# ---- design 1 ----
design_1/layer_met1.png
Bar = 20 um.
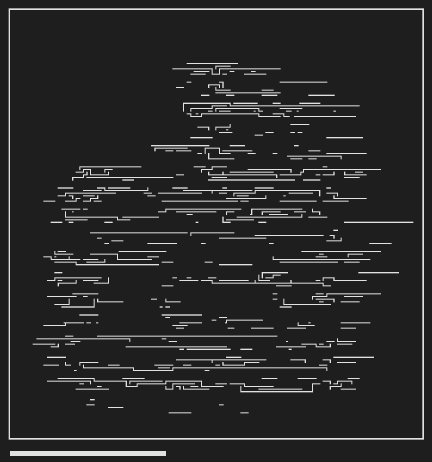

===== config.mk =====
export PLATFORM = sky130hd
export DESIGN_NAME = sudoku_group_cell_map
export DESIGN_NICKNAME = d
export VERILOG_FILES = /design/src/rtl/sudoku_board_checker_pkg.sv /design/src/rtl/sudoku_group_cell_map.sv
export SDC_FILE = /design/constraint.sdc
export NUM_CORES = 1
export LEC_CHECK = 0
export ABC_CLOCK_PERIOD_IN_PS = 12600
export CAP_MARGIN = 5
export CELL_PAD_IN_SITES_DETAIL_PLACEMENT = 0
export CELL_PAD_IN_SITES_GLOBAL_PLACEMENT = 1
export CORE_AREA = 2 2 51 53
export DETAILED_ROUTE_END_ITERATION = 6
export DIE_AREA = 0 0 53 55
export PLACE_DENSITY = 0.94
export RECOVER_POWER = 50
export SYNTH_ARGS = -nofsm -noshare
export SYNTH_HDL_FRONTEND = slang
export SYNTH_SLANG_ARGS = --single-unit

===== constraint.sdc =====
create_clock -name vclk -period 12.6
set_input_delay 1.89 -clock vclk [all_inputs]
set_output_delay 1.89 -clock vclk [all_outputs]
set_load 0.02 [all_outputs]

===== src/rtl/sudoku_board_checker_pkg.sv =====
// Shared constants, FSM encoding and cell-index helper for the sudoku board checker.
package sudoku_pkg;
    localparam int GRID       = 9;
    localparam int CELL_W     = 4;
    localparam int BOARD_W    = GRID * GRID * CELL_W;
    localparam int NUM_GROUPS = 3 * GRID;

    typedef enum logic [1:0] {
        ST_IDLE = 2'd0,
        ST_SCAN = 2'd1,
        ST_DONE = 2'd2
    } state_e;

    function automatic logic [6:0] cell_idx(input logic [3:0] x, input logic [3:0] y);
        return 7'(y) * 7'd9 + 7'(x);
    endfunction
endpackage


===== src/rtl/sudoku_group_cell_map.sv =====
// Maps (group, element) to board coordinates: groups 0..8 rows, 9..17 columns, 18..26 boxes.
module sudoku_group_cell_map
    import sudoku_pkg::*;
(
    input  logic [4:0] i_g,
    input  logic [3:0] i_e,
    output logic [3:0] o_x,
    output logic [3:0] o_y
);
    logic [3:0] w_b;
    logic [3:0] w_bx;
    logic [3:0] w_by;

    always_comb begin
        w_b  = 4'(i_g - 5'(2 * GRID));
        w_bx = w_b % 4'd3;
        w_by = w_b / 4'd3;
        o_x  = '0;
        o_y  = '0;
        if (i_g < 5'(GRID)) begin
            o_x = i_e;
            o_y = i_g[3:0];
        end else if (i_g < 5'(2 * GRID)) begin
            o_x = 4'(i_g - 5'(GRID));
            o_y = i_e;
        end else begin
            o_x = w_bx * 4'd3 + i_e % 4'd3;
            o_y = w_by * 4'd3 + i_e / 4'd3;
        end
    end
endmodule


# ---- design 2 ----
--- src/rtl/fifo722gmii.sv ---
// fifo722gmii: pops 72-bit {valid,byte}x8 words from a standard-read FIFO and
// serialises them onto GMII TX with inter-frame gap pacing and underrun signalling.
module fifo722gmii #(
    parameter logic [3:0] Gap = 4'h9
) (
    input  logic        gmii_tx_clk,
    input  logic        sys_rst,
    input  logic [71:0] dout,
    input  logic        empty,
    output logic        rd_en,
    output logic        rd_clk,
    output logic        gmii_tx_en,
    output logic        gmii_tx_er,
    output logic [7:0]  gmii_txd,
    output logic        underrun
);
    typedef enum logic [2:0] {IDLE, LOAD, SEND, ERR, IFG} state_t;
    state_t      state, state_nx;
    logic [71:0] word, word_nx;
    logic [2:0]  lane, lane_nx;
    logic [3:0]  gap_cnt, gap_nx;
    logic        frame_active, active_nx;
    logic        pf, pf_nx;
    logic        rd_req;
    logic        en_nx, er_nx, ur_nx;
    logic [7:0]  txd_nx;
    logic [8:0]  cur;
    logic        lane_valid, frame_end;

    assign rd_clk     = gmii_tx_clk;
    assign cur        = word[9*lane +: 9];
    assign lane_valid = cur[8];
    assign frame_end  = frame_active && !lane_valid;
    // a read issued the same cycle reset is sampled would be lost, so suppress it
    assign rd_en      = rd_req && !sys_rst;

    always_comb begin
        state_nx  = state;
        word_nx   = word;
        lane_nx   = lane;
        gap_nx    = gap_cnt;
        active_nx = frame_active;
        pf_nx     = pf;
        rd_req    = 1'b0;
        en_nx     = 1'b0;
        er_nx     = 1'b0;
        ur_nx     = 1'b0;
        txd_nx    = 8'h00;
        case (state)
            IDLE: begin
                rd_req   = !empty;
                state_nx = empty ? IDLE : LOAD;
            end
            LOAD: begin
                word_nx   = dout;
                lane_nx   = 3'd0;
                active_nx = 1'b0;
                pf_nx     = 1'b0;
                state_nx  = SEND;
            end
            SEND: begin
                en_nx     = lane_valid;
                txd_nx    = lane_valid ? cur[7:0] : 8'h00;
                active_nx = frame_active || lane_valid;
                lane_nx   = lane + 3'd1;
                // fetch the next word one lane early so it lands exactly after lane 7
                if (lane == 3'd6 && !frame_end && word[71] && !empty) begin
                    rd_req = 1'b1;
                    pf_nx  = 1'b1;
                end
                if (frame_end) begin
                    state_nx = (Gap == 4'd0) ? IDLE : IFG;
                    gap_nx   = Gap - 4'd1;
                end else if (lane == 3'd7) begin
                    pf_nx    = 1'b0;
                    word_nx  = pf ? dout : word;
                    state_nx = pf ? SEND : (lane_valid ? ERR : IDLE);
                end
            end
            ERR: begin
                en_nx    = 1'b1;
                er_nx    = 1'b1;
                ur_nx    = 1'b1;
                state_nx = (Gap == 4'd0) ? IDLE : IFG;
                gap_nx   = Gap - 4'd1;
            end
            IFG: begin
                state_nx = (gap_cnt == 4'd0) ? IDLE : IFG;
                gap_nx   = gap_cnt - 4'd1;
            end
            default: state_nx = IDLE;
        endcase
    end

    always_ff @(posedge gmii_tx_clk) begin
        if (sys_rst) begin
            state        <= IDLE;
            word         <= '0;
            lane         <= 3'd0;
            gap_cnt      <= 4'd0;
            frame_active <= 1'b0;
            pf           <= 1'b0;
            gmii_tx_en   <= 1'b0;
            gmii_tx_er   <= 1'b0;
            gmii_txd     <= 8'h00;
            underrun     <= 1'b0;
        end else begin
            state        <= state_nx;
            word         <= word_nx;
            lane         <= lane_nx;
            gap_cnt      <= gap_nx;
            frame_active <= active_nx;
            pf           <= pf_nx;
            gmii_tx_en   <= en_nx;
            gmii_tx_er   <= er_nx;
            gmii_txd     <= txd_nx;
            underrun     <= ur_nx;
        end
    end
endmodule

--- config.mk ---
export PLATFORM = sky130hd
export DESIGN_NAME = fifo722gmii
export DESIGN_NICKNAME = d
export VERILOG_FILES = /design/src/rtl/fifo722gmii.sv
export SDC_FILE = /design/constraint.sdc
export NUM_CORES = 1
export LEC_CHECK = 0
export ABC_AREA = 1
export CAP_MARGIN = 25
export CORE_MARGIN = 4
export CORE_UTILIZATION = 37
export DETAILED_ROUTE_END_ITERATION = 8
export HOLD_SLACK_MARGIN = 0.03
export SLEW_MARGIN = 20
export SYNTH_ARGS = -nofsm -noshare
export SYNTH_HDL_FRONTEND = slang
export SYNTH_SLANG_ARGS = --single-unit
export TNS_END_PERCENT = 20
--- constraint.sdc ---
create_clock -name gmii_tx_clk -period 2.5 [get_ports gmii_tx_clk]
set_input_delay 0.5 -clock gmii_tx_clk [delete_from_list [all_inputs] [get_ports gmii_tx_clk]]
set_output_delay 0.5 -clock gmii_tx_clk [all_outputs]
set_load 0.03 [all_outputs]
# ---- design 3 ----
==> src/rtl/pow5_result_bcd_conv.sv <==
// pow5_result_bcd_conv
//   Sequential double-dabble (shift-add-3) binary-to-BCD converter for the
//   registered pow5 multiplier result. One input bit is consumed per clock,
//   and only one conversion is in flight at a time. The finished digits feed
//   the 7-segment display scanner.
//
//   Optional feature macro: BCD_BLANK_EN adds the bcd_blank_o leading-zero mask.
//
// Ports
//   clk          rising-edge clock
//   rst          asynchronous, active-high reset
//   bin_valid_i  bin_data_i holds a value to convert
//   bin_ready_o  converter is idle and can accept a value
//   bin_data_i   unsigned binary value, BIN_WIDTH bits
//   bcd_valid_o  bcd_data_o / bcd_ovf_o hold a finished result
//   bcd_ready_i  consumer takes the result
//   bcd_data_o   DIGITS BCD digits, digit 0 in bits [3:0]
//   bcd_ovf_o    value >= 10**DIGITS; bcd_data_o then holds value mod 10**DIGITS
//   bcd_blank_o  leading-zero blank mask (BCD_BLANK_EN only)
module pow5_result_bcd_conv #(
  parameter int unsigned BIN_WIDTH = 40,
  parameter int unsigned DIGITS    = 13
) (
  input  logic                  clk,
  input  logic                  rst,
  input  logic                  bin_valid_i,
  output logic                  bin_ready_o,
  input  logic [BIN_WIDTH-1:0]  bin_data_i,
  output logic                  bcd_valid_o,
  input  logic                  bcd_ready_i,
  output logic [4*DIGITS-1:0]   bcd_data_o,
  output logic                  bcd_ovf_o
`ifdef BCD_BLANK_EN
  ,
  output logic [DIGITS-1:0]     bcd_blank_o
`endif
);

  localparam int unsigned BCD_W = 4 * DIGITS;
  localparam int unsigned CNT_W = (BIN_WIDTH > 1) ? $clog2(BIN_WIDTH) : 1;

  localparam logic [1:0] S_IDLE  = 2'd0;
  localparam logic [1:0] S_SHIFT = 2'd1;
  localparam logic [1:0] S_DONE  = 2'd2;

  logic [1:0]           state, state_nxt;
  logic [BIN_WIDTH-1:0] bin_sr, bin_sr_nxt;
  logic [BCD_W-1:0]     acc, acc_nxt, acc_adj, acc_shift;
  logic                 ovf_acc, ovf_acc_nxt;
  logic [CNT_W-1:0]     cnt, cnt_nxt;
  logic                 load_out;

  // Add-3 correction on every nibble in parallel, then shift the next binary bit in.
  always_comb begin
    acc_adj = acc;
    for (int k = 0; k < int'(DIGITS); k++) begin
      if (acc[4*k +: 4] >= 4'd5) acc_adj[4*k +: 4] = acc[4*k +: 4] + 4'd3;
    end
    acc_shift = {acc_adj[BCD_W-2:0], bin_sr[BIN_WIDTH-1]};
  end

  // Next-state and datapath control.
  always_comb begin
    state_nxt   = state;
    bin_sr_nxt  = bin_sr;
    acc_nxt     = acc;
    ovf_acc_nxt = ovf_acc;
    cnt_nxt     = cnt;
    load_out    = 1'b0;
    case (state)
      S_IDLE: begin
        if (bin_valid_i && bin_ready_o) begin
          bin_sr_nxt  = bin_data_i;
          acc_nxt     = '0;
          ovf_acc_nxt = 1'b0;
          cnt_nxt     = '0;
          state_nxt   = S_SHIFT;
        end
      end
      S_SHIFT: begin
        bin_sr_nxt  = bin_sr << 1;
        acc_nxt     = acc_shift;
        // Any 1 leaving the top digit means the value no longer fits.
        ovf_acc_nxt = ovf_acc | acc_adj[BCD_W-1];
        cnt_nxt     = cnt + CNT_W'(1);
        if (cnt == CNT_W'(BIN_WIDTH - 1)) begin
          state_nxt = S_DONE;
          load_out  = 1'b1;
        end
      end
      S_DONE: begin
        if (bcd_ready_i) state_nxt = S_IDLE;
      end
      default: state_nxt = S_IDLE;
    endcase
  end

`ifdef BCD_BLANK_EN
  logic [DIGITS-1:0] blank_nxt;

  // Digit k is blank when it and every higher digit are zero; digit 0 always shows.
  always_comb begin
    logic hz;
    hz        = 1'b1;
    blank_nxt = '0;
    for (int k = int'(DIGITS) - 1; k >= 0; k--) begin
      hz           = hz & (acc_shift[4*k +: 4] == 4'd0);
      blank_nxt[k] = hz;
    end
    blank_nxt[0] = 1'b0;
  end

  always_ff @(posedge clk or posedge rst) begin
    if (rst) begin
      bcd_blank_o <= {{(DIGITS-1){1'b1}}, 1'b0};
    end else if (load_out) begin
      bcd_blank_o <= blank_nxt;
    end
  end
`endif

  // State, datapath and registered outputs.
  always_ff @(posedge clk or posedge rst) begin
    if (rst) begin
      state       <= S_IDLE;
      bin_sr      <= '0;
      acc         <= '0;
      ovf_acc     <= 1'b0;
      cnt         <= '0;
      bin_ready_o <= 1'b1;
      bcd_valid_o <= 1'b0;
      bcd_data_o  <= '0;
      bcd_ovf_o   <= 1'b0;
    end else begin
      state       <= state_nxt;
      bin_sr      <= bin_sr_nxt;
      acc         <= acc_nxt;
      ovf_acc     <= ovf_acc_nxt;
      cnt         <= cnt_nxt;
      bin_ready_o <= (state_nxt == S_IDLE);
      bcd_valid_o <= (state_nxt == S_DONE);
      if (load_out) begin
        bcd_data_o <= acc_shift;
        bcd_ovf_o  <= ovf_acc | acc_adj[BCD_W-1];
      end
    end
  end

endmodule

==> config.mk <==
export PLATFORM = sky130hd
export DESIGN_NAME = pow5_result_bcd_conv
export DESIGN_NICKNAME = d
export VERILOG_FILES = /design/src/rtl/pow5_result_bcd_conv.sv
export SDC_FILE = /design/constraint.sdc
export NUM_CORES = 1
export LEC_CHECK = 0
export CORE_ASPECT_RATIO = 0.5
export CORE_MARGIN = 3
export CORE_UTILIZATION = 55
export DETAILED_ROUTE_END_ITERATION = 16
export GPL_ROUTABILITY_DRIVEN = 0
export HOLD_SLACK_MARGIN = 0.05
export PLACE_DENSITY = 0.87
export SLEW_MARGIN = 5
export SYNTH_ARGS = -nofsm -noshare
export SYNTH_HDL_FRONTEND = slang
export SYNTH_SLANG_ARGS = --single-unit
export TNS_END_PERCENT = 50
==> constraint.sdc <==
create_clock -name clk -period 6.9 [get_ports clk]
set_input_delay 1.38 -clock clk [delete_from_list [all_inputs] [get_ports clk]]
set_output_delay 1.38 -clock clk [all_outputs]
set_load 0.01 [all_outputs]
# ---- design 4 ----
[src/rtl/uart_tx_if.sv]
// Handshake and serial-line bundle between a byte source and the UART transmitter.
interface uart_tx_if;
  logic       tx_en;
  logic [7:0] tx_data;
  logic       txd;
  logic       tx_busy;
  logic       tx_done;

  modport master (
    output tx_en,
    output tx_data,
    input  txd,
    input  tx_busy,
    input  tx_done
  );

  modport slave (
    input  tx_en,
    input  tx_data,
    output txd,
    output tx_busy,
    output tx_done
  );
endinterface

[src/rtl/uart_tx.sv]
// UART transmitter: 8 data bits, LSB first, 1 stop bit. Defining UART_TX_PARITY_EN
// inserts an even-parity bit before the stop bit (8E1, 11-bit frame).
module uart_tx #(
  parameter int CLK_FREQ = 50_000_000,
  parameter int BAUD     = 9600
) (
  input  logic      clk,
  input  logic      rst_n,
  uart_tx_if.slave  bus
);

  localparam int BPS_CNT = CLK_FREQ / BAUD;
  localparam int CNT_W   = ($clog2(BPS_CNT) > 16) ? $clog2(BPS_CNT) : 16;

  localparam logic [2:0] IDLE   = 3'd0;
  localparam logic [2:0] START  = 3'd1;
  localparam logic [2:0] DATA   = 3'd2;
`ifdef UART_TX_PARITY_EN
  localparam logic [2:0] PARITY = 3'd3;
`endif
  localparam logic [2:0] STOP   = 3'd4;

`ifdef UART_TX_PARITY_EN
  function automatic logic f_even_parity(input logic [7:0] d);
    return ^d;
  endfunction
`endif

  logic [2:0]       r_state;
  logic [CNT_W-1:0] r_cnt;
  logic [2:0]       r_idx;
  logic [7:0]       r_shift;
  logic             r_txd;
  logic             r_busy;
  logic             r_done;
`ifdef UART_TX_PARITY_EN
  logic             r_par;
`endif

  logic [2:0]       w_state_nxt;
  logic             w_bit_end;
  logic             w_txd_nxt;

  assign w_bit_end = (r_cnt == CNT_W'(BPS_CNT - 1));

  // Next-state selection; every bit period ends on the same counter terminal value.
  always_comb begin
    w_state_nxt = r_state;
    case (r_state)
      IDLE: begin
        if (bus.tx_en) w_state_nxt = START;
        else           w_state_nxt = IDLE;
      end
      START: begin
        if (w_bit_end) w_state_nxt = DATA;
        else           w_state_nxt = START;
      end
      DATA: begin
`ifdef UART_TX_PARITY_EN
        if (w_bit_end && (r_idx == 3'd7)) w_state_nxt = PARITY;
        else                              w_state_nxt = DATA;
`else
        if (w_bit_end && (r_idx == 3'd7)) w_state_nxt = STOP;
        else                              w_state_nxt = DATA;
`endif
      end
`ifdef UART_TX_PARITY_EN
      PARITY: begin
        if (w_bit_end) w_state_nxt = STOP;
        else           w_state_nxt = PARITY;
      end
`endif
      STOP: begin
        if (w_bit_end) w_state_nxt = IDLE;
        else           w_state_nxt = STOP;
      end
      default: w_state_nxt = IDLE;
    endcase
  end

  // Line level for the next cycle, so txd comes straight from a flop.
  always_comb begin
    w_txd_nxt = 1'b1;
    case (w_state_nxt)
      IDLE:  w_txd_nxt = 1'b1;
      START: w_txd_nxt = 1'b0;
      DATA: begin
        if ((r_state == DATA) && w_bit_end) w_txd_nxt = r_shift[1];
        else                                w_txd_nxt = r_shift[0];
      end
`ifdef UART_TX_PARITY_EN
      PARITY: w_txd_nxt = r_par;
`endif
      STOP:    w_txd_nxt = 1'b1;
      default: w_txd_nxt = 1'b1;
    endcase
  end

  // State, bit timing, data path and registered outputs.
  always_ff @(posedge clk or negedge rst_n) begin
    if (!rst_n) begin
      r_state <= IDLE;
      r_cnt   <= '0;
      r_idx   <= 3'd0;
      r_shift <= 8'h00;
      r_txd   <= 1'b1;
      r_busy  <= 1'b0;
      r_done  <= 1'b0;
`ifdef UART_TX_PARITY_EN
      r_par   <= 1'b0;
`endif
    end else begin
      r_state <= w_state_nxt;
      r_txd   <= w_txd_nxt;
      r_busy  <= (w_state_nxt != IDLE);
      r_done  <= (r_state == STOP) && w_bit_end;

      if ((r_state == IDLE) || w_bit_end) r_cnt <= '0;
      else                                r_cnt <= r_cnt + CNT_W'(1);

      if (r_state != DATA)  r_idx <= 3'd0;
      else if (w_bit_end)   r_idx <= r_idx + 3'd1;
      else                  r_idx <= r_idx;

      if ((r_state == IDLE) && bus.tx_en) begin
        r_shift <= bus.tx_data;
`ifdef UART_TX_PARITY_EN
        r_par   <= f_even_parity(bus.tx_data);
`endif
      end else if ((r_state == DATA) && w_bit_end) begin
        r_shift <= {1'b0, r_shift[7:1]};
      end else begin
        r_shift <= r_shift;
      end
    end
  end

  assign bus.txd     = r_txd;
  assign bus.tx_busy = r_busy;
  assign bus.tx_done = r_done;

endmodule

[src/flat_wrapper.sv]
// flat-port wrapper written by rule: the top's interface ports become plain ports
module uart_tx_flat 
#(
  parameter int CLK_FREQ = 50_000_000,
  parameter int BAUD     = 9600
)
  (clk, rst_n, bus_tx_en, bus_tx_data, bus_txd, bus_tx_busy, bus_tx_done);
  uart_tx_if bus_i ();
  input  logic clk;
  input  logic rst_n;
  input wire logic [$bits(bus_i.tx_en)-1:0] bus_tx_en;
  input wire logic [$bits(bus_i.tx_data)-1:0] bus_tx_data;
  output wire logic [$bits(bus_i.txd)-1:0] bus_txd;
  output wire logic [$bits(bus_i.tx_busy)-1:0] bus_tx_busy;
  output wire logic [$bits(bus_i.tx_done)-1:0] bus_tx_done;
  assign bus_i.tx_en = bus_tx_en;
  assign bus_i.tx_data = bus_tx_data;
  assign bus_txd = bus_i.txd;
  assign bus_tx_busy = bus_i.tx_busy;
  assign bus_tx_done = bus_i.tx_done;
  uart_tx #(.CLK_FREQ(CLK_FREQ), .BAUD(BAUD)) u_core (.clk(clk), .rst_n(rst_n), .bus(bus_i));
endmodule
[config.mk]
export PLATFORM = sky130hd
export DESIGN_NAME = uart_tx_flat
export DESIGN_NICKNAME = d
export VERILOG_FILES = /design/src/rtl/uart_tx_if.sv /design/src/rtl/uart_tx.sv /design/src/flat_wrapper.sv
export SDC_FILE = /design/constraint.sdc
export NUM_CORES = 1
export LEC_CHECK = 0
export CAP_MARGIN = 20
export CORE_ASPECT_RATIO = 0.75
export CORE_MARGIN = 1.5
export CORE_UTILIZATION = 56
export DETAILED_ROUTE_END_ITERATION = 8
export PLACE_DENSITY = 0.77
export SYNTH_ARGS = -nofsm -noshare
export SYNTH_HDL_FRONTEND = slang
export SYNTH_SLANG_ARGS = --single-unit
[constraint.sdc]
create_clock -name clk -period 2.07 [get_ports clk]
set_input_delay 0.414 -clock clk [delete_from_list [all_inputs] [get_ports clk]]
set_output_delay 0.414 -clock clk [all_outputs]
set_load 0.05 [all_outputs]
# ---- design 5 ----
File: config.mk
export PLATFORM = sky130hd
export DESIGN_NAME = multicycle_ctrl
export DESIGN_NICKNAME = d
export VERILOG_FILES = /design/src/rtl/multicycle_ctrl.sv
export SDC_FILE = /design/constraint.sdc
export NUM_CORES = 1
export LEC_CHECK = 0
export CORE_ASPECT_RATIO = 0.9
export CORE_UTILIZATION = 26
export DETAILED_ROUTE_END_ITERATION = 10
export PLACE_DENSITY_LB_ADDON = 0.3
export REMOVE_ABC_BUFFERS = 1
export SYNTH_ARGS = -nofsm -noshare
export SYNTH_HDL_FRONTEND = slang
export SYNTH_SLANG_ARGS = --single-unit
export TNS_END_PERCENT = 30
File: constraint.sdc
create_clock -name clk -period 2.4 [get_ports clk]
set_input_delay 0.36 -clock clk [delete_from_list [all_inputs] [get_ports clk]]
set_output_delay 0.36 -clock clk [all_outputs]
set_load 0.1 [all_outputs]
File: src/rtl/multicycle_ctrl.sv
// Multicycle LEGv8 control FSM: sequences FETCH/DECODE/EXEC/MEM/WB and counts retired instructions.
// Build option ILLEGAL_TRAP_EN: unrecognised opcodes enter an absorbing TRAP state instead of acting as a NOP.
module multicycle_ctrl #(
  parameter int CNT_W = 32
) (
  input  logic             clk,
  input  logic             reset,
  input  logic [10:0]      Op,
  input  logic             Zero,
  input  logic             mem_ready,
  output logic             Reg2Loc,
  output logic             ALUSrc,
  output logic             MemtoReg,
  output logic             RegWrite,
  output logic             MemRead,
  output logic             MemWrite,
  output logic             Branch,
  output logic [1:0]       ALUOp,
  output logic             PCWrite,
  output logic             IRWrite,
  output logic             Exc,
  output logic [3:0]       state,
  output logic [CNT_W-1:0] instr_retired
);

  // state  | meaning
  // FETCH  | load IR, PC <= PC+4
  // DECODE | classify Op
  // EXEC_R | R-type ALU operation
  // WB_R   | R-type register write, retire
  // ADDR   | LDUR/STUR address computation
  // MEM_RD | load access, waits for mem_ready
  // WB_LD  | load register write, retire
  // MEM_WR | store access, waits for mem_ready, retires
  // BRANCH | CBZ, PC <= target when Zero, retire
  // TRAP   | illegal opcode, held until reset
  typedef enum logic [3:0] {
    FETCH  = 4'd0,
    DECODE = 4'd1,
    EXEC_R = 4'd2,
    WB_R   = 4'd3,
    ADDR   = 4'd4,
    MEM_RD = 4'd5,
    WB_LD  = 4'd6,
    MEM_WR = 4'd7,
    BRANCH = 4'd8,
    TRAP   = 4'd9
  } state_t;

`ifdef ILLEGAL_TRAP_EN
  localparam state_t ILL_NEXT = TRAP;
`else
  localparam state_t ILL_NEXT = FETCH;
`endif

  state_t     st, nxt;
  logic       is_ld, nxt_ld;
  logic       retire;
  logic       op_ld, op_st, op_r, op_cbz;
  logic [8:0] flags_q;
  logic       fetch_q;

  always_comb begin
    op_ld  = 1'b0;
    op_st  = 1'b0;
    op_r   = 1'b0;
    op_cbz = 1'b0;
    casez (Op)
      11'b111_1100_0010: op_ld  = 1'b1;
      11'b111_1100_0000: op_st  = 1'b1;
      11'b100_0101_1000,
      11'b110_0101_1000,
      11'b100_0101_0000,
      11'b101_0101_0000: op_r   = 1'b1;
      11'b101_1010_0???: op_cbz = 1'b1;
      default: ;
    endcase
  end

  // Load/store choice is captured in DECODE so ADDR and the memory states need not re-decode Op.
  assign nxt_ld = (st == DECODE) ? op_ld : is_ld;

  always_comb begin
    nxt    = st;
    retire = 1'b0;
    case (st)
      FETCH:  nxt = DECODE;
      DECODE: begin
        if (op_ld || op_st) nxt = ADDR;
        else if (op_r)      nxt = EXEC_R;
        else if (op_cbz)    nxt = BRANCH;
        else                nxt = ILL_NEXT;
      end
      EXEC_R: nxt = WB_R;
      WB_R:   begin nxt = FETCH; retire = 1'b1; end
      ADDR:   nxt = is_ld ? MEM_RD : MEM_WR;
      MEM_RD: if (mem_ready) nxt = WB_LD;
      WB_LD:  begin nxt = FETCH; retire = 1'b1; end
      MEM_WR: if (mem_ready) begin nxt = FETCH; retire = 1'b1; end
      BRANCH: begin nxt = FETCH; retire = 1'b1; end
      TRAP:   nxt = TRAP;
      default: nxt = FETCH;
    endcase
  end

  // {Reg2Loc,ALUSrc,MemtoReg,RegWrite,MemRead,MemWrite,Branch,ALUOp}
  function automatic logic [8:0] flags_of(input state_t s, input logic ld);
    case (s)
      EXEC_R:  return 9'b000_000_010;
      WB_R:    return 9'b000_100_010;
      ADDR:    return ld ? 9'b011_000_000 : 9'b110_000_000;
      MEM_RD:  return 9'b011_010_000;
      WB_LD:   return 9'b011_110_000;
      MEM_WR:  return 9'b110_001_000;
      BRANCH:  return 9'b100_000_101;
      default: return 9'b000_000_000;
    endcase
  endfunction

  // Outputs are registered from the next state, so they always match the state register.
  always_ff @(posedge clk) begin
    if (reset) begin
      st            <= FETCH;
      is_ld         <= 1'b0;
      flags_q       <= 9'b0;
      fetch_q       <= 1'b1;
      instr_retired <= '0;
    end else begin
      st      <= nxt;
      is_ld   <= nxt_ld;
      flags_q <= flags_of(nxt, nxt_ld);
      fetch_q <= (nxt == FETCH);
      if (retire) instr_retired <= instr_retired + {{(CNT_W-1){1'b0}}, 1'b1};
    end
  end

  assign {Reg2Loc, ALUSrc, MemtoReg, RegWrite, MemRead, MemWrite, Branch, ALUOp} = flags_q;
  assign IRWrite = fetch_q;
  assign PCWrite = fetch_q | ((st == BRANCH) & Zero);
  assign state   = st;

`ifdef ILLEGAL_TRAP_EN
  assign Exc = (st == TRAP);
`else
  assign Exc = 1'b0;
`endif

endmodule

design_3/congestion.png
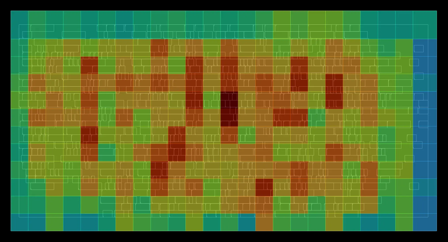
global routing met1 resource utilization: 0.2890
met3 Use GR: 0.05304
aggregate global-route resource usage: 0.2286
routed wirelength normalized by instance count: 16.86 um

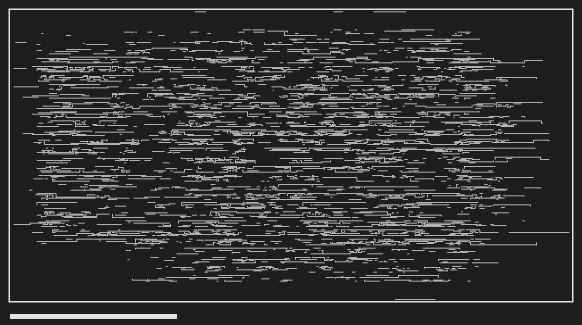
design_3/layer_met1.png
Bar = 50 um.
- share of all routed wire: 44%
- wire length on this layer: 7140 um
wire length after detailed routing: 16050 um
via count: 5503

==> impl.org, design 3 <==
#+TITLE: Flow metrics

** Logic synthesis
- Of the post-synthesis cell area, the dominant cell type holds 0.5367.
- Total cell area reported by yosys after synthesis :: 0.007227 mm^2
- Counting the warning lines in the Yosys log gives 0.
- The number of cells reported by Yosys stat comes to 689.
- Synth cell count leaders :: 155 x dfrtp_1, 80 x nor2_1, 76 x o21ai_0, 50 x o22ai_1, 44 x nand2_1
- Basic Gates by Area :: 0.1238

** Final layout
- Per the final report, the share of cell area in non-clock buffers is 0.1146.
- Combined area of the multi-input logic cells :: roughly 0.0031 mm^2
- Post-layout nets :: 845
- Final sequential cell count :: roughly 160
- Ratio of cells with drive above 1 in the final layout :: 0.08895
- Multi-input logic gates represent a cell area share of 0.3442.
- The finished layout holds 952 standard cells, fillers aside.

** Die
- In this run the standard cell core region covers 0.01230 mm^2.
- Placement Rows :: 28
- After floorplanning, the die was sized to cover 0.01463 mm^2.
- Fp util :: 0.5877

** Placement
- In this run the cell area measured after placement is approximately 0.0083 mm^2.
- Placement Setup Slack :: around 3600 ps
- Quantity of I/O buffers inserted on ports :: 98

** GRT
- Total grt overflow :: 0
- Global routing put the most usage on met2.

** Final timing
- Of the available clock period, the critical path in the final layout requires 0.4141.
- Measured against its own limit, the worst slew margin works out to 0.3380.
- Across all setup checks in the final design, the least slack found is around 4000 ps.
- Based on the critical path, the design can be clocked at up to 349.9 MHz.

** CTS
- The longest clock path from root to sink contains 2 buffers.
- Number of buffers added by the clock tree synthesis step :: 17

** Pwr
- The share of total power dissipated in sequential elements is 0.371.
- The largest share of the power goes to combinational cells.
- VDD sags by at most about 240 uV.
- Power after layout :: 0.004369 W
- Per the summary, power density relative to cell area is 491.7 mW/mm^2.

** Run status
- The flow ran to the end, and the final reports show no timing, DRC or antenna violations.

** Setup path
- Slack of the worst reg-to-reg path :: around 4700 ps
- Looking at the setup timing report, the critical path kind is register to primary output.
- According to the timing report, the critical path is launched from bin_ready_o$_DFF_PP1_.
- The largest single stage delay on the critical path is 530 ps.
- Ordered cell list for the critical path :: clkdlybuf4s50_1
- STA classifies the critical path startpoint as a register.

** Job
- MaxCap Viol Count :: 0

** Min path
- In this run the most critical hold path is launched from bcd_data_o[35]$_DFFE_PP0P_.
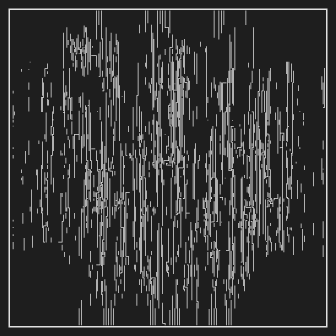
design_2/layer_met2.png
- wire length on this layer: 5820 um
- nets with wire on the layer: 611
GR met2 Demand/Resource: 0.2959
via count: 4292

==> impl.org, design 2 <==
#+TITLE: Flow metrics

** Logic synthesis
- Main logic family after synthesis :: simple AND/OR/NAND/NOR gates
- After synthesis, the share of cell area in mux cells is 0.
- Top-area cell share :: 0.4157
- In the post-synthesis netlist, the biggest area contributors are dfxtp_1 42%, nor2_1 15%, nand3b_1 12%, nand2_1 10%, o21ai_0 4.0%.
- Synthesized-area fraction occupied by adder cells :: 0.01106
- Dominant cell by count in the synthesized netlist :: nor2_1
- Synth Area per Inst :: 6.986 um^2

** Final layout
- Non-clk invs :: 26
- word holds more flip-flops than any other register.
- Area Growth Syn to Fin :: 30.60%
- Largest register FFs :: 72

** GRT
- Overall routing resource usage recorded by global route was 0.1721.
- The number of antenna violations at the first check in global routing is 0.
- For this run, global-route usage on met3 was measured as 0.04258.
- The first global-routing pass estimated 19830 um of wire.

** Setup path
- For reference, the critical path cell chain is buf_4 -> nand3_1 -> nand3_1 -> nand2_2 -> nand2_2 -> nand3_1 -> a21oi_2 -> buf_12.
- Total stage count of the critical path :: 8
- The critical path endpoint has a required time of 2000 ps.
- STA classifies the critical path endpoint as a primary output.

** Final timing
- Total count of hold-check failures in the final report :: 0
- Achievable Freq :: 419.4 MHz
- Period utilisation layout :: 0.9536

** Job
- The logs give a warning total of 28.

** Route
- After detailed routing, the wire length on met1 is 5356 um.
- After the first detailed-routing iteration, the DRC count stood at 269.

** Pwr
- In this run, power in the clock network comes to around 0.0016 W.
- The power report attributes to the clock group a share of 0.403.

** Run status
- The run finished with clean final reports.

** CTS
- The report puts the hold buffer count at CTS at 0.

** Placement
- Cell total after placement :: ~850

** Die
- In this run the core area contains 40 standard-cell rows.

** Min path
- The launch point of the worst min-delay path is recorded as word[37]$_SDFFE_PP0P_.
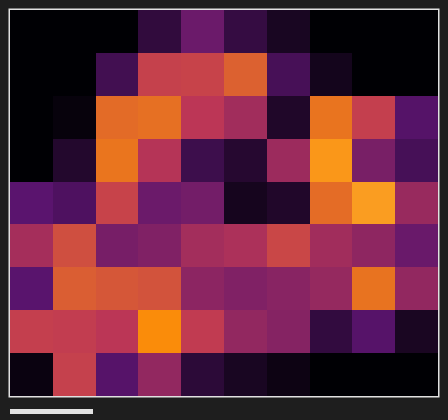
design_5/cell_density.png
Bar = 20 um. 10 x 9 tiles, from black (low) to pale yellow (high), 0 to 100% covered.
- tiles over 75% full: 3.3%
- fullest tile: 79%
- emptiest ninth of the die: top left
Post-Route Utilization: 0.3535
fp util: 0.2737
placeable core region: 0.008768 mm^2

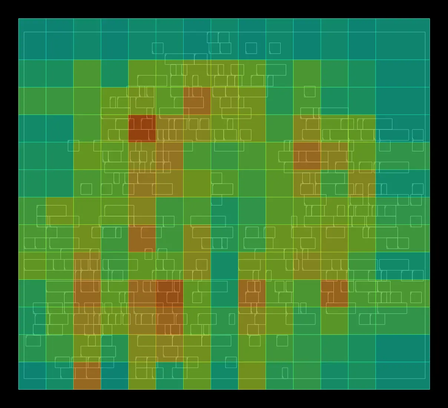
design_5/congestion.png
global routing met1 resource utilization: 0.1593
met3 Use GR: 0.03662
routed wirelength normalized by instance count: 12.62 um

==> impl.org, design 5 <==
#+TITLE: Flow metrics

** Run status
- The flow ran to the end, and the final reports show no timing, DRC or antenna violations.

** Die
- Floorplan die area :: 0.009619 mm^2
- During I/O placement, the number of pins put on the boundary was approximately 63.
- TAP cells :: 119

** Logic synthesis
- Prevailing post-synth register cell :: dfxtp_1
- Per Yosys stat, the portion of area used by sequential elements is 0.3837.
- Per the synthesis report, the adder-cell share of the synthesized area is 0.005214.

** CTS
- TritonCTS built the clock tree.
- Hold buffer count at CTS :: 0

** GRT
- Antenna violations before repair :: 0
- For this run, global-route usage on met2 was measured as 0.1811.
- Pin count of the biggest net entering global routing :: around 40

** Placement
- In this run, placement finished with an instance count of about 430.

** Setup path
- The worst setup path is captured at a register.
- Launch point of the critical path :: state[2]$_SDFF_PP0_
- The most critical setup path has its endpoint at flags_q[4]$_SDFF_PP0_.

** Route
- Uppermost metal layer occupied by signal nets :: met4
- DR WL met3 :: 312 um
- Per the detail_route report, the via count comes to just under 2000.

** Final timing
- Setup repair after global routing left no endpoint under its margin.
- Across all hold checks on the routed design, the worst slack comes to ~540 ps.

** Final layout
- Diode count :: 0
- Area Growth Syn to Fin :: 29.14%
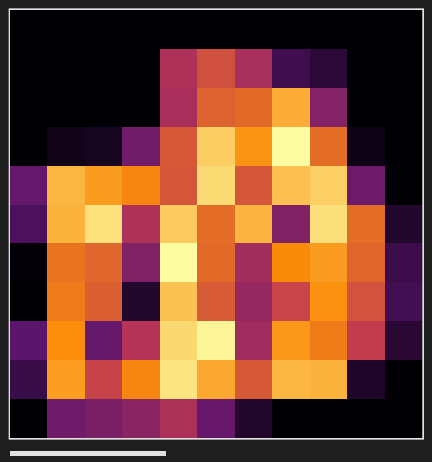
design_1/cell_density.png
Bar = 20 um. 11 x 11 tiles, from black (low) to pale yellow (high), 0 to 100% covered.
- densest ninth of the die: middle
- emptiest ninth of the die: top left
- mean over tiles: 40%
fp util: 0.4328
Post-Route Utilization: 0.5095
placeable core region: 0.002365 mm^2

Notes on design_1/layer_met1.png above:
- longest straight run: 23.0 um
- wire length on this layer: 1010 um
- share of all routed wire: 46%
- main direction: horizontal
- nets with wire on the layer: 160
global routing met1 resource utilization: 0.2111
wire length after detailed routing: 2222 um

==> impl.org, design 1 <==
#+TITLE: Flow metrics

** Die
- TAP cells :: 30
- Placement Rows :: 18
- Die width :: 53 um

** Final layout
- By instance count after routing, the leading logic cell types are 18 x nand2_1, 16 x ha_1, 15 x inv_1.
- Final Non-Filler Cells :: about 180
- Clock network share of area :: 0
- By area, logic gates come first.
- Final sequential cell count :: 0
- In the final layout, the fill cell count is around 250.
- The flow measured a signed area growth from synthesis to layout of 17.73%.
- Final std cell area, no fill :: 0.001205 mm^2

** Setup path
- For the worst setup path, the data required time is 10710 ps.
- The timing report shows that the slowest cell on the worst path is a21boi_0.
- Number of buffers and inverters on the critical path :: 6
- Crit Path Class :: input pin to primary output
- In this run the worst path has a maximum fanout of 7.
- Total stage count of the critical path :: 22
- The worst setup path is captured at a primary output.
- CP max stage delay :: just under 800 ps

** Logic synthesis
- The cell-mix breakdown from Yosys lists the compound-gate area share as 0.2506.
- Of all cell types, the one taking the most synthesized area is ha_1.
- Top-area cell share :: 0.1956
- Net count after synthesis :: about 170
- Mux area share :: 0.09291
- By area the synthesized netlist is led by ha_1 20%, fa_1 12%, xnor2_1 6.8%, nand2_1 6.6%, a21oi_1 5.9%.
- Total cell area reported by yosys after synthesis :: between 0.001 and 0.0015 mm^2
- Synth cell count leaders :: 18 x nand2_1, 16 x ha_1, 15 x inv_1, 12 x a21oi_1, 12 x o21ai_0
- Cell area after technology mapping :: 0.001023 mm^2
- Synthesized-area fraction occupied by adder cells :: 0.3130

** Placement
- Cell total after placement :: about 180
- For this run the detailed placement stage logged an HPWL of approximately 1900 um.
- Routability Congestion :: 0.7684

** Run status
- Run status :: finished, final reports clean

** Pwr
- Flop+latch power :: 0 W
- Power Clock :: 0 W

** Final timing
- Number of setup violations in the final report :: 0
- On the final layout, the worst hold slack is between 5000 and 6000 ps.
- Counting I/O delays and the setup requirement, the final critical path takes 10420 ps.

** Route
- The detail route stage leaves a number of antenna-violating nets equal to 0.
- DRC violation count after routing :: 0
- Vias per cell :: 5.486
- The pre-antenna-repair detailed-routing pass consisted of 4 iterations.

** GRT
- met3 track demand over resource after global routing is 0.002688.
- The number of antenna violations at the first check in global routing came to 0.
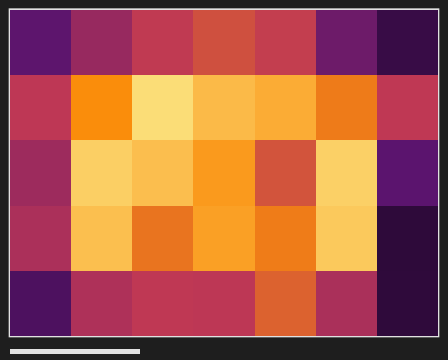
design_4/cell_density.png
Bar = 20 um. 7 x 5 tiles, from black (low) to pale yellow (high), 0 to 100% covered.
- mean over tiles: 57%
- fullest tile: 93%
- tiles over 75% full: 31%
fp util: 0.6134
Post-Route Utilization: 0.7083
placeable core region: 0.002703 mm^2

==> impl.org, design 4 <==
#+TITLE: Flow metrics

** CTS
- TritonCTS built the clock tree.

** Setup path
- Launch point of the critical path :: u_core.bus.txd$_DFF_PN1_
- Along the worst path, the maximum fanout reaches 1.
- The critical path's slowest stage uses the library cell clkdlybuf4s50_1.

** Final layout
- The area growth from synthesis to layout is 15.47%.
- Of the cells placed in the final design, the portion with a size suffix greater than 1 is 0.1648.
- Final std cell area, no fill :: 0.001914 mm^2
- The area taken by sequential standard cells is reported as 827.0 um^2.
- Counting plain and timing-repair buffers in the layout gives 17.

** Final timing
- Slew at the pin closest to its max-slew limit :: 488.4 ps
- After layout, the minimum clock period comes to 1988 ps.
- Total count of hold-check failures in the final report :: 0

** Logic synthesis
- Synthesis produced 158 cells.

** GRT
- The number of antenna violations at the first check in global routing is 0.
- Met3 Use GR :: 0.06849

** Min path
- Hold endpoint :: u_core.r_cnt[0]$_DFF_PN0_

** Pwr
- Switching Power :: 0.0004589 W
- Power after layout :: 0.001568 W
- For this design the ratio of total power to cell area is 819.0 mW/mm^2.

** Run status
- Run status :: finished, final reports clean

** Placement
- Post-DP HPWL :: 1971 um

# ---- design 6 ----
design_6/cell_density.png
Bar = 20 um. 10 x 10 tiles, from black (low) to pale yellow (high), 0 to 100% covered.
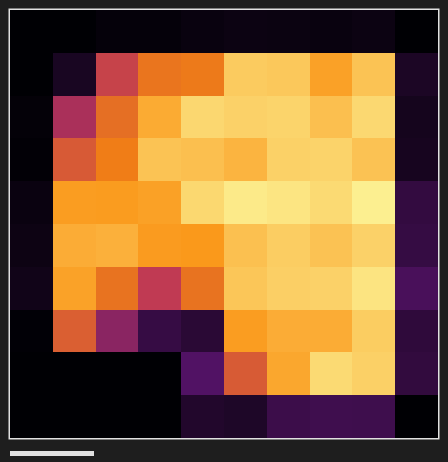

`src/rtl/instr_encoder.sv`:
```
// instr_encoder: packs a mnemonic index plus operand fields into 32-bit
// instruction words and streams them into instruction memory, one word per
// accepted request. A finish pulse seals the program with a self-jump halt
// word in the slot after the last instruction.
module instr_encoder #(
  parameter int ADDR_W = 8,
  parameter int DEPTH  = 256,
  parameter int BASE   = 0
) (
  input  logic              clk,
  input  logic              rst,
  input  logic              clr,
  input  logic              in_valid,
  output logic              in_ready,
  input  logic [4:0]        in_mnem,
  input  logic [4:0]        in_rs,
  input  logic [4:0]        in_rt,
  input  logic [4:0]        in_rd,
  input  logic [4:0]        in_shamt,
  input  logic [15:0]       in_imm,
  input  logic [25:0]       in_target,
  input  logic              finish,
  output logic              imem_we,
  output logic [ADDR_W-1:0] imem_addr,
  output logic [31:0]       imem_wdata,
  output logic [ADDR_W:0]   count,
  output logic              done,
  output logic              err,
  output logic [7:0]        err_cnt
);

  localparam int CW = ADDR_W + 1;

  // Controller states: IDLE holds only while nothing has been written,
  // FULL means only the reserved halt slot remains.
  localparam logic [1:0] S_IDLE = 2'd0;
  localparam logic [1:0] S_RUN  = 2'd1;
  localparam logic [1:0] S_FULL = 2'd2;
  localparam logic [1:0] S_DONE = 2'd3;

  localparam logic [ADDR_W-1:0] BASE_ADDR    = ADDR_W'(BASE);
  localparam logic [25:0]       BASE_TGT     = 26'(BASE);
  localparam logic [CW-1:0]     CNT_LAST     = CW'(DEPTH - 1);
  localparam logic [CW-1:0]     CNT_ONE      = CW'(1);
  localparam logic [4:0]        MNEM_INVALID = 5'd31;
  localparam logic [5:0]        OP_J         = 6'h02;

  // R-type func code (mnemonics 0..17) or I/J-type opcode (18..30).
  function automatic logic [5:0] code_of(input logic [4:0] mnem);
    logic [5:0] c;
    c = 6'h00;
    case (mnem)
      5'd0:  c = 6'h20;  // add
      5'd1:  c = 6'h21;  // addu
      5'd2:  c = 6'h22;  // sub
      5'd3:  c = 6'h23;  // subu
      5'd4:  c = 6'h24;  // and
      5'd5:  c = 6'h25;  // or
      5'd6:  c = 6'h26;  // xor
      5'd7:  c = 6'h27;  // nor
      5'd8:  c = 6'h2A;  // slt
      5'd9:  c = 6'h2B;  // sltu
      5'd10: c = 6'h00;  // sll
      5'd11: c = 6'h02;  // srl
      5'd12: c = 6'h03;  // sra
      5'd13: c = 6'h04;  // sllv
      5'd14: c = 6'h06;  // srlv
      5'd15: c = 6'h07;  // srav
      5'd16: c = 6'h08;  // jr
      5'd17: c = 6'h09;  // jalr
      5'd18: c = 6'h08;  // addi
      5'd19: c = 6'h0A;  // slti
      5'd20: c = 6'h0B;  // sltiu
      5'd21: c = 6'h17;  // lw
      5'd22: c = 6'h2B;  // sw
      5'd23: c = 6'h04;  // beq
      5'd24: c = 6'h05;  // bne
      5'd25: c = 6'h0D;  // ori
      5'd26: c = 6'h0F;  // xori
      5'd27: c = 6'h01;  // andi
      5'd28: c = 6'h07;  // lui
      5'd29: c = 6'h02;  // j
      5'd30: c = 6'h03;  // jal
      default: c = 6'h00;
    endcase
    return c;
  endfunction

  // Full instruction word with unused fields forced to zero so the decoder
  // never sees stray bits (shamt outside shifts, rs on immediate shifts/lui,
  // rt/rd on jr).
  function automatic logic [31:0] encode(
    input logic [4:0]  mnem,
    input logic [4:0]  rs,
    input logic [4:0]  rt,
    input logic [4:0]  rd,
    input logic [4:0]  shamt,
    input logic [15:0] imm,
    input logic [25:0] tgt
  );
    logic [5:0]  code;
    logic [4:0]  rs_f;
    logic [4:0]  rt_f;
    logic [4:0]  rd_f;
    logic [4:0]  sh_f;
    logic [31:0] w;
    code = code_of(mnem);
    rs_f = rs;
    rt_f = rt;
    rd_f = rd;
    sh_f = 5'd0;
    if (mnem == 5'd10 || mnem == 5'd11 || mnem == 5'd12) begin
      sh_f = shamt;
      rs_f = 5'd0;
    end
    if (mnem == 5'd16) begin
      rt_f = 5'd0;
      rd_f = 5'd0;
    end
    if (mnem == 5'd28) begin
      rs_f = 5'd0;
    end
    if (mnem < 5'd18) begin
      w = {6'h00, rs_f, rt_f, rd_f, sh_f, code};
    end else if (mnem < 5'd29) begin
      w = {code, rs_f, rt_f, imm};
    end else begin
      w = {code, tgt};
    end
    return w;
  endfunction

  logic [1:0]        state_q, state_d;
  logic [CW-1:0]     count_q, count_d;
  logic              we_q, we_d;
  logic [ADDR_W-1:0] addr_q, addr_d;
  logic [31:0]       wdata_q, wdata_d;
  logic              done_q, done_d;
  logic              err_q, err_d;
  logic [7:0]        errcnt_q, errcnt_d;
  logic              pend_q, pend_d;

  logic              ready;
  logic              accept;
  logic              mnem_ok;
  logic [ADDR_W-1:0] slot_addr;
  logic [31:0]       halt_word;
  logic [31:0]       instr_word;
  logic [CW-1:0]     next_count;

  // Handshake and the address/words that a write this cycle would use.
  always_comb begin
    ready      = ((state_q == S_IDLE) || (state_q == S_RUN)) && !pend_q;
    accept     = in_valid && ready;
    mnem_ok    = (in_mnem != MNEM_INVALID);
    slot_addr  = BASE_ADDR + count_q[ADDR_W-1:0];
    halt_word  = {OP_J, BASE_TGT + 26'(count_q)};
    instr_word = encode(in_mnem, in_rs, in_rt, in_rd, in_shamt, in_imm, in_target);
    next_count = count_q + CNT_ONE;
  end

  // Next-state: clr restart, deferred halt, instruction write, drop/halt.
  always_comb begin
    state_d  = state_q;
    count_d  = count_q;
    we_d     = 1'b0;
    addr_d   = addr_q;
    wdata_d  = wdata_q;
    done_d   = done_q;
    err_d    = err_q;
    errcnt_d = errcnt_q;
    pend_d   = pend_q;
    if (clr) begin
      state_d  = S_IDLE;
      count_d  = '0;
      addr_d   = BASE_ADDR;
      wdata_d  = 32'd0;
      done_d   = 1'b0;
      err_d    = 1'b0;
      errcnt_d = 8'd0;
      pend_d   = 1'b0;
    end else if (pend_q) begin
      // Halt requested alongside the previous instruction goes in now.
      we_d    = 1'b1;
      addr_d  = slot_addr;
      wdata_d = halt_word;
      count_d = next_count;
      done_d  = 1'b1;
      pend_d  = 1'b0;
      state_d = S_DONE;
    end else if (accept && mnem_ok) begin
      we_d    = 1'b1;
      addr_d  = slot_addr;
      wdata_d = instr_word;
      count_d = next_count;
      state_d = (next_count == CNT_LAST) ? S_FULL : S_RUN;
      pend_d  = finish;
    end else begin
      if (accept) begin
        err_d = 1'b1;
        if (errcnt_q != 8'hFF) begin
          errcnt_d = errcnt_q + 8'd1;
        end
      end
      // No instruction occupies the write slot, so the halt goes in directly.
      if (finish && (state_q != S_DONE)) begin
        we_d    = 1'b1;
        addr_d  = slot_addr;
        wdata_d = halt_word;
        count_d = next_count;
        done_d  = 1'b1;
        state_d = S_DONE;
      end
    end
  end

  // State and output registers.
  always_ff @(posedge clk or posedge rst) begin
    if (rst) begin
      state_q  <= S_IDLE;
      count_q  <= '0;
      we_q     <= 1'b0;
      addr_q   <= BASE_ADDR;
      wdata_q  <= 32'd0;
      done_q   <= 1'b0;
      err_q    <= 1'b0;
      errcnt_q <= 8'd0;
      pend_q   <= 1'b0;
    end else begin
      state_q  <= state_d;
      count_q  <= count_d;
      we_q     <= we_d;
      addr_q   <= addr_d;
      wdata_q  <= wdata_d;
      done_q   <= done_d;
      err_q    <= err_d;
      errcnt_q <= errcnt_d;
      pend_q   <= pend_d;
    end
  end

  assign in_ready   = ready;
  assign imem_we    = we_q;
  assign imem_addr  = addr_q;
  assign imem_wdata = wdata_q;
  assign count      = count_q;
  assign done       = done_q;
  assign err        = err_q;
  assign err_cnt    = errcnt_q;

endmodule

```
`config.mk`:
```
export PLATFORM = sky130hd
export DESIGN_NAME = instr_encoder
export DESIGN_NICKNAME = d
export VERILOG_FILES = /design/src/rtl/instr_encoder.sv
export SDC_FILE = /design/constraint.sdc
export NUM_CORES = 1
export LEC_CHECK = 0
export CORE_MARGIN = 8
export CORE_UTILIZATION = 48
export CTS_CLUSTER_DIAMETER = 100
export DETAILED_ROUTE_END_ITERATION = 12
export GPL_TIMING_DRIVEN = 1
export MAX_ROUTING_LAYER = met4
export PLACE_DENSITY = 0.95
export SYNTH_ARGS = -nofsm -noshare
export SYNTH_HDL_FRONTEND = slang
export SYNTH_SLANG_ARGS = --single-unit
```
`constraint.sdc`:
```
create_clock -name clk -period 4.1 [get_ports clk]
set_input_delay 0.41 -clock clk [delete_from_list [all_inputs] [get_ports clk]]
set_output_delay 0.41 -clock clk [all_outputs]
set_load 0.01 [all_outputs]
```
# ---- design 7 ----
<file path="src/rtl/cic_comp_pkg.sv">
// Shared constants, FSM encoding and the default coefficient set for the CIC compensation FIR.
package cic_comp_pkg;

  localparam int CIC_DATA_W = 24;
  localparam int CIC_COEF_W = 18;
  localparam int CIC_NTAPS  = 21;
  localparam int CIC_OUT_W  = 24;

  typedef enum logic [1:0] {
    ST_IDLE  = 2'd0,
    ST_MAC   = 2'd1,
    ST_DRAIN = 2'd2,
    ST_ROUND = 2'd3
  } fir_state_e;

  // Symmetric inverse-sinc taps for a 5-stage, M=2 CIC in Q1.17; indices past the table read as zero.
  function automatic logic signed [CIC_COEF_W-1:0] default_coef(input logic [5:0] idx);
    logic signed [CIC_COEF_W-1:0] c;
    case (idx)
      6'd0,  6'd20: c = -18'sd120;
      6'd1,  6'd19: c =  18'sd310;
      6'd2,  6'd18: c = -18'sd650;
      6'd3,  6'd17: c =  18'sd1180;
      6'd4,  6'd16: c = -18'sd2000;
      6'd5,  6'd15: c =  18'sd3250;
      6'd6,  6'd14: c = -18'sd5200;
      6'd7,  6'd13: c =  18'sd8400;
      6'd8,  6'd12: c = -18'sd14300;
      6'd9,  6'd11: c =  18'sd30500;
      6'd10:        c =  18'sd100000;
      default:      c =  18'sd0;
    endcase
    return c;
  endfunction

endpackage

</file>
<file path="src/rtl/cic_comp_coef_rom.sv">
// Coefficient ROM with a registered read; the default Q1.17 table is rescaled to COEF_WIDTH.
module cic_comp_coef_rom
  import cic_comp_pkg::*;
#(
  parameter int COEF_WIDTH = CIC_COEF_W,
  parameter int ADDR_W     = 5
) (
  input  logic                         clk_i,
  input  logic                         rst_n_i,
  input  logic                         en_i,
  input  logic [ADDR_W-1:0]            addr_i,
  output logic signed [COEF_WIDTH-1:0] coef_o
);

  logic signed [COEF_WIDTH-1:0] coef_q, coef_d;

  always_comb begin
    longint v;
    v = longint'(default_coef(6'(addr_i)));
    if (COEF_WIDTH >= CIC_COEF_W) begin
      v = v <<< (COEF_WIDTH - CIC_COEF_W);
    end else begin
      v = v >>> (CIC_COEF_W - COEF_WIDTH);
    end
    coef_d = COEF_WIDTH'(v);
  end

  always_ff @(posedge clk_i or negedge rst_n_i) begin
    if (!rst_n_i) begin
      coef_q <= '0;
    end else if (en_i) begin
      coef_q <= coef_d;
    end
  end

  assign coef_o = coef_q;

endmodule

</file>
<file path="src/rtl/cic_comp_fir.sv">
// CIC compensation FIR: circular delay line, one registered multiplier, half-up rounding.
// Build option: define CIC_COMP_FIR_SAT_EN to clamp results to the output range instead of wrapping.
module cic_comp_fir
  import cic_comp_pkg::*;
#(
  parameter int DATA_WIDTH = CIC_DATA_W,
  parameter int COEF_WIDTH = CIC_COEF_W,
  parameter int NTAPS      = CIC_NTAPS,
  parameter int OUT_WIDTH  = CIC_OUT_W
) (
  input  logic                         clk_i,
  input  logic                         rst_n_i,
  input  logic                         en_i,
  input  logic signed [DATA_WIDTH-1:0] data_i,
  input  logic                         val_i,
  input  logic                         clr_i,
  output logic signed [OUT_WIDTH-1:0]  data_o,
  output logic                         val_o,
  output logic                         busy_o,
  output logic                         ovf_o
);

  localparam int TW     = $clog2(NTAPS);
  localparam int PROD_W = DATA_WIDTH + COEF_WIDTH;
  localparam int ACC_W  = PROD_W + $clog2(NTAPS);
  localparam logic [TW-1:0] LAST = TW'(NTAPS - 1);
  localparam logic signed [ACC_W-1:0] RND_BIAS = ACC_W'(1) << (COEF_WIDTH - 2);

  fir_state_e                   state_q, state_d;
  logic [TW-1:0]                wptr_q, wptr_d, rptr_q, rptr_d, tap_q, tap_d;
  logic signed [DATA_WIDTH-1:0] line_q [NTAPS];
  logic signed [COEF_WIDTH-1:0] coef_s;
  logic signed [DATA_WIDTH-1:0] samp_s;
  logic signed [PROD_W-1:0]     prod_q;
  logic                         pvld_q;
  logic signed [ACC_W-1:0]      acc_q, sum_s, rnd_s;
  logic signed [OUT_WIDTH-1:0]  res_s, data_q;
  logic                         val_q, ovf_q;
  logic                         accept_s, overrun_s, done_s;

  // ROM is addressed with the next tap index so its read latency lines up with the MAC cycle.
  cic_comp_coef_rom #(
    .COEF_WIDTH(COEF_WIDTH),
    .ADDR_W    (TW)
  ) u_rom (
    .clk_i  (clk_i),
    .rst_n_i(rst_n_i),
    .en_i   (en_i),
    .addr_i (tap_d),
    .coef_o (coef_s)
  );

  assign samp_s = line_q[rptr_q];

  always_comb begin
    state_d   = state_q;
    tap_d     = tap_q;
    wptr_d    = wptr_q;
    rptr_d    = rptr_q;
    accept_s  = 1'b0;
    overrun_s = 1'b0;
    done_s    = 1'b0;
    case (state_q)
      ST_IDLE: begin
        tap_d = '0;
        if (val_i) begin
          accept_s = 1'b1;
          state_d  = ST_MAC;
        end else begin
          state_d = ST_IDLE;
        end
      end
      ST_MAC: begin
        overrun_s = val_i;
        rptr_d    = (rptr_q == '0) ? LAST : rptr_q - TW'(1);
        if (tap_q == LAST) begin
          state_d = ST_DRAIN;
        end else begin
          tap_d = tap_q + TW'(1);
        end
      end
      ST_DRAIN: begin
        overrun_s = val_i;
        state_d   = ST_ROUND;
      end
      ST_ROUND: begin
        done_s = 1'b1;
        tap_d  = '0;
        if (val_i) begin
          accept_s = 1'b1;
          state_d  = ST_MAC;
        end else begin
          state_d = ST_IDLE;
        end
      end
      default: state_d = ST_IDLE;
    endcase
    if (accept_s) begin
      rptr_d = wptr_q;
      wptr_d = (wptr_q == LAST) ? '0 : wptr_q + TW'(1);
    end else begin
      wptr_d = wptr_q;
    end
  end

  always_ff @(posedge clk_i or negedge rst_n_i) begin
    if (!rst_n_i) begin
      state_q <= ST_IDLE;
      tap_q   <= '0;
      wptr_q  <= '0;
      rptr_q  <= '0;
      ovf_q   <= 1'b0;
    end else if (en_i) begin
      state_q <= state_d;
      tap_q   <= tap_d;
      wptr_q  <= wptr_d;
      rptr_q  <= rptr_d;
      // An overrun in the same cycle as a clear wins.
      if (overrun_s) begin
        ovf_q <= 1'b1;
      end else if (clr_i) begin
        ovf_q <= 1'b0;
      end
    end
  end

  always_ff @(posedge clk_i or negedge rst_n_i) begin
    if (!rst_n_i) begin
      for (int i = 0; i < NTAPS; i++) line_q[i] <= '0;
    end else if (en_i && accept_s) begin
      line_q[wptr_q] <= data_i;
    end
  end

  always_ff @(posedge clk_i or negedge rst_n_i) begin
    if (!rst_n_i) begin
      prod_q <= '0;
      pvld_q <= 1'b0;
      acc_q  <= '0;
      data_q <= '0;
      val_q  <= 1'b0;
    end else begin
      val_q <= en_i & done_s;
      if (en_i) begin
        pvld_q <= (state_q == ST_MAC);
        if (state_q == ST_MAC) begin
          prod_q <= PROD_W'(coef_s) * PROD_W'(samp_s);
        end
        if (accept_s) begin
          acc_q <= '0;
        end else if (pvld_q) begin
          acc_q <= acc_q + ACC_W'(prod_q);
        end
        if (done_s) begin
          data_q <= res_s;
        end
      end
    end
  end

  assign sum_s = acc_q + RND_BIAS;
  assign rnd_s = sum_s >>> (COEF_WIDTH - 1);

`ifdef CIC_COMP_FIR_SAT_EN
  localparam logic signed [ACC_W-1:0] OUT_MAX = ACC_W'({(OUT_WIDTH-1){1'b1}});
  localparam logic signed [ACC_W-1:0] OUT_MIN = ~OUT_MAX;

  always_comb begin
    if (rnd_s > OUT_MAX) begin
      res_s = {1'b0, {(OUT_WIDTH-1){1'b1}}};
    end else if (rnd_s < OUT_MIN) begin
      res_s = {1'b1, {(OUT_WIDTH-1){1'b0}}};
    end else begin
      res_s = rnd_s[OUT_WIDTH-1:0];
    end
  end
`else
  logic rnd_unused_s;
  assign res_s        = rnd_s[OUT_WIDTH-1:0];
  assign rnd_unused_s = ^rnd_s[ACC_W-1:OUT_WIDTH];
`endif

  assign data_o = data_q;
  assign val_o  = val_q;
  assign busy_o = (state_q != ST_IDLE);
  assign ovf_o  = ovf_q;

endmodule
</file>
<file path="config.mk">
export PLATFORM = sky130hd
export DESIGN_NAME = cic_comp_fir
export DESIGN_NICKNAME = d
export VERILOG_FILES = /design/src/rtl/cic_comp_pkg.sv /design/src/rtl/cic_comp_coef_rom.sv /design/src/rtl/cic_comp_fir.sv
export SDC_FILE = /design/constraint.sdc
export NUM_CORES = 2
export LEC_CHECK = 0
export CORE_ASPECT_RATIO = 1.5
export CORE_MARGIN = 2
export CORE_UTILIZATION = 40
export CTS_CLUSTER_DIAMETER = 100
export DETAILED_ROUTE_END_ITERATION = 12
export HOLD_SLACK_MARGIN = 0.12
export PLACE_DENSITY_LB_ADDON = 0.2
export SLEW_MARGIN = 15
export SYNTH_ARGS = -nofsm -noshare
export SYNTH_HDL_FRONTEND = slang
export SYNTH_SLANG_ARGS = --single-unit
</file>
<file path="constraint.sdc">
create_clock -name clk_i -period 8.2 [get_ports clk_i]
set_clock_uncertainty 0.15 [all_clocks]
set_input_delay 1.64 -clock clk_i [delete_from_list [all_inputs] [get_ports clk_i]]
set_output_delay 1.64 -clock clk_i [all_outputs]
set_load 0.005 [all_outputs]
</file>
# ---- design 8 ----
**src/rtl/counter_cmd_sched.sv**
```systemverilog
// rtl/counter_cmd_sched.sv - round-robin command scheduler driving the 16-bit up/down counter
module counter_cmd_sched #(
  parameter int NREQ  = 2,
  parameter int WIDTH = 16
) (
  input  logic                  clk,
  input  logic                  rst_,
  input  logic [NREQ-1:0]       rq_valid,
  input  logic [2*NREQ-1:0]     rq_op,
  input  logic [WIDTH*NREQ-1:0] rq_arg,
  output logic [NREQ-1:0]       rq_ready,
  output logic [NREQ-1:0]       done,
  output logic [WIDTH-1:0]      result,
  output logic                  wrap,
  output logic                  busy,
  output logic                  ld_cnt,
  output logic                  updn_cnt,
  output logic                  count_enb,
  output logic [WIDTH-1:0]      cnt_data_in,
  input  logic [WIDTH-1:0]      cnt_data_out
);

  localparam int PW = (NREQ > 1) ? $clog2(NREQ) : 1;
  localparam logic [1:0] OP_LOAD  = 2'b00;
  localparam logic [1:0] OP_UP    = 2'b01;
  localparam logic [1:0] OP_DOWN  = 2'b10;
  localparam logic [1:0] OP_CLEAR = 2'b11;

  typedef enum logic [1:0] {S_IDLE, S_EXEC, S_DONE} state_t;

  state_t           state;
  logic [PW-1:0]    rr_ptr;
  logic [PW-1:0]    id_q;
  logic [1:0]       op_q;
  logic [WIDTH-1:0] arg_q;
  logic [WIDTH-1:0] start_q;
  logic [WIDTH-1:0] remain;
  logic [PW-1:0]    win;
  logic [PW-1:0]    idx;
  logic [PW:0]      sum;
  logic             found;
  logic [1:0]       sel_op;
  logic [WIDTH-1:0] sel_arg;
  logic [WIDTH:0]   up_sum;
  logic             wrap_calc;

  // Rotating priority search starting at rr_ptr.
  always_comb begin
    found = 1'b0;
    win   = '0;
    sum   = '0;
    idx   = '0;
    for (int k = 0; k < NREQ; k++) begin
      sum = {1'b0, rr_ptr} + (PW+1)'(k);
      if (sum >= (PW+1)'(NREQ)) sum = sum - (PW+1)'(NREQ);
      idx = sum[PW-1:0];
      if (!found && rq_valid[idx]) begin
        found = 1'b1;
        win   = idx;
      end
    end
  end

  always_comb begin
    rq_ready = '0;
    if (rst_ && state == S_IDLE && found) rq_ready[win] = 1'b1;
  end

  assign sel_op    = rq_op[2*win +: 2];
  assign sel_arg   = rq_arg[WIDTH*win +: WIDTH];
  assign up_sum    = {1'b0, start_q} + {1'b0, arg_q};
  assign wrap_calc = (op_q == OP_UP)   ? up_sum[WIDTH] :
                     (op_q == OP_DOWN) ? (arg_q > start_q) : 1'b0;
  assign result    = (done != '0) ? cnt_data_out : '0;

  always_ff @(posedge clk or negedge rst_) begin
    if (!rst_) begin
      state       <= S_IDLE;
      rr_ptr      <= '0;
      id_q        <= '0;
      op_q        <= OP_LOAD;
      arg_q       <= '0;
      start_q     <= '0;
      remain      <= '0;
      ld_cnt      <= 1'b1;
      updn_cnt    <= 1'b0;
      count_enb   <= 1'b0;
      cnt_data_in <= '0;
      done        <= '0;
      wrap        <= 1'b0;
      busy        <= 1'b0;
    end else begin
      case (state)
        S_IDLE: begin
          if (found) begin
            id_q    <= win;
            op_q    <= sel_op;
            arg_q   <= sel_arg;
            start_q <= cnt_data_out;
            remain  <= sel_arg;
            rr_ptr  <= (win == PW'(NREQ-1)) ? '0 : win + 1'b1;
            busy    <= 1'b1;
            state   <= S_EXEC;
            case (sel_op)
              OP_LOAD: begin
                ld_cnt      <= 1'b0;
                cnt_data_in <= sel_arg;
              end
              OP_CLEAR: begin
                ld_cnt      <= 1'b0;
                cnt_data_in <= '0;
              end
              default: begin
                updn_cnt  <= (sel_op == OP_UP);
                count_enb <= (sel_arg != '0);
              end
            endcase
          end
        end
        S_EXEC: begin
          // remain counts enabled cycles still owed; n==0 leaves after one idle cycle.
          if (op_q == OP_LOAD || op_q == OP_CLEAR || remain <= WIDTH'(1)) begin
            ld_cnt    <= 1'b1;
            count_enb <= 1'b0;
            done      <= NREQ'(1) << id_q;
            wrap      <= wrap_calc;
            state     <= S_DONE;
          end else begin
            remain <= remain - 1'b1;
          end
        end
        S_DONE: begin
          done  <= '0;
          wrap  <= 1'b0;
          busy  <= 1'b0;
          state <= S_IDLE;
        end
        default: state <= S_IDLE;
      endcase
    end
  end

endmodule

```
**config.mk**
```make
export PLATFORM = sky130hd
export DESIGN_NAME = counter_cmd_sched
export DESIGN_NICKNAME = d
export VERILOG_FILES = /design/src/rtl/counter_cmd_sched.sv
export SDC_FILE = /design/constraint.sdc
export NUM_CORES = 1
export LEC_CHECK = 0
export CAP_MARGIN = 20
export CORE_ASPECT_RATIO = 0.75
export CORE_MARGIN = 2
export CORE_UTILIZATION = 30
export CTS_CLUSTER_DIAMETER = 80
export DETAILED_ROUTE_END_ITERATION = 8
export PLACE_DENSITY = 0.62
export RECOVER_POWER = 100
export SETUP_SLACK_MARGIN = 0.02
export SYNTH_ARGS = -nofsm -noshare
export SYNTH_HDL_FRONTEND = slang
export SYNTH_SLANG_ARGS = --single-unit
```
**constraint.sdc**
```tcl
create_clock -name clk -period 3.6 [get_ports clk]
set_input_delay 0.54 -clock clk [delete_from_list [all_inputs] [get_ports clk]]
set_output_delay 0.54 -clock clk [all_outputs]
set_load 0.01 [all_outputs]
```
# ---- design 9 ----
[src/rtl/bound_flasher_ctrl.sv]
// Sequencing controller for the 16-lamp bound flasher: synchronises flick, runs the
// six-phase up/down lamp sequence with kickback, and drives a thermometer lamp bus.
module bound_flasher_ctrl #(
  parameter int TICK_DIV    = 1,
  parameter int SYNC_STAGES = 2
) (
  input  logic        clk,
  input  logic        rst_n,
  input  logic        flick,
  input  logic        en,
  input  logic        clr,
  output logic [15:0] led,
  output logic [2:0]  state_o,
  output logic        busy
);

  localparam int PW = (TICK_DIV > 1) ? $clog2(TICK_DIV) : 1;
  localparam logic [PW-1:0] PRE_LAST = PW'(TICK_DIV - 1);

  typedef enum logic [2:0] {
    INIT    = 3'd0,
    ON0_15  = 3'd1,
    OFF15_5 = 3'd2,
    ON5_10  = 3'd3,
    OFF10_0 = 3'd4,
    ON0_5   = 3'd5,
    OFF5_0  = 3'd6
  } state_t;

  logic [SYNC_STAGES-1:0] sync_r;
  logic                   flick_s;
  logic [2:0]             state_r, state_nxt_s, adv_s;
  logic [4:0]             cnt_r, cnt_nxt_s, cnt_inc_s, cnt_dec_s, step_s;
  logic [4:0]             bound_s, kick_val_s;
  logic [PW-1:0]          pre_r, pre_nxt_s;
  logic                   tick_s, dir_up_s, kick_s, legal_s;
  logic [15:0]            led_r;
  logic                   busy_r;

  function automatic logic [15:0] therm(input logic [4:0] c);
    if (c >= 5'd16) begin
      return 16'hFFFF;
    end else begin
      return (16'd1 << c) - 16'd1;
    end
  endfunction

  // Flick synchroniser; keeps running regardless of en and clr
  always_ff @(posedge clk or negedge rst_n) begin
    if (!rst_n) begin
      sync_r <= '0;
    end else begin
      sync_r <= {sync_r[SYNC_STAGES-2:0], flick};
    end
  end

  assign flick_s   = sync_r[SYNC_STAGES-1];
  assign tick_s    = en && (pre_r == PRE_LAST) && (state_r != INIT);
  assign cnt_inc_s = cnt_r + 5'd1;
  assign cnt_dec_s = cnt_r - 5'd1;
  assign step_s    = dir_up_s ? cnt_inc_s : cnt_dec_s;

  // Per-phase direction, exit bound, successor and kickback condition
  always_comb begin
    dir_up_s   = 1'b0;
    bound_s    = 5'd0;
    adv_s      = INIT;
    kick_s     = 1'b0;
    kick_val_s = 5'd0;
    legal_s    = 1'b1;
    case (state_r)
      INIT:    begin legal_s = 1'b1; end
      ON0_15:  begin dir_up_s = 1'b1; bound_s = 5'd16; adv_s = OFF15_5; end
      OFF15_5: begin
        bound_s    = 5'd5;
        adv_s      = ON5_10;
        kick_s     = flick_s && (cnt_dec_s == 5'd5);
        kick_val_s = 5'd16;
      end
      ON5_10:  begin dir_up_s = 1'b1; bound_s = 5'd10; adv_s = OFF10_0; end
      OFF10_0: begin
        bound_s    = 5'd0;
        adv_s      = ON0_5;
        kick_s     = flick_s && ((cnt_dec_s == 5'd5) || (cnt_dec_s == 5'd0));
        kick_val_s = 5'd10;
      end
      ON0_5:   begin dir_up_s = 1'b1; bound_s = 5'd5; adv_s = OFF5_0; end
      OFF5_0:  begin bound_s = 5'd0; adv_s = INIT; end
      default: begin legal_s = 1'b0; end
    endcase
  end

  // Next state/counter; clr and illegal codes collapse to INIT, kickback beats step and exit
  always_comb begin
    state_nxt_s = state_r;
    cnt_nxt_s   = cnt_r;
    if (clr || !legal_s) begin
      state_nxt_s = INIT;
      cnt_nxt_s   = 5'd0;
    end else if (state_r == INIT) begin
      if (flick_s && en) begin
        state_nxt_s = ON0_15;
        cnt_nxt_s   = 5'd0;
      end else begin
        state_nxt_s = INIT;
        cnt_nxt_s   = 5'd0;
      end
    end else if (tick_s) begin
      if (kick_s) begin
        cnt_nxt_s = kick_val_s;
      end else begin
        cnt_nxt_s = step_s;
        if (step_s == bound_s) begin
          state_nxt_s = adv_s;
        end else begin
          state_nxt_s = state_r;
        end
      end
    end else begin
      state_nxt_s = state_r;
    end
  end

  // Step-rate prescaler: parked at zero in INIT, frozen while en is low
  always_comb begin
    pre_nxt_s = pre_r;
    if (clr || !legal_s || (state_r == INIT) || tick_s) begin
      pre_nxt_s = '0;
    end else if (en) begin
      pre_nxt_s = pre_r + PW'(1);
    end else begin
      pre_nxt_s = pre_r;
    end
  end

  // Main registers; lamp bus and busy are registered from the next-state values
  always_ff @(posedge clk or negedge rst_n) begin
    if (!rst_n) begin
      state_r <= INIT;
      cnt_r   <= 5'd0;
      pre_r   <= '0;
      led_r   <= 16'd0;
      busy_r  <= 1'b0;
    end else begin
      state_r <= state_nxt_s;
      cnt_r   <= cnt_nxt_s;
      pre_r   <= pre_nxt_s;
      led_r   <= therm(cnt_nxt_s);
      busy_r  <= (state_nxt_s != INIT);
    end
  end

  assign led     = led_r;
  assign busy    = busy_r;
  assign state_o = state_r;

endmodule
[config.mk]
export PLATFORM = sky130hd
export DESIGN_NAME = bound_flasher_ctrl
export DESIGN_NICKNAME = d
export VERILOG_FILES = /design/src/rtl/bound_flasher_ctrl.sv
export SDC_FILE = /design/constraint.sdc
export NUM_CORES = 1
export LEC_CHECK = 0
export CAP_MARGIN = 20
export CORE_MARGIN = 2
export CORE_UTILIZATION = 36
export CTS_CLUSTER_SIZE = 25
export DETAILED_ROUTE_END_ITERATION = 12
export HOLD_SLACK_MARGIN = 0.06
export REMOVE_ABC_BUFFERS = 1
export SYNTH_ARGS = -nofsm -noshare
export SYNTH_HDL_FRONTEND = slang
export SYNTH_SLANG_ARGS = --single-unit
[constraint.sdc]
create_clock -name clk -period 3.45 [get_ports clk]
set_input_delay 0.69 -clock clk [delete_from_list [all_inputs] [get_ports clk]]
set_output_delay 0.69 -clock clk [all_outputs]
set_load 0.03 [all_outputs]

==> screenshots <==
Track usage over the die.
shot_01.png
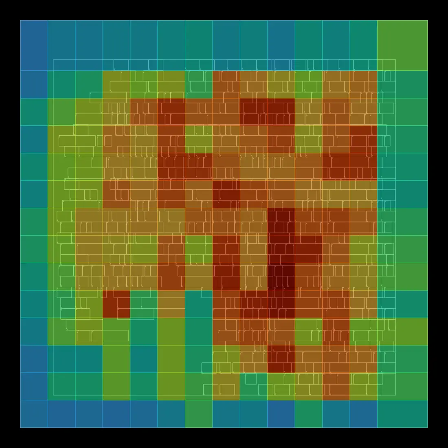
shot_02.png
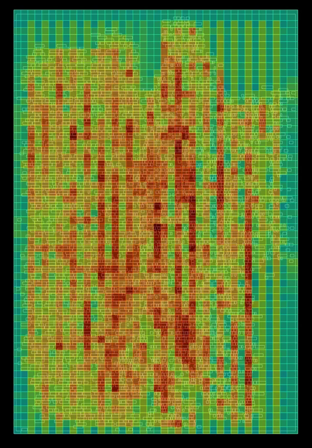
shot_03.png
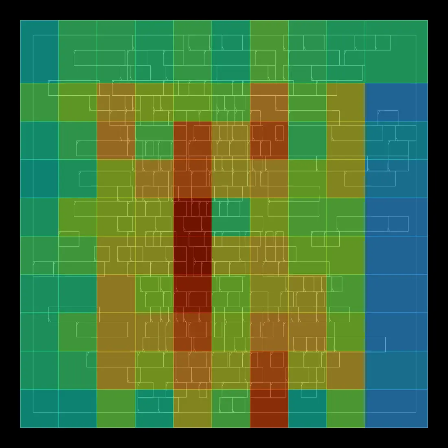
shot_04.png
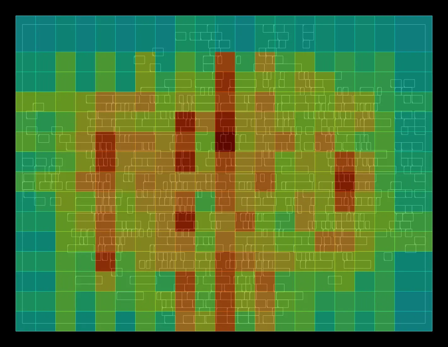
design 7: shot_02.png
design 9: shot_03.png
design 8: shot_04.png
design 6: shot_01.png
- highest utilization: shot_01.png
- highest track usage: shot_01.png

design_8/cell_density.png
Bar = 50 um. 14 x 11 tiles, from black (low) to pale yellow (high), 0 to 100% covered.
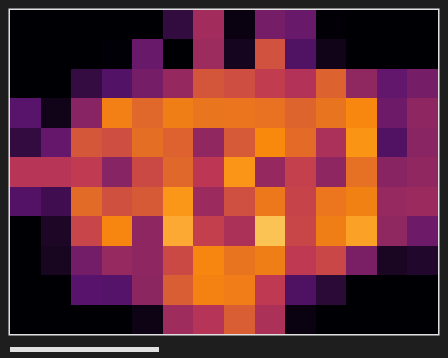
- nearly empty tiles: 22%
- mean over tiles: 36%
- fullest tile: 87%
- tiles over 75% full: 3.9%
- emptiest ninth of the die: top left
Post-Route Utilization: 0.4065
fp util: 0.3066

==> impl.org, design 8 <==
#+TITLE: Flow metrics

** CTS
- Clock tree from TritonCTS :: built
- Looking at the clock tree report, the H-tree level count equals 3.
- For reference, the clock transition at the flip-flops on the worst setup and hold paths is 60 ps.

** Setup path
- The critical path contains buffers and inverters numbering 4 combined.
- Slack of the worst reg-to-reg path :: approximately 800 ps
- STA classifies the critical path startpoint as an input pin.
- Critical-path top delay cell :: dlygate4sd3_1

** Die
- Die width :: 144.1 um
- Floorplan die area :: 0.01572 mm^2

** Final layout
- Flip-flop and latch share of the layout cell area :: 0.3292
- Final Non-Filler Cells :: roughly 800
- Final sequential cell count :: around 77
- Leaving out buffers and inverters, the combinational logic in the layout accounts for 0.002246 mm^2.
- Post-layout nets :: 688

** Final timing
- Once routing completed, OpenROAD measured the worst setup slack at between 500 and 600 ps.
- For this run, the top clock speed supported by timing is 323.1 MHz.
- Worst clock skew :: 7.155 ps

** GRT
- Wire length of the first global-routing pass :: 20370 um
- Total grt overflow :: 0
- Pin count of the biggest net entering global routing :: 46

** Logic synthesis
- Net count after synthesis :: 592
- Yosys cell count :: 498
- Synth warnings :: 0

** Placement
- Summing all placed instances gives a cell area of 0.005602 mm^2.

** Route
- After detailed routing, the number of remaining DRC violations is 0.
- Per the detail_route log, met3 wirelength is 517 um.
- Via count :: between 3000 and 4000

** Run status
- Run status :: finished, final reports clean
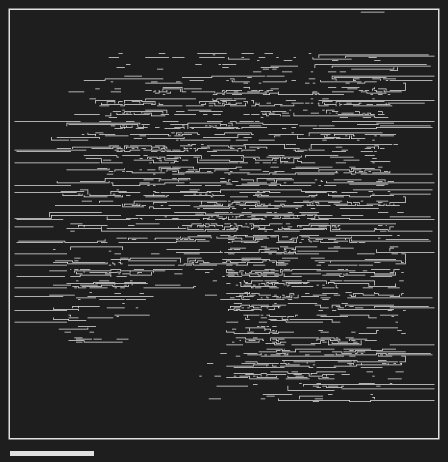
design_6/layer_met1.png
Bar = 20 um.
- wire length on this layer: 5110 um
- nets with wire on the layer: 536
global routing met1 resource utilization: 0.2811
via count: 3693
wire length after detailed routing: 12280 um

About design_6/cell_density.png:
- nearly empty tiles: 18%
- densest ninth of the die: middle
- mean over tiles: 49%
- fullest tile: 97%
- emptiest ninth of the die: bottom left
- tiles over 75% full: 44%
fp util: 0.4934
placeable core region: 0.007253 mm^2

==> impl.org, design 6 <==
#+TITLE: Flow metrics

** Run status
- The flow ran to the end, and the final reports show no timing, DRC or antenna violations.

** CTS
- Post_cts resized :: 0
- Longest Clk Path Bufs :: 2
- Clock tree from TritonCTS :: built
- Clock latency of the later-clocked register in the worst-skew pair :: between 300 and 400 ps
- Hold buffer count at CTS :: 0

** Setup path
- Data arrival at the endpoint of the critical path :: 3130 ps
- Per STA, the endpoint of the critical path is imem_wdata[24]$_DFFE_PP0P_.

** Final timing
- Period utilisation layout :: 0.7013
- Setup repair after global routing left no endpoint under its margin.
- Achievable Freq :: between 300 and 400 MHz
- Worst relative slew slack :: 0.3485

** Logic synthesis
- The main area contributors are dfrtp_1 44%, nand2_1 7.3%, a21oi_1 3.9%, ha_1 3.8%, nor2_1 3.8%.
- Post-synthesis sequential area ratio :: 0.4406
- Top-area cell share :: 0.4406
- Synth cell count leaders :: 70 x nand2_1, 63 x dfrtp_1, 36 x nor2_1, 28 x a21oi_1, 18 x o21ai_0
- Counting distinct cell types in the post-synthesis netlist gives 58.
- Net count after synthesis :: 481
- After synthesis the cells add up to 0.003578 mm^2.

** Job
- Summing over the stages, the warning tally comes to 34.

** Final layout
- Multi-input logic gates represent a cell area share of 0.3569.
- The finished cells cover about 0.0052 mm^2.
- Leaving out the clock tree, the finished layout contains a buffer count of 140.
- Final Non-Filler Cells :: 626
- Commonest cells after routing, fill and taps aside :: 132 x clkdlybuf4s50_1, 70 x nand2_1, 63 x dfrtp_1
- Filler instances :: 502
- Area taken by flip-flops and latches :: between 0.0015 and 0.002 mm^2
- At the end of the flow the core is filled with cells to 0.7168.

** Route
- After detailed routing, the number of remaining DRC violations is 0.
- For this sky-water flow run, the detailed-routed wirelength per cell is reported as 19.62 um.

** Placement
- Post-DP HPWL :: 9068 um
- Setup slack on the worst path after placement came out at ~950 ps.
- Routability-driven placement finished with a final weighted congestion of 0.9067.

** Die
- The floorplan has 31 rows.

** GRT
- Antenna violations before repair :: 0
- The global route stage reports its total congestion overflow as 0.
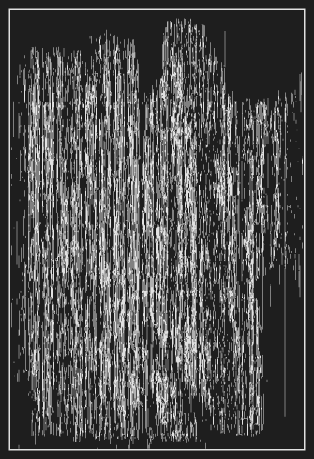
design_7/layer_met2.png
- share of all routed wire: 54%
- main direction: vertical
- wire length on this layer: 62.5 mm
- nets with wire on the layer: 4082
via count: 29350
wire length after detailed routing: 115200 um

==> impl.org, design 7 <==
#+TITLE: Flow metrics

** GRT
- The global routing report lists met1 layer usage as 0.2312.
- Entering global routing, the biggest net connects 180 pins.
- Aggregate global-route resource usage :: 0.2015

** Logic synthesis
- Mux area share :: 0.1982
- Prevailing post-synth register cell :: dfrtp_1
- Synth cell count leaders :: 644 x dfrtp_1, 555 x inv_1, 513 x mux2_2, 392 x fa_1, 357 x nand2_1
- Count of unique library cells instantiated by Yosys :: 71
- Count of library flops with an enable pin :: 0
- Dominant cell by count in the synthesized netlist :: dfrtp_1
- Xor/xnor cell area share of the yosys netlist :: 0.01882

** Final layout
- The largest registers in the layout are line_q (504), acc_q (40), prod_q (40).
- For the completed layout, the total cell area is recorded as 0.05272 mm^2.
- Most common cell after layout, fill and taps aside :: dfrtp_1
- After layout, the buffer instance count without clock buffers stands at 347.
- Flip-flop and latch share of the layout cell area :: 0.3059
- Commonest cells after routing, fill and taps aside :: 641 x dfrtp_1, 540 x inv_1, 513 x mux2_2
- The layout report lists the clock-cell share of area as 0.04683.
- Post-Route Utilization :: 0.4666
- Non-clk invs :: approximately 560
- The clock buffers instantiated in the layout total 91.

** Final timing
- Post-route period utilization is reported as 1.003.
- The critical path in the final layout is reported with a setup slack of -27.84 ps.
- Adding up every negative setup slack in the final design gives -27.84 ps.
- The final timing report counts setup violations totalling 1.
- Final count of pins violating max slew :: 0

** Setup path
- CP endpoint :: prod_q[39]$_DFFE_PN0P_
- STA lists the endpoint of the worst register-to-register path as prod_q[39]$_DFFE_PN0P_.
- The worst setup path is launched from a register.
- Data arrival at the endpoint of the critical path :: 8590 ps
- Cell count of the worst reg-to-reg path :: 31
- Crit Path Class :: register to register
- The largest individual stage delay along the critical path comes from the cell dfrtp_4.

** Placement
- Cell total after placement :: 5515
- Quantity of I/O buffers inserted on ports :: 55

** CTS
- Depth of the CTS H-tree :: 3
- Clock latency of the later-clocked register in the worst-skew pair :: between 600 and 700 ps
- Hold buffer count at CTS :: 0

** Min path
- STA lists the startpoint of the worst hold path as prod_q[32]$_DFFE_PN0P_.

** Die
- Top-level port count :: 56

** Run status
- The checks that failed: negative setup slack.
- Run status :: finished with violations
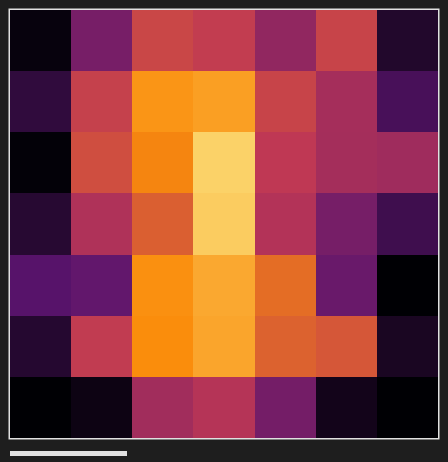
design_9/cell_density.png
Bar = 20 um. 7 x 7 tiles, from black (low) to pale yellow (high), 0 to 100% covered.
- nearly empty tiles: 8.2%
- densest ninth of the die: middle
- tiles over 75% full: 16%
fp util: 0.3693
placeable core region: 0.004692 mm^2
Post-Route Utilization: 0.4885

==> impl.org, design 9 <==
#+TITLE: Flow metrics

** Run status
- The run finished with clean final reports.

** Final layout
- Count of plain and timing-repair buffers in the layout :: 51
- Count of multi-input gates :: 142
- After routing the design area is 0.002292 mm^2.
- Ratio of cells with drive above 1 in the final layout :: 0.2213
- Per the final report, the share of cell area in clock cells is 0.03111.
- Flip-flop and latch share of the layout cell area :: 0.3062
- Leaving out filler cells and counting taps, the final layout contains 289.
- The register with the most flip-flops in the layout has 16 of them.
- In the finished design the tool counted flip-flops and latches totalling 28.

** Die
- Placement Rows :: 25

** GRT
- Vias in the first global route :: approximately 1400
- After global routing the overflow that remains totals 0.
- Global-route layer with the greatest usage :: met1

** Logic synthesis
- Per Yosys stat, the portion of area used by sequential elements is 0.4043.
- Per the synthesis report, the dominant area consumer among library cells is dfrtp_1.
- The post-synth count of flops with an enable pin is 0.
- Top post-synthesis cells by area :: dfrtp_1 40%, nand2_1 4.3%, ha_1 3.6%, nor2_1 3.5%, o21ai_0 2.9%
- Main logic family after synthesis :: simple AND/OR/NAND/NOR gates
- Cell area after technology mapping :: around 0.0017 mm^2

** CTS
- Buffers inserted during clock tree synthesis total 3.

** Setup path
- Data required, critical path :: 3640 ps

** Final timing
- Dividing the final minimum period by the clock period gives 0.9345.
- Across all hold checks on the routed design, the worst slack comes to 361.0 ps.
- After layout, the setup clock skew is reported as 1.416 ps.
- The critical path in the final layout is reported with a setup slack of 225.9 ps.
- Final sum of negative setup slack :: 0 ps

** Min path
- The launch point of the worst min-delay path is recorded as sync_r[0]$_DFF_PN0_.
- Hold Crit Class :: register to register
- Cell depth of the worst hold path :: 0

** Placement
- Post-DP HPWL :: roughly 2900 um

** Route
- Uppermost metal layer occupied by signal nets :: met4
- Per the detail_route log, met2 wirelength is 1965 um.
- Antenna violation net count after detailed routing :: 0
- After detailed routing, the average wire length per cell comes to 14.66 um.
- The routed design uses 171 um of met3 wire.
- For this block, the via count after detailed routing is 1547.

# ---- design 10 ----
design_10/metal_density.png
Bar = 10 um. 9 x 9 tiles, from black (low) to pale yellow (high), scaled to the fullest tile. Values are wire area over tile area, all layers added.
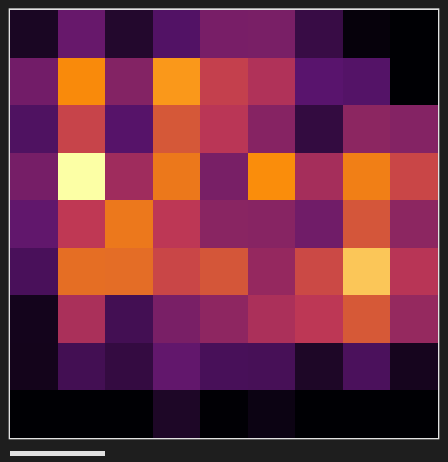

## src/rtl/flag_ctrl.sv

```systemverilog
// -----------------------------------------------------------------------------
// flag_ctrl
//
// Owns the shadow copy F of the processor status flags (bit0=Z, bit1=N,
// bit2=C) and the interrupt flag save/restore mechanism. Every change to F
// is presented one cycle later on flag_wdata/flag_we for the flag register.
//
// Build option:
//   FLAG_CTRL_NEST_EN defined   : DEPTH-entry save stack, nested interrupts.
//   FLAG_CTRL_NEST_EN undefined : one save slot; a push onto a full slot
//                                 overwrites it (and flags stack_ovf).
//
// Ports:
//   clk, reset            clock, synchronous active-high reset
//   alu_we/alu_flags/
//   alu_mask              masked flag update from the ALU
//   setc, clrc            force C to 1 / 0 (setc wins)
//   jmp_clr, jmp_sel      clear the flag consumed by a taken jump (3 = none)
//   int_req, rti_req      level requests, held until int_ack / rti_done
//   flag_wdata, flag_we   registered write port towards the flag register
//   int_ack, rti_done     one-cycle completion pulses
//   busy                  high while a save or restore is in progress
//   depth                 current save-stack occupancy
//   stack_ovf, stack_udf  sticky overflow / underflow indications
// -----------------------------------------------------------------------------
module flag_ctrl #(
    parameter int WIDTH = 3,
    parameter int DEPTH = 4
) (
    input  logic                           clk,
    input  logic                           reset,
    input  logic                           alu_we,
    input  logic [WIDTH-1:0]               alu_flags,
    input  logic [WIDTH-1:0]               alu_mask,
    input  logic                           setc,
    input  logic                           clrc,
    input  logic                           jmp_clr,
    input  logic [1:0]                     jmp_sel,
    input  logic                           int_req,
    input  logic                           rti_req,
    output logic [WIDTH-1:0]               flag_wdata,
    output logic                           flag_we,
    output logic                           int_ack,
    output logic                           rti_done,
    output logic                           busy,
    output logic [$clog2(DEPTH+1)-1:0]     depth,
    output logic                           stack_ovf,
    output logic                           stack_udf
);

    localparam int DW = $clog2(DEPTH + 1);

`ifdef FLAG_CTRL_NEST_EN
    localparam int SLOTS     = DEPTH;
    localparam bit OVERWRITE = 1'b0;
`else
    localparam int SLOTS     = 1;
    localparam bit OVERWRITE = 1'b1;
`endif

    typedef enum logic [1:0] {
        ST_IDLE    = 2'd0,
        ST_SAVE    = 2'd1,
        ST_RESTORE = 2'd2
    } state_t;

    state_t             state_q;
    logic [WIDTH-1:0]   flags_q;
    logic [WIDTH-1:0]   flags_d;
    logic [DW-1:0]      depth_q;
    logic               flag_we_q;
    logic               int_ack_q;
    logic               rti_done_q;
    logic               busy_q;
    logic               ovf_q;
    logic               udf_q;
    logic [WIDTH-1:0]   stack_q [SLOTS];

    logic               upd_req;
    logic               upd_go;
    logic               int_go;
    logic               rti_go;
    logic               full;
    logic               push_wr;
    logic [DW-1:0]      wr_idx;
    logic [DW-1:0]      rd_idx;
    logic [WIDTH-1:0]   top_val;

    // A request whose acknowledge is on the output this cycle is the one just
    // served; the requester drops it after seeing the pulse, so it must not
    // start a second operation.
    assign int_go  = int_req && !int_ack_q;
    assign rti_go  = rti_req && !rti_done_q;
    assign upd_req = alu_we || jmp_clr || setc || clrc;
    assign upd_go  = (state_q == ST_IDLE) && !int_req && !rti_req && upd_req;

    assign full    = (depth_q == DW'(SLOTS));
    assign push_wr = (state_q == ST_SAVE) && (OVERWRITE || !full);
    assign wr_idx  = OVERWRITE ? '0 : depth_q;
    assign rd_idx  = depth_q - DW'(1);

    // Updates compose from the shadow F, so back-to-back requests never see a
    // stale flag register value.
    always_comb begin
        flags_d = flags_q;
        if (alu_we) begin
            flags_d = (flags_d & ~alu_mask) | (alu_flags & alu_mask);
        end
        if (jmp_clr) begin
            case (jmp_sel)
                2'd0:    flags_d[0] = 1'b0;
                2'd1:    flags_d[1] = 1'b0;
                2'd2:    flags_d[2] = 1'b0;
                default: ;
            endcase
        end
        if (setc) begin
            flags_d[2] = 1'b1;
        end else if (clrc) begin
            flags_d[2] = 1'b0;
        end
    end

    // Top-of-stack read; only used when depth_q is non-zero.
    always_comb begin
        top_val = '0;
        for (int i = 0; i < SLOTS; i++) begin
            if (rd_idx == DW'(i)) begin
                top_val = stack_q[i];
            end
        end
    end

    // Save stack storage.
    always_ff @(posedge clk) begin
        if (reset) begin
            for (int i = 0; i < SLOTS; i++) begin
                stack_q[i] <= '0;
            end
        end else if (push_wr) begin
            for (int i = 0; i < SLOTS; i++) begin
                if (wr_idx == DW'(i)) begin
                    stack_q[i] <= flags_q;
                end
            end
        end
    end

    // Control FSM with registered outputs.
    always_ff @(posedge clk) begin
        if (reset) begin
            state_q    <= ST_IDLE;
            flags_q    <= '0;
            depth_q    <= '0;
            flag_we_q  <= 1'b0;
            int_ack_q  <= 1'b0;
            rti_done_q <= 1'b0;
            busy_q     <= 1'b0;
            ovf_q      <= 1'b0;
            udf_q      <= 1'b0;
        end else begin
            flag_we_q  <= 1'b0;
            int_ack_q  <= 1'b0;
            rti_done_q <= 1'b0;
            case (state_q)
                ST_IDLE: begin
                    if (int_go) begin
                        state_q <= ST_SAVE;
                        busy_q  <= 1'b1;
                    end else if (rti_go) begin
                        state_q <= ST_RESTORE;
                        busy_q  <= 1'b1;
                    end else if (upd_go) begin
                        flags_q   <= flags_d;
                        flag_we_q <= 1'b1;
                    end
                end
                ST_SAVE: begin
                    // Full stack: entry dropped (or slot overwritten) but the
                    // save still completes.
                    if (!full) begin
                        depth_q <= depth_q + DW'(1);
                    end else begin
                        ovf_q <= 1'b1;
                    end
                    flags_q   <= '0;
                    int_ack_q <= 1'b1;
                    flag_we_q <= 1'b1;
                    busy_q    <= 1'b0;
                    state_q   <= ST_IDLE;
                end
                ST_RESTORE: begin
                    if (depth_q != '0) begin
                        flags_q <= top_val;
                        depth_q <= depth_q - DW'(1);
                    end else begin
                        flags_q <= '0;
                        udf_q   <= 1'b1;
                    end
                    rti_done_q <= 1'b1;
                    flag_we_q  <= 1'b1;
                    busy_q     <= 1'b0;
                    state_q    <= ST_IDLE;
                end
                default: begin
                    state_q <= ST_IDLE;
                    busy_q  <= 1'b0;
                end
            endcase
        end
    end

    assign flag_wdata = flags_q;
    assign flag_we    = flag_we_q;
    assign int_ack    = int_ack_q;
    assign rti_done   = rti_done_q;
    assign busy       = busy_q;
    assign depth      = depth_q;
    assign stack_ovf  = ovf_q;
    assign stack_udf  = udf_q;

endmodule

```

## config.mk

```make
export PLATFORM = sky130hd
export DESIGN_NAME = flag_ctrl
export DESIGN_NICKNAME = d
export VERILOG_FILES = /design/src/rtl/flag_ctrl.sv
export SDC_FILE = /design/constraint.sdc
export NUM_CORES = 1
export LEC_CHECK = 0
export ABC_CLOCK_PERIOD_IN_PS = 3100
export CORE_UTILIZATION = 48
export CTS_CLUSTER_DIAMETER = 60
export DETAILED_ROUTE_END_ITERATION = 8
export PLACE_DENSITY = 0.87
export SETUP_SLACK_MARGIN = 0.1
export SYNTH_ARGS = -nofsm -noshare
export SYNTH_HDL_FRONTEND = slang
export SYNTH_SLANG_ARGS = --single-unit
```

## constraint.sdc

```tcl
create_clock -name clk -period 3.1 [get_ports clk]
set_input_delay 0.62 -clock clk [delete_from_list [all_inputs] [get_ports clk]]
set_output_delay 0.62 -clock clk [all_outputs]
set_load 0.1 [all_outputs]
```

# ---- design 11 ----
### config.mk
export PLATFORM = sky130hd
export DESIGN_NAME = sia_receiver_fifo_flat
export DESIGN_NICKNAME = d
export VERILOG_FILES = /design/src/rtl/sia_receiver_fifo_if.sv /design/src/rtl/sia_receiver_fifo.sv /design/src/flat_wrapper.sv
export SDC_FILE = /design/constraint.sdc
export NUM_CORES = 1
export LEC_CHECK = 0
export CAP_MARGIN = 40
export CELL_PAD_IN_SITES_DETAIL_PLACEMENT = 1
export CELL_PAD_IN_SITES_GLOBAL_PLACEMENT = 2
export CORE_MARGIN = 2
export CORE_UTILIZATION = 38
export CTS_CLUSTER_DIAMETER = 50
export DETAILED_ROUTE_END_ITERATION = 7
export PLACE_DENSITY_LB_ADDON = 0.1
export RECOVER_POWER = 50
export SLEW_MARGIN = 20
export SYNTH_ARGS = -nofsm -noshare
export SYNTH_HDL_FRONTEND = slang
export SYNTH_SLANG_ARGS = --single-unit
### constraint.sdc
create_clock -name clk_i -period 4.95 [get_ports clk_i]
set_clock_uncertainty 0.1 [all_clocks]
set_input_delay 0.495 -clock clk_i [delete_from_list [all_inputs] [get_ports clk_i]]
set_output_delay 0.495 -clock clk_i [all_outputs]
set_load 0.01 [all_outputs]
### src/rtl/sia_receiver_fifo_if.sv
// rtl/sia_receiver_fifo_if.sv - receive FIFO pop-side handshake bundle
interface sia_receiver_fifo_if #(
  parameter int WIDTH = 64
);
  logic [WIDTH-1:0] dat_o;
  logic             valid_o;
  logic             ack_i;

  modport master (output dat_o, output valid_o, input ack_i);
  modport slave  (input dat_o, input valid_o, output ack_i);
endinterface

### src/rtl/sia_receiver_fifo.sv
// rtl/sia_receiver_fifo.sv - serial receiver with frame FIFO; optional break detect via SIA_RX_BREAK_DETECT_EN
module sia_receiver_fifo #(
  parameter int SHIFT_REG_WIDTH = 64,
  parameter int BAUD_RATE_WIDTH = 32,
  parameter int BITS_WIDTH      = 6,
  parameter int FIFO_DEPTH_LOG2 = 2
) (
  input  logic                       clk_i,
  input  logic                       reset_i,
  input  logic [BITS_WIDTH-1:0]      bits_i,
  input  logic [BAUD_RATE_WIDTH-1:0] baud_i,
  input  logic                       eedd_i,
  input  logic                       eedc_i,
  input  logic                       rxd_i,
  input  logic                       rxc_i,
  input  logic                       clr_overrun_i,
  sia_receiver_fifo_if.master        rx_if,
  output logic                       overrun_o,
  output logic                       idle_o,
  output logic                       sample_to,
  output logic                       break_o
);
  localparam int W     = SHIFT_REG_WIDTH;
  localparam int CW    = $clog2(W + 1);
  localparam int PW    = FIFO_DEPTH_LOG2;
  localparam int NW    = FIFO_DEPTH_LOG2 + 1;
  localparam int DEPTH = 1 << FIFO_DEPTH_LOG2;

`ifdef SIA_RX_BREAK_DETECT_EN
  typedef enum logic [1:0] {ST_IDLE = 2'd0, ST_RECV = 2'd1, ST_BRKWAIT = 2'd2} state_t;
  logic break_q, break_d;
`else
  typedef enum logic [1:0] {ST_IDLE = 2'd0, ST_RECV = 2'd1} state_t;
`endif

  state_t                     state_q, state_d;
  logic [W-1:0]               shift_q, shift_d, shift_next, push_data;
  logic [CW-1:0]              bit_cnt_q, bit_cnt_d, cnt_next, bits_lat_q, bits_lat_d, bits_eff, bits_target;
  logic [BAUD_RATE_WIDTH-1:0] baud_cnt_q, baud_cnt_d, baud_lat_q, baud_lat_d;
  logic                       eedd_lat_q, eedd_lat_d;
  logic                       rxd_s1_q, rxd_s2_q, rxd_prev_q, rxd_s1_d, rxd_s2_d, rxd_prev_d;
  logic                       rxc_s1_q, rxc_s2_q, rxc_prev_q, rxc_s1_d, rxc_s2_d, rxc_prev_d;
  logic                       sample_to_q, sample_to_d;
  logic                       sample_now, push_req, rxd_edge, rxc_rise;
  logic [W-1:0]               fifo_mem [DEPTH];
  logic [PW-1:0]              wr_ptr_q, wr_ptr_d, rd_ptr_q, rd_ptr_d;
  logic [NW-1:0]              count_q, count_d;
  logic                       overrun_q, overrun_d;
  logic                       pop, full, push_ok, drop;

  assign rxd_edge = rxd_s2_q != rxd_prev_q;
  assign rxc_rise = rxc_s2_q & ~rxc_prev_q;

  // Frame length as latched at frame start: zero means one bit, anything above W clamps to W.
  always_comb begin
    bits_eff = CW'(bits_i);
    if (bits_i == '0) bits_eff = CW'(1);
    else if (int'(bits_i) > W) bits_eff = CW'(W);
  end

  // Receive sequencing: start detection, bit timing, shifting and frame completion.
  always_comb begin
    state_d     = state_q;
    shift_d     = shift_q;
    bit_cnt_d   = bit_cnt_q;
    baud_cnt_d  = baud_cnt_q;
    bits_lat_d  = bits_lat_q;
    baud_lat_d  = baud_lat_q;
    eedd_lat_d  = eedd_lat_q;
    sample_now  = 1'b0;
    push_req    = 1'b0;
    push_data   = shift_q;
    shift_next  = shift_q;
    cnt_next    = bit_cnt_q;
    bits_target = bits_lat_q;
    rxd_s1_d    = rxd_i;
    rxd_s2_d    = rxd_s1_q;
    rxd_prev_d  = rxd_s2_q;
    rxc_s1_d    = rxc_i;
    rxc_s2_d    = rxc_s1_q;
    rxc_prev_d  = rxc_s2_q;
`ifdef SIA_RX_BREAK_DETECT_EN
    break_d     = 1'b0;
`endif
    case (state_q)
      ST_IDLE: begin
        shift_d     = '1;
        bit_cnt_d   = '0;
        bits_target = bits_eff;
        if (eedc_i) begin
          // The clock edge that starts the frame is also its first sample.
          if (rxc_rise) begin
            state_d    = ST_RECV;
            bits_lat_d = bits_eff;
            baud_lat_d = baud_i;
            eedd_lat_d = eedd_i;
            sample_now = 1'b1;
          end
        end else if (!rxd_s2_q) begin
          // Half a bit period puts every later sample near mid-bit.
          state_d    = ST_RECV;
          bits_lat_d = bits_eff;
          baud_lat_d = baud_i;
          eedd_lat_d = eedd_i;
          baud_cnt_d = baud_i >> 1;
        end
      end
      ST_RECV: begin
        if (eedc_i) begin
          sample_now = rxc_rise;
        end else if (eedd_lat_q && rxd_edge) begin
          baud_cnt_d = baud_lat_q >> 1;
        end else if (baud_cnt_q == '0) begin
          sample_now = 1'b1;
          baud_cnt_d = baud_lat_q;
        end else begin
          baud_cnt_d = baud_cnt_q - BAUD_RATE_WIDTH'(1);
        end
      end
`ifdef SIA_RX_BREAK_DETECT_EN
      ST_BRKWAIT: begin
        shift_d   = '1;
        bit_cnt_d = '0;
        if (rxd_s2_q) state_d = ST_IDLE;
      end
`endif
      default: state_d = ST_IDLE;
    endcase

    if (sample_now) begin
      shift_next = {rxd_s2_q, shift_q[W-1:1]};
      cnt_next   = bit_cnt_q + CW'(1);
      if (cnt_next >= bits_target) begin
        state_d   = ST_IDLE;
        shift_d   = '1;
        bit_cnt_d = '0;
        push_data = shift_next;
`ifdef SIA_RX_BREAK_DETECT_EN
        // Unsampled positions stay one, so an all-zero frame equals ones shifted right by its length.
        if (shift_next == ({W{1'b1}} >> bits_target)) begin
          break_d = 1'b1;
          state_d = ST_BRKWAIT;
        end else begin
          push_req = 1'b1;
        end
`else
        push_req = 1'b1;
`endif
      end else begin
        shift_d   = shift_next;
        bit_cnt_d = cnt_next;
      end
    end
    sample_to_d = sample_now;
  end

  // FIFO bookkeeping: a pop frees the slot a same-cycle push needs when full.
  always_comb begin
    pop       = rx_if.ack_i && (count_q != '0);
    full      = count_q == NW'(DEPTH);
    push_ok   = push_req && (!full || pop);
    drop      = push_req && full && !pop;
    wr_ptr_d  = push_ok ? wr_ptr_q + PW'(1) : wr_ptr_q;
    rd_ptr_d  = pop ? rd_ptr_q + PW'(1) : rd_ptr_q;
    count_d   = count_q;
    if (push_ok && !pop) count_d = count_q + NW'(1);
    else if (!push_ok && pop) count_d = count_q - NW'(1);
    overrun_d = overrun_q;
    if (drop) overrun_d = 1'b1;
    else if (clr_overrun_i) overrun_d = 1'b0;
  end

  // State, synchroniser and FIFO pointer registers.
  always_ff @(posedge clk_i) begin
    if (reset_i) begin
      state_q     <= ST_IDLE;
      shift_q     <= '1;
      bit_cnt_q   <= '0;
      baud_cnt_q  <= '0;
      bits_lat_q  <= '0;
      baud_lat_q  <= '0;
      eedd_lat_q  <= 1'b0;
      rxd_s1_q    <= 1'b1;
      rxd_s2_q    <= 1'b1;
      rxd_prev_q  <= 1'b1;
      rxc_s1_q    <= 1'b0;
      rxc_s2_q    <= 1'b0;
      rxc_prev_q  <= 1'b0;
      sample_to_q <= 1'b0;
      wr_ptr_q    <= '0;
      rd_ptr_q    <= '0;
      count_q     <= '0;
      overrun_q   <= 1'b0;
`ifdef SIA_RX_BREAK_DETECT_EN
      break_q     <= 1'b0;
`endif
    end else begin
      state_q     <= state_d;
      shift_q     <= shift_d;
      bit_cnt_q   <= bit_cnt_d;
      baud_cnt_q  <= baud_cnt_d;
      bits_lat_q  <= bits_lat_d;
      baud_lat_q  <= baud_lat_d;
      eedd_lat_q  <= eedd_lat_d;
      rxd_s1_q    <= rxd_s1_d;
      rxd_s2_q    <= rxd_s2_d;
      rxd_prev_q  <= rxd_prev_d;
      rxc_s1_q    <= rxc_s1_d;
      rxc_s2_q    <= rxc_s2_d;
      rxc_prev_q  <= rxc_prev_d;
      sample_to_q <= sample_to_d;
      wr_ptr_q    <= wr_ptr_d;
      rd_ptr_q    <= rd_ptr_d;
      count_q     <= count_d;
      overrun_q   <= overrun_d;
`ifdef SIA_RX_BREAK_DETECT_EN
      break_q     <= break_d;
`endif
    end
  end

  // Frame storage; contents are only visible through the occupancy count.
  always_ff @(posedge clk_i) begin
    if (push_ok) fifo_mem[wr_ptr_q] <= push_data;
  end

  assign rx_if.valid_o = count_q != '0;
  assign rx_if.dat_o   = (count_q != '0) ? fifo_mem[rd_ptr_q] : '1;
  assign overrun_o     = overrun_q;
  assign idle_o        = state_q == ST_IDLE;
  assign sample_to     = sample_to_q;
`ifdef SIA_RX_BREAK_DETECT_EN
  assign break_o       = break_q;
`else
  assign break_o       = 1'b0;
`endif
endmodule

### src/flat_wrapper.sv
// flat-port wrapper written by rule: the top's interface ports become plain ports
module sia_receiver_fifo_flat 
#(
  parameter int SHIFT_REG_WIDTH = 64,
  parameter int BAUD_RATE_WIDTH = 32,
  parameter int BITS_WIDTH      = 6,
  parameter int FIFO_DEPTH_LOG2 = 2
)
  (clk_i, reset_i, bits_i, baud_i, eedd_i, eedc_i, rxd_i, rxc_i, clr_overrun_i, overrun_o, idle_o, sample_to, break_o, rx_if_dat_o, rx_if_valid_o, rx_if_ack_i);
  sia_receiver_fifo_if #(.WIDTH((64))) rx_if_i ();
  input  logic clk_i;
  input  logic reset_i;
  input  logic [BITS_WIDTH-1:0] bits_i;
  input  logic [BAUD_RATE_WIDTH-1:0] baud_i;
  input  logic eedd_i;
  input  logic eedc_i;
  input  logic rxd_i;
  input  logic rxc_i;
  input  logic clr_overrun_i;
  output logic overrun_o;
  output logic idle_o;
  output logic sample_to;
  output logic break_o;
  output wire logic [$bits(rx_if_i.dat_o)-1:0] rx_if_dat_o;
  output wire logic [$bits(rx_if_i.valid_o)-1:0] rx_if_valid_o;
  input wire logic [$bits(rx_if_i.ack_i)-1:0] rx_if_ack_i;
  assign rx_if_dat_o = rx_if_i.dat_o;
  assign rx_if_valid_o = rx_if_i.valid_o;
  assign rx_if_i.ack_i = rx_if_ack_i;
  sia_receiver_fifo #(.SHIFT_REG_WIDTH(SHIFT_REG_WIDTH), .BAUD_RATE_WIDTH(BAUD_RATE_WIDTH), .BITS_WIDTH(BITS_WIDTH), .FIFO_DEPTH_LOG2(FIFO_DEPTH_LOG2)) u_core (.clk_i(clk_i), .reset_i(reset_i), .bits_i(bits_i), .baud_i(baud_i), .eedd_i(eedd_i), .eedc_i(eedc_i), .rxd_i(rxd_i), .rxc_i(rxc_i), .clr_overrun_i(clr_overrun_i), .rx_if(rx_if_i), .overrun_o(overrun_o), .idle_o(idle_o), .sample_to(sample_to), .break_o(break_o));
endmodule
# ---- design 12 ----
## config.mk

```make
export PLATFORM = sky130hd
export DESIGN_NAME = uart_rx
export DESIGN_NICKNAME = d
export VERILOG_FILES = /design/src/rtl/uart_pkg.sv /design/src/rtl/uart_bit_timer.sv /design/src/rtl/uart_rx.sv
export SDC_FILE = /design/constraint.sdc
export NUM_CORES = 1
export LEC_CHECK = 0
export CELL_PAD_IN_SITES_DETAIL_PLACEMENT = 1
export CELL_PAD_IN_SITES_GLOBAL_PLACEMENT = 2
export CORE_MARGIN = 2
export CORE_UTILIZATION = 32
export CTS_CLUSTER_DIAMETER = 40
export DETAILED_ROUTE_END_ITERATION = 8
export GPL_TIMING_DRIVEN = 1
export PLACE_DENSITY = 0.7
export SETUP_SLACK_MARGIN = 0.15
export SLEW_MARGIN = 20
export SYNTH_ARGS = -nofsm -noshare
export SYNTH_HDL_FRONTEND = slang
export SYNTH_SLANG_ARGS = --single-unit
```

## constraint.sdc

```tcl
create_clock -name clock -period 1.9 [get_ports clock]
set_input_delay 0.475 -clock clock [delete_from_list [all_inputs] [get_ports clock]]
set_output_delay 0.475 -clock clock [all_outputs]
set_load 0.1 [all_outputs]
```

## src/rtl/uart_pkg.sv

```systemverilog
//==============================================================================
// Module      : uart_pkg
// Description : Constants and FSM state codes shared by the UART blocks.
// Revision    : 1.0 - initial release
//==============================================================================
`default_nettype none

package uart_pkg;

    localparam int UART_DATA_BITS = 8;
    localparam int UART_CLK_FREQ  = 50_000_000;
    localparam int UART_BAUD_RATE = 115_200;

    typedef logic [2:0] uart_state_t;

    localparam uart_state_t ST_WAIT_IDLE = 3'd0;
    localparam uart_state_t ST_IDLE      = 3'd1;
    localparam uart_state_t ST_START     = 3'd2;
    localparam uart_state_t ST_DATA      = 3'd3;
    localparam uart_state_t ST_PARITY    = 3'd4;
    localparam uart_state_t ST_STOP      = 3'd5;

endpackage

`default_nettype wire

```

## src/rtl/uart_bit_timer.sv

```systemverilog
//==============================================================================
// Module      : uart_bit_timer
// Description : Bit-period counter with half-bit and full-bit ticks.
// Revision    : 1.0 - initial release
//==============================================================================
`default_nettype none

module uart_bit_timer #(
    parameter int CLKS_PER_BIT = 434
) (
    input  logic clock,
    input  logic reset,
    input  logic clear,
    output logic half,
    output logic full
);
    localparam int CNT_W = $clog2(CLKS_PER_BIT);
    localparam logic [CNT_W-1:0] c_half = CNT_W'(CLKS_PER_BIT / 2 - 1);
    localparam logic [CNT_W-1:0] c_full = CNT_W'(CLKS_PER_BIT - 1);

    logic [CNT_W-1:0] r_cnt;

    // Wrapping on the full tick lets consecutive data bits share one state.
    always_ff @(posedge clock) begin
        if (!reset) begin
            r_cnt <= '0;
        end else if (clear || full) begin
            r_cnt <= '0;
        end else begin
            r_cnt <= r_cnt + 1'b1;
        end
    end

    assign half = (r_cnt == c_half);
    assign full = (r_cnt == c_full);

endmodule

`default_nettype wire

```

## src/rtl/uart_rx.sv

```systemverilog
//==============================================================================
// Module      : uart_rx
// Description : Oversampling 8N1 UART receiver with a one-entry valid/ready
//               holding register; optional even parity via UART_RX_PARITY_EN.
// Revision    : 1.0 - initial release
//==============================================================================
`default_nettype none

module uart_rx
    import uart_pkg::*;
#(
    parameter int CLK_FREQ  = UART_CLK_FREQ,
    parameter int BAUD_RATE = UART_BAUD_RATE
) (
    input  logic                      clock,
    input  logic                      reset,
    input  logic                      rx,
    output logic [UART_DATA_BITS-1:0] data_out,
    output logic                      data_valid,
    input  logic                      data_ready,
    output logic                      frame_err,
    output logic                      overrun,
    output logic                      busy
`ifdef UART_RX_PARITY_EN
    ,
    output logic                      parity_err
`endif
);
    localparam int CLKS_PER_BIT = CLK_FREQ / BAUD_RATE;

    logic                      r_rx_meta;
    logic                      r_rx_s;
    logic [1:0]                r_sync_fill;
    uart_state_t               r_state;
    uart_state_t               w_state_next;
    logic [2:0]                r_bit_idx;
    logic [UART_DATA_BITS-1:0] r_shift;
    logic [UART_DATA_BITS-1:0] r_data;
    logic                      r_valid;
    logic                      r_ferr;
    logic                      r_ovr;
    logic                      w_half;
    logic                      w_full;
    logic                      w_clear;
    logic                      w_sync_ok;
    logic                      w_stop_tick;
    logic                      w_deliver;
    logic                      w_load;
`ifdef UART_RX_PARITY_EN
    logic                      r_par_bit;
    logic                      r_perr;
    logic                      w_par_bad;
`endif

    // The synchronizer's reset value is not a line sample, so WAIT_IDLE
    // only trusts rx_s once real samples have reached the second flop.
    always_ff @(posedge clock) begin
        if (!reset) begin
            r_rx_meta   <= 1'b1;
            r_rx_s      <= 1'b1;
            r_sync_fill <= 2'b00;
        end else begin
            r_rx_meta   <= rx;
            r_rx_s      <= r_rx_meta;
            r_sync_fill <= {r_sync_fill[0], 1'b1};
        end
    end

    assign w_sync_ok = r_sync_fill[1];

    uart_bit_timer #(
        .CLKS_PER_BIT(CLKS_PER_BIT)
    ) u_timer (
        .clock(clock),
        .reset(reset),
        .clear(w_clear),
        .half (w_half),
        .full (w_full)
    );

    always_comb begin
        w_state_next = r_state;
        case (r_state)
            ST_WAIT_IDLE: if (w_sync_ok && r_rx_s) w_state_next = ST_IDLE;
            ST_IDLE:      if (!r_rx_s) w_state_next = ST_START;
            ST_START:     if (w_half) w_state_next = r_rx_s ? ST_IDLE : ST_DATA;
`ifdef UART_RX_PARITY_EN
            ST_DATA:      if (w_full && (r_bit_idx == 3'd7)) w_state_next = ST_PARITY;
            ST_PARITY:    if (w_full) w_state_next = ST_STOP;
`else
            ST_DATA:      if (w_full && (r_bit_idx == 3'd7)) w_state_next = ST_STOP;
`endif
            ST_STOP:      if (w_full) w_state_next = r_rx_s ? ST_IDLE : ST_WAIT_IDLE;
            default:      w_state_next = ST_WAIT_IDLE;
        endcase
    end

    assign w_clear     = (w_state_next != r_state);
    assign w_stop_tick = (r_state == ST_STOP) && w_full;
`ifdef UART_RX_PARITY_EN
    assign w_par_bad   = ^{r_shift, r_par_bit};
    assign w_deliver   = w_stop_tick && r_rx_s && !w_par_bad;
`else
    assign w_deliver   = w_stop_tick && r_rx_s;
`endif
    assign w_load      = w_deliver && (!r_valid || data_ready);

    always_ff @(posedge clock) begin
        if (!reset) begin
            r_state   <= ST_WAIT_IDLE;
            r_bit_idx <= 3'd0;
            r_shift   <= '0;
            r_data    <= '0;
            r_valid   <= 1'b0;
            r_ferr    <= 1'b0;
            r_ovr     <= 1'b0;
`ifdef UART_RX_PARITY_EN
            r_par_bit <= 1'b0;
            r_perr    <= 1'b0;
`endif
        end else begin
            r_state <= w_state_next;
            r_ferr  <= w_stop_tick && !r_rx_s;
            r_ovr   <= 1'b0;
`ifdef UART_RX_PARITY_EN
            r_perr  <= w_stop_tick && r_rx_s && w_par_bad;
            if ((r_state == ST_PARITY) && w_full) r_par_bit <= r_rx_s;
`endif
            if (r_state != ST_DATA) begin
                r_bit_idx <= 3'd0;
            end else if (w_full) begin
                r_bit_idx <= r_bit_idx + 3'd1;
                r_shift   <= {r_rx_s, r_shift[UART_DATA_BITS-1:1]};
            end
            if (w_load) begin
                r_data  <= r_shift;
                r_valid <= 1'b1;
            end else if (w_deliver) begin
                r_ovr   <= 1'b1;
            end else if (r_valid && data_ready) begin
                r_valid <= 1'b0;
            end
        end
    end

    assign data_out   = r_data;
    assign data_valid = r_valid;
    assign frame_err  = r_ferr;
    assign overrun    = r_ovr;
    assign busy       = (r_state != ST_WAIT_IDLE) && (r_state != ST_IDLE);
`ifdef UART_RX_PARITY_EN
    assign parity_err = r_perr;
`endif

endmodule

`default_nettype wire

```

design_10/layer_met1.png
Bar = 10 um.
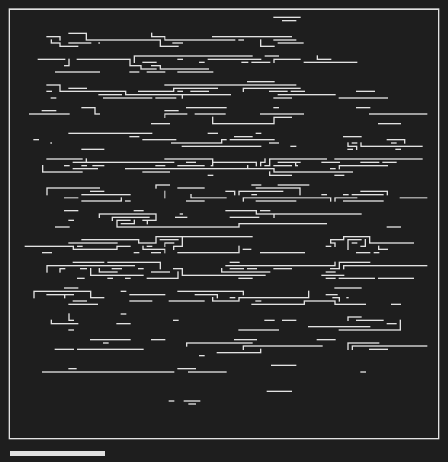
- wire length on this layer: 905 um
- share of all routed wire: 46%
- main direction: horizontal
global routing met1 resource utilization: 0.2693
wire length after detailed routing: 1969 um

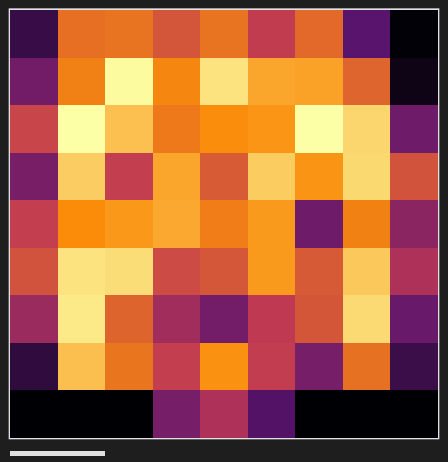
design_10/cell_density.png
Bar = 10 um. 9 x 9 tiles, from black (low) to pale yellow (high), 0 to 100% covered.
- mean over tiles: 57%
- emptiest ninth of the die: bottom right
- fullest tile: 100%
- nearly empty tiles: 8.6%
- tiles over 75% full: 33%
placeable core region: 0.001727 mm^2
Post-Route Utilization: 0.6884
fp util: 0.5174

Notes on design_10/metal_density.png above:
- mean over tiles: 0.15
- fullest tile: 0.46
- tiles over half the peak: 25%
- emptiest ninth of the die: bottom left
- nearly empty tiles: 12%
via count: 802
routed wirelength normalized by instance count: 13.04 um

==> impl.org, design 10 <==
#+TITLE: Flow metrics

** Die
- The vertical die dimension reported for this design is 45.14 um.

** Logic synthesis
- Cell type contributing the most total cell area after synthesis :: dfxtp_1

** Pwr
- Clock share of power :: 0.181
- The net switching power in the latest report is ~0.00027 W.
- Of the total power, the share spent switching nets is 0.4211.

** CTS
- Depth of the CTS H-tree :: 1
- Clock tree from TritonCTS :: built

** Final layout
- Final Non-Filler Cells :: 151
- In the layout the commonest cells are 15 x clkdlybuf4s50_1, 14 x dfxtp_1, 12 x buf_4.
- The layout report lists the combined flip-flop and latch area as 370.4 um^2.

** Final timing
- Slew at the pin closest to its max-slew limit :: 472.1 ps
- Setup repair after global routing left no endpoint under its margin.

** Setup path
- Critical register-to-register path endpoint :: flag_wdata[2]$_SDFFE_PP0P_

** GRT
- For met3 alone, demand over resource in global routing was 0.03200.
- Looking at the global route congestion table, the highest-usage layer is met2.
- The first global-routing pass estimated 3105 um of wire.

** Route
- Uppermost metal layer occupied by signal nets :: met4

** Min path
- In this run the most critical hold path is launched from stack_udf$_SDFFE_PP0P_.

** Run status
- Run status :: finished, final reports clean
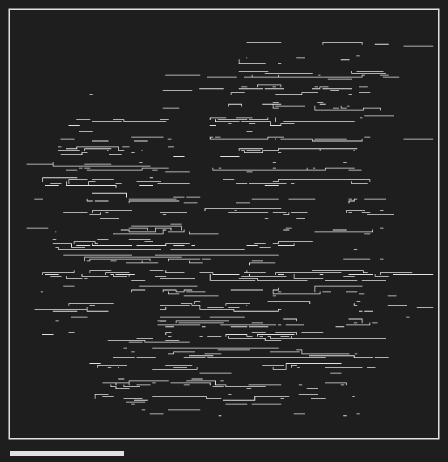
design_12/layer_met1.png
Bar = 20 um.
- main direction: horizontal
- wire length on this layer: 1620 um
- share of all routed wire: 44%
- nets with wire on the layer: 185
wire length after detailed routing: 3667 um
via count: 1268
global routing met1 resource utilization: 0.1700

==> impl.org, design 12 <==
#+TITLE: Flow metrics

** Route
- The first detailed-routing pass took 4 iterations.
- DRT met1 WL :: 1623 um
- Uppermost metal layer occupied by signal nets :: met4
- Antenna violation net count after detailed routing :: 0
- Vias per cell :: 4.896
- DRC violation count after routing :: 0
- Routed wirelength normalized by instance count :: 14.16 um

** CTS
- CTS saw 38 sinks.
- The timing report gives the clock slew at the launch and capture registers of the worst setup and hold paths as approximately 80 ps.
- After clock tree synthesis, the repair step resized 0 gates.
- TritonCTS built the clock tree.

** Setup path
- Ordered cell list for the critical path :: or2_2 -> buf_12
- The data required time reported for the critical path is between 1000 and 1500 ps.
- Slack of the worst reg-to-reg path :: 240 ps
- STA classifies the critical path endpoint as a primary output.
- Number of buffers and inverters on the critical path :: 1
- The critical path is of the register to primary output type.
- The worst register-to-register path has a depth of 7.

** Logic synthesis
- Among all cell types in the netlist, the one instantiated most often is dfxtp_1.
- Grouping non-sequential cells by family puts the most area in simple AND/OR/NAND/NOR gates.
- Synthesized registers :: 38
- Compound-gate portion of the synthesized area :: 0.04086
- After synthesis the cells add up to 0.001623 mm^2.
- Mux area share :: 0.1110

** Pwr
- Leakage :: between 0.8 and 0.9 nW
- Of the total power, registers draw 0.478.
- The analysis reports a worst IR drop on VDD of between 400 and 500 uV.
- Power Clock :: 0.000830 W
- Total power normalized to cell area comes to 772.3 mW/mm^2.
- Combinational cells consume a total of a little under 0.00007 W.

** Job
- MaxCap Viol Count :: 0

** Final layout
- Count of plain and timing-repair buffers in the layout :: 27
- With fillers left out, the area of the finished cells amounts to 0.002228 mm^2.
- Ratio of cells with drive above 1 in the final layout :: 0.2448
- Count of multi-input gates :: 115
- Final sequential cell count :: 38
- Once layout is complete, the utilization of the core stands at 0.4626.
- After filler insertion, the fill cell instance count of the layout stands at 554.

** Final timing
- Measured against its own limit, the worst slew margin works out to 0.7774.

** Die
- The floorplan has 25 rows.
- Die width :: 75.21 um
- The flow inserted 67 tap cells.

** Placement
- Per the gpl log, the routability congestion estimate is approximately 0.83.
- Quantity of I/O buffers inserted on ports :: 15
- Once placement completed, the tool counted placed cells totaling 250.
- After detailed placement, the total cell area comes to around 0.0021 mm^2.

** GRT
- Looking at the global route congestion table, the highest-usage layer is met2.
- Pin count of the biggest net entering global routing :: 19
- Total grt overflow :: 0

** Min path
- Cell depth of the worst hold path :: 1

** Run status
- The flow ran to the end, and the final reports show no timing, DRC or antenna violations.
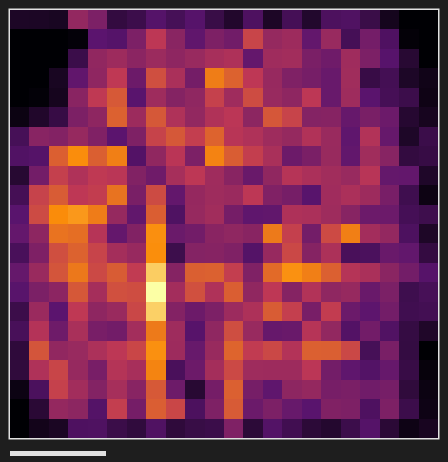
design_11/metal_density.png
Bar = 50 um. 22 x 22 tiles, from black (low) to pale yellow (high), scaled to the fullest tile. Values are wire area over tile area, all layers added.
- nearly empty tiles: 4.1%
- tiles over half the peak: 20%
- densest ninth of the die: left middle
- mean over tiles: 0.15
- fullest tile: 0.42
routed wirelength normalized by instance count: 22.25 um
aggregate global-route resource usage: 0.1980
wire length after detailed routing: 48520 um

==> impl.org, design 11 <==
#+TITLE: Flow metrics

** Final timing
- The final max-slew violation count recorded for this run is 153.
- Setup total negative slack on the finished layout was measured at 0 ps.

** CTS
- Clock tree from TritonCTS :: built
- Hold buffer count at CTS :: 0
- Post-CTS clock slew at the launch and capture registers of the worst setup and hold paths :: 60 ps

** Logic synthesis
- Synth cell count leaders :: 256 x edfxtp_1, 161 x dfxtp_1, 152 x nor3_1, 109 x nand2_1, 89 x o21ai_0
- The cell-mix breakdown from Yosys lists the XOR/XNOR area share as 0.01057.
- Compound-gate portion of the synthesized area :: 0.08588
- Top-area cell share :: 0.4218
- Counting the warning lines in the Yosys log gives 0.
- Cell count after synthesis :: 1425

** Die
- For this configuration, the core starts out at a cell density of 0.3833.
- Top-level port count :: 115
- From bottom edge to top edge, the die measures 223.0 um.

** Final layout
- Filler instances :: 4867
- Most common cell after layout, fill and taps aside :: edfxtp_1
- between 800 and 900 cells are multi-input combinational gates.
- The layout report lists the non-clock buffer share of cell area as 0.07163.
- Non-clk invs :: 11

** Job
- MaxCap Viol Count :: 3
- The logs give a warning total of 30.

** Pwr
- Sw frac :: 0.2629
- For the clock group, total power comes out at about 0.0036 W.
- The switching component of the power was reported as 0.002394 W.
- Power after layout :: 0.009107 W

** Route
- Vias per cell :: 5.483

** Setup path
- STA classifies the critical path endpoint as a register.
- The startpoint identified for the worst register-to-register timing path is u_core.state_q[1]$_SDFF_PP0_.
- Ordered cell list for the critical path :: or2_2 -> inv_2 -> mux2i_1 -> ha_1 -> o2111ai_1 -> o211ai_1 -> and3_1 -> and2_0 -> buf_12
- Max fanout on the critical path was recorded as ~58.
- The worst setup path is launched from a register.

** Run status
- The final reports fail on max-capacitance violations, max-slew violations.
- The flow ran to the end, but the final reports show violations.

** Placement
- Quantity of I/O buffers inserted on ports :: approximately 110
- Placement-stage cell area :: 0.02013 mm^2

** Min path
- The most critical min-delay path falls under register to register.

==> screenshots <==
Signal wires on met2.
(a)
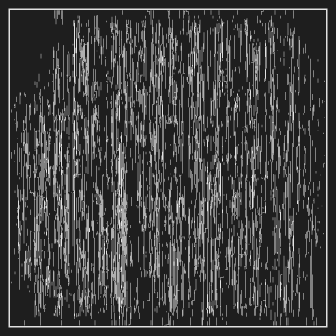
(b)
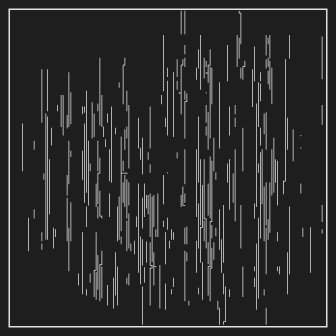
(c)
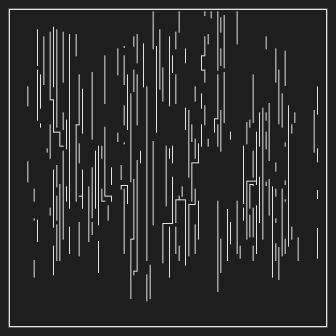
design 12: (b)
design 11: (a)
design 10: (c)

Key to (a):
- nets with wire on the layer: 1393
- wire length on this layer: 24.1 mm
- share of all routed wire: 50%
- main direction: vertical



==> layout pictures side by side <==
Metal 1.
picture 1
Bar = 20 um.
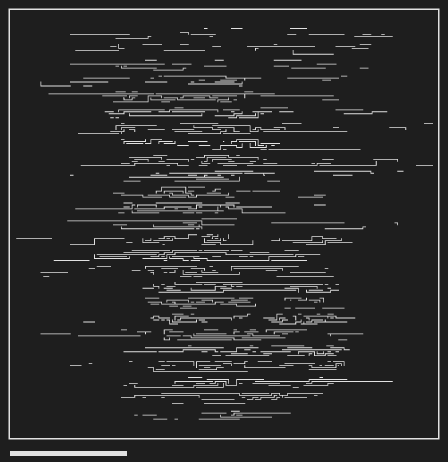
picture 2
Bar = 20 um.
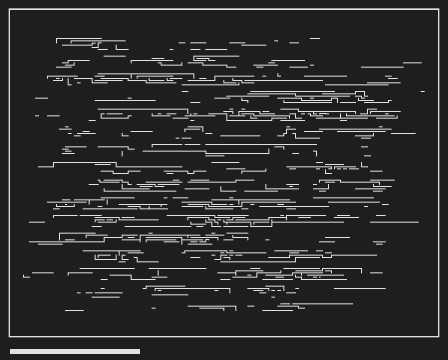
picture 3
Bar = 20 um.
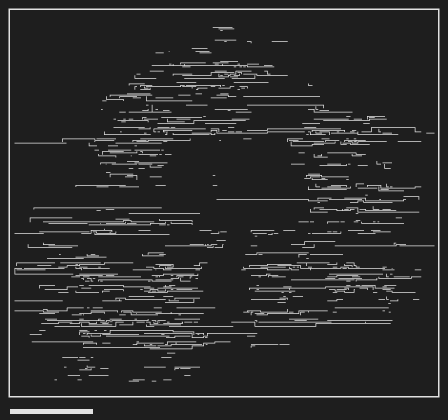
picture 4
Bar = 50 um.
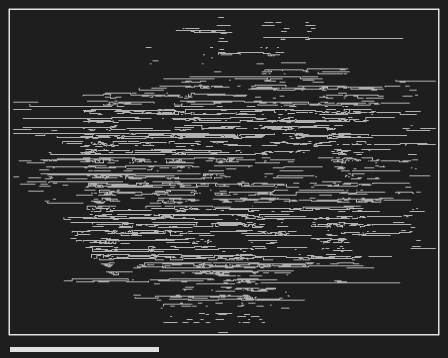
picture 5
Bar = 50 um.
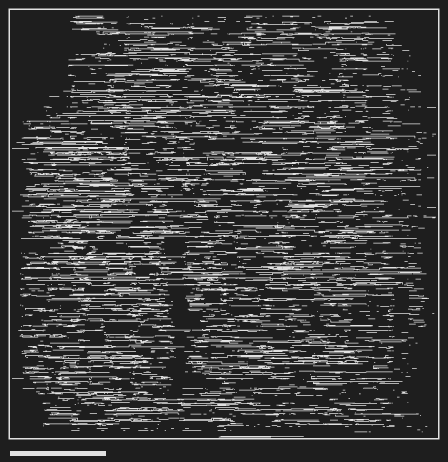
picture 6
Bar = 20 um.
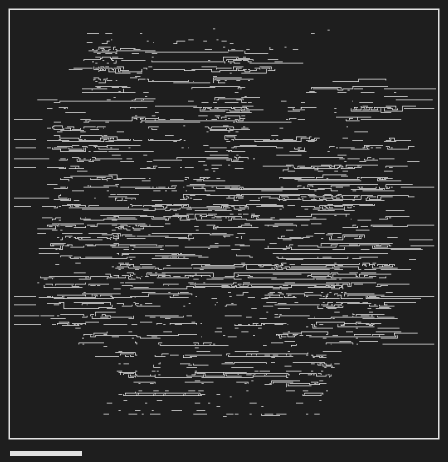
For design 2, see picture 6.
For design 9, see picture 1.
For design 11, see picture 5.
For design 4, see picture 2.
For design 8, see picture 4.
For design 5, see picture 3.
The one with the smallest die is picture 2.
The one with the largest die is picture 5.


==> notes/layouts.md <==
Pictures saved along the way, in no particular order.

Signal wires on met2.
image #1
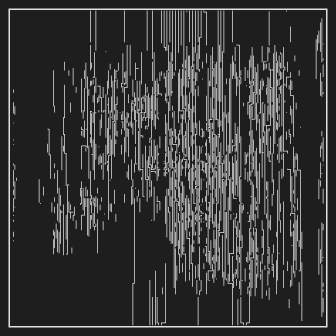
image #2
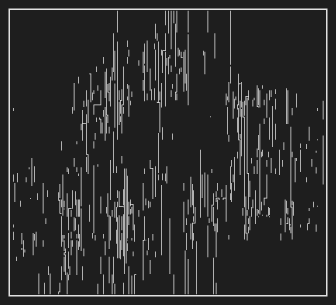
image #3
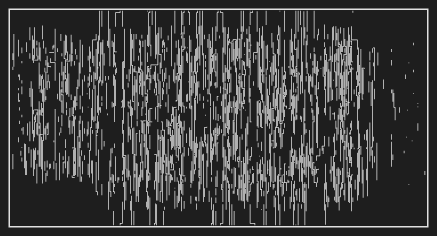
image #4
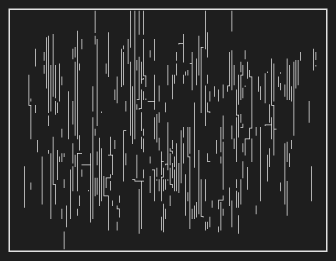
image #5
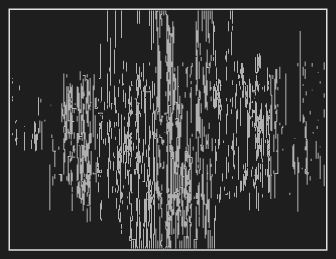
image #6
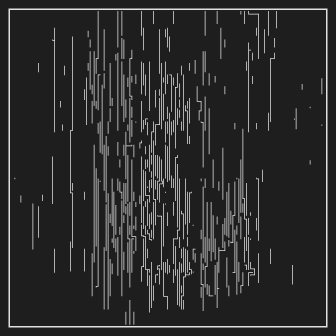
| picture | from |
|---|---|
| image #6 | design 9 |
| image #2 | design 5 |
| image #4 | design 4 |
| image #5 | design 8 |
| image #1 | design 6 |
| image #3 | design 3 |

Key to image #6:
- main direction: vertical
- share of all routed wire: 46%
- nets with wire on the layer: 200
- longest straight run: 27.2 um

Power and IR drop assume default switching activity.
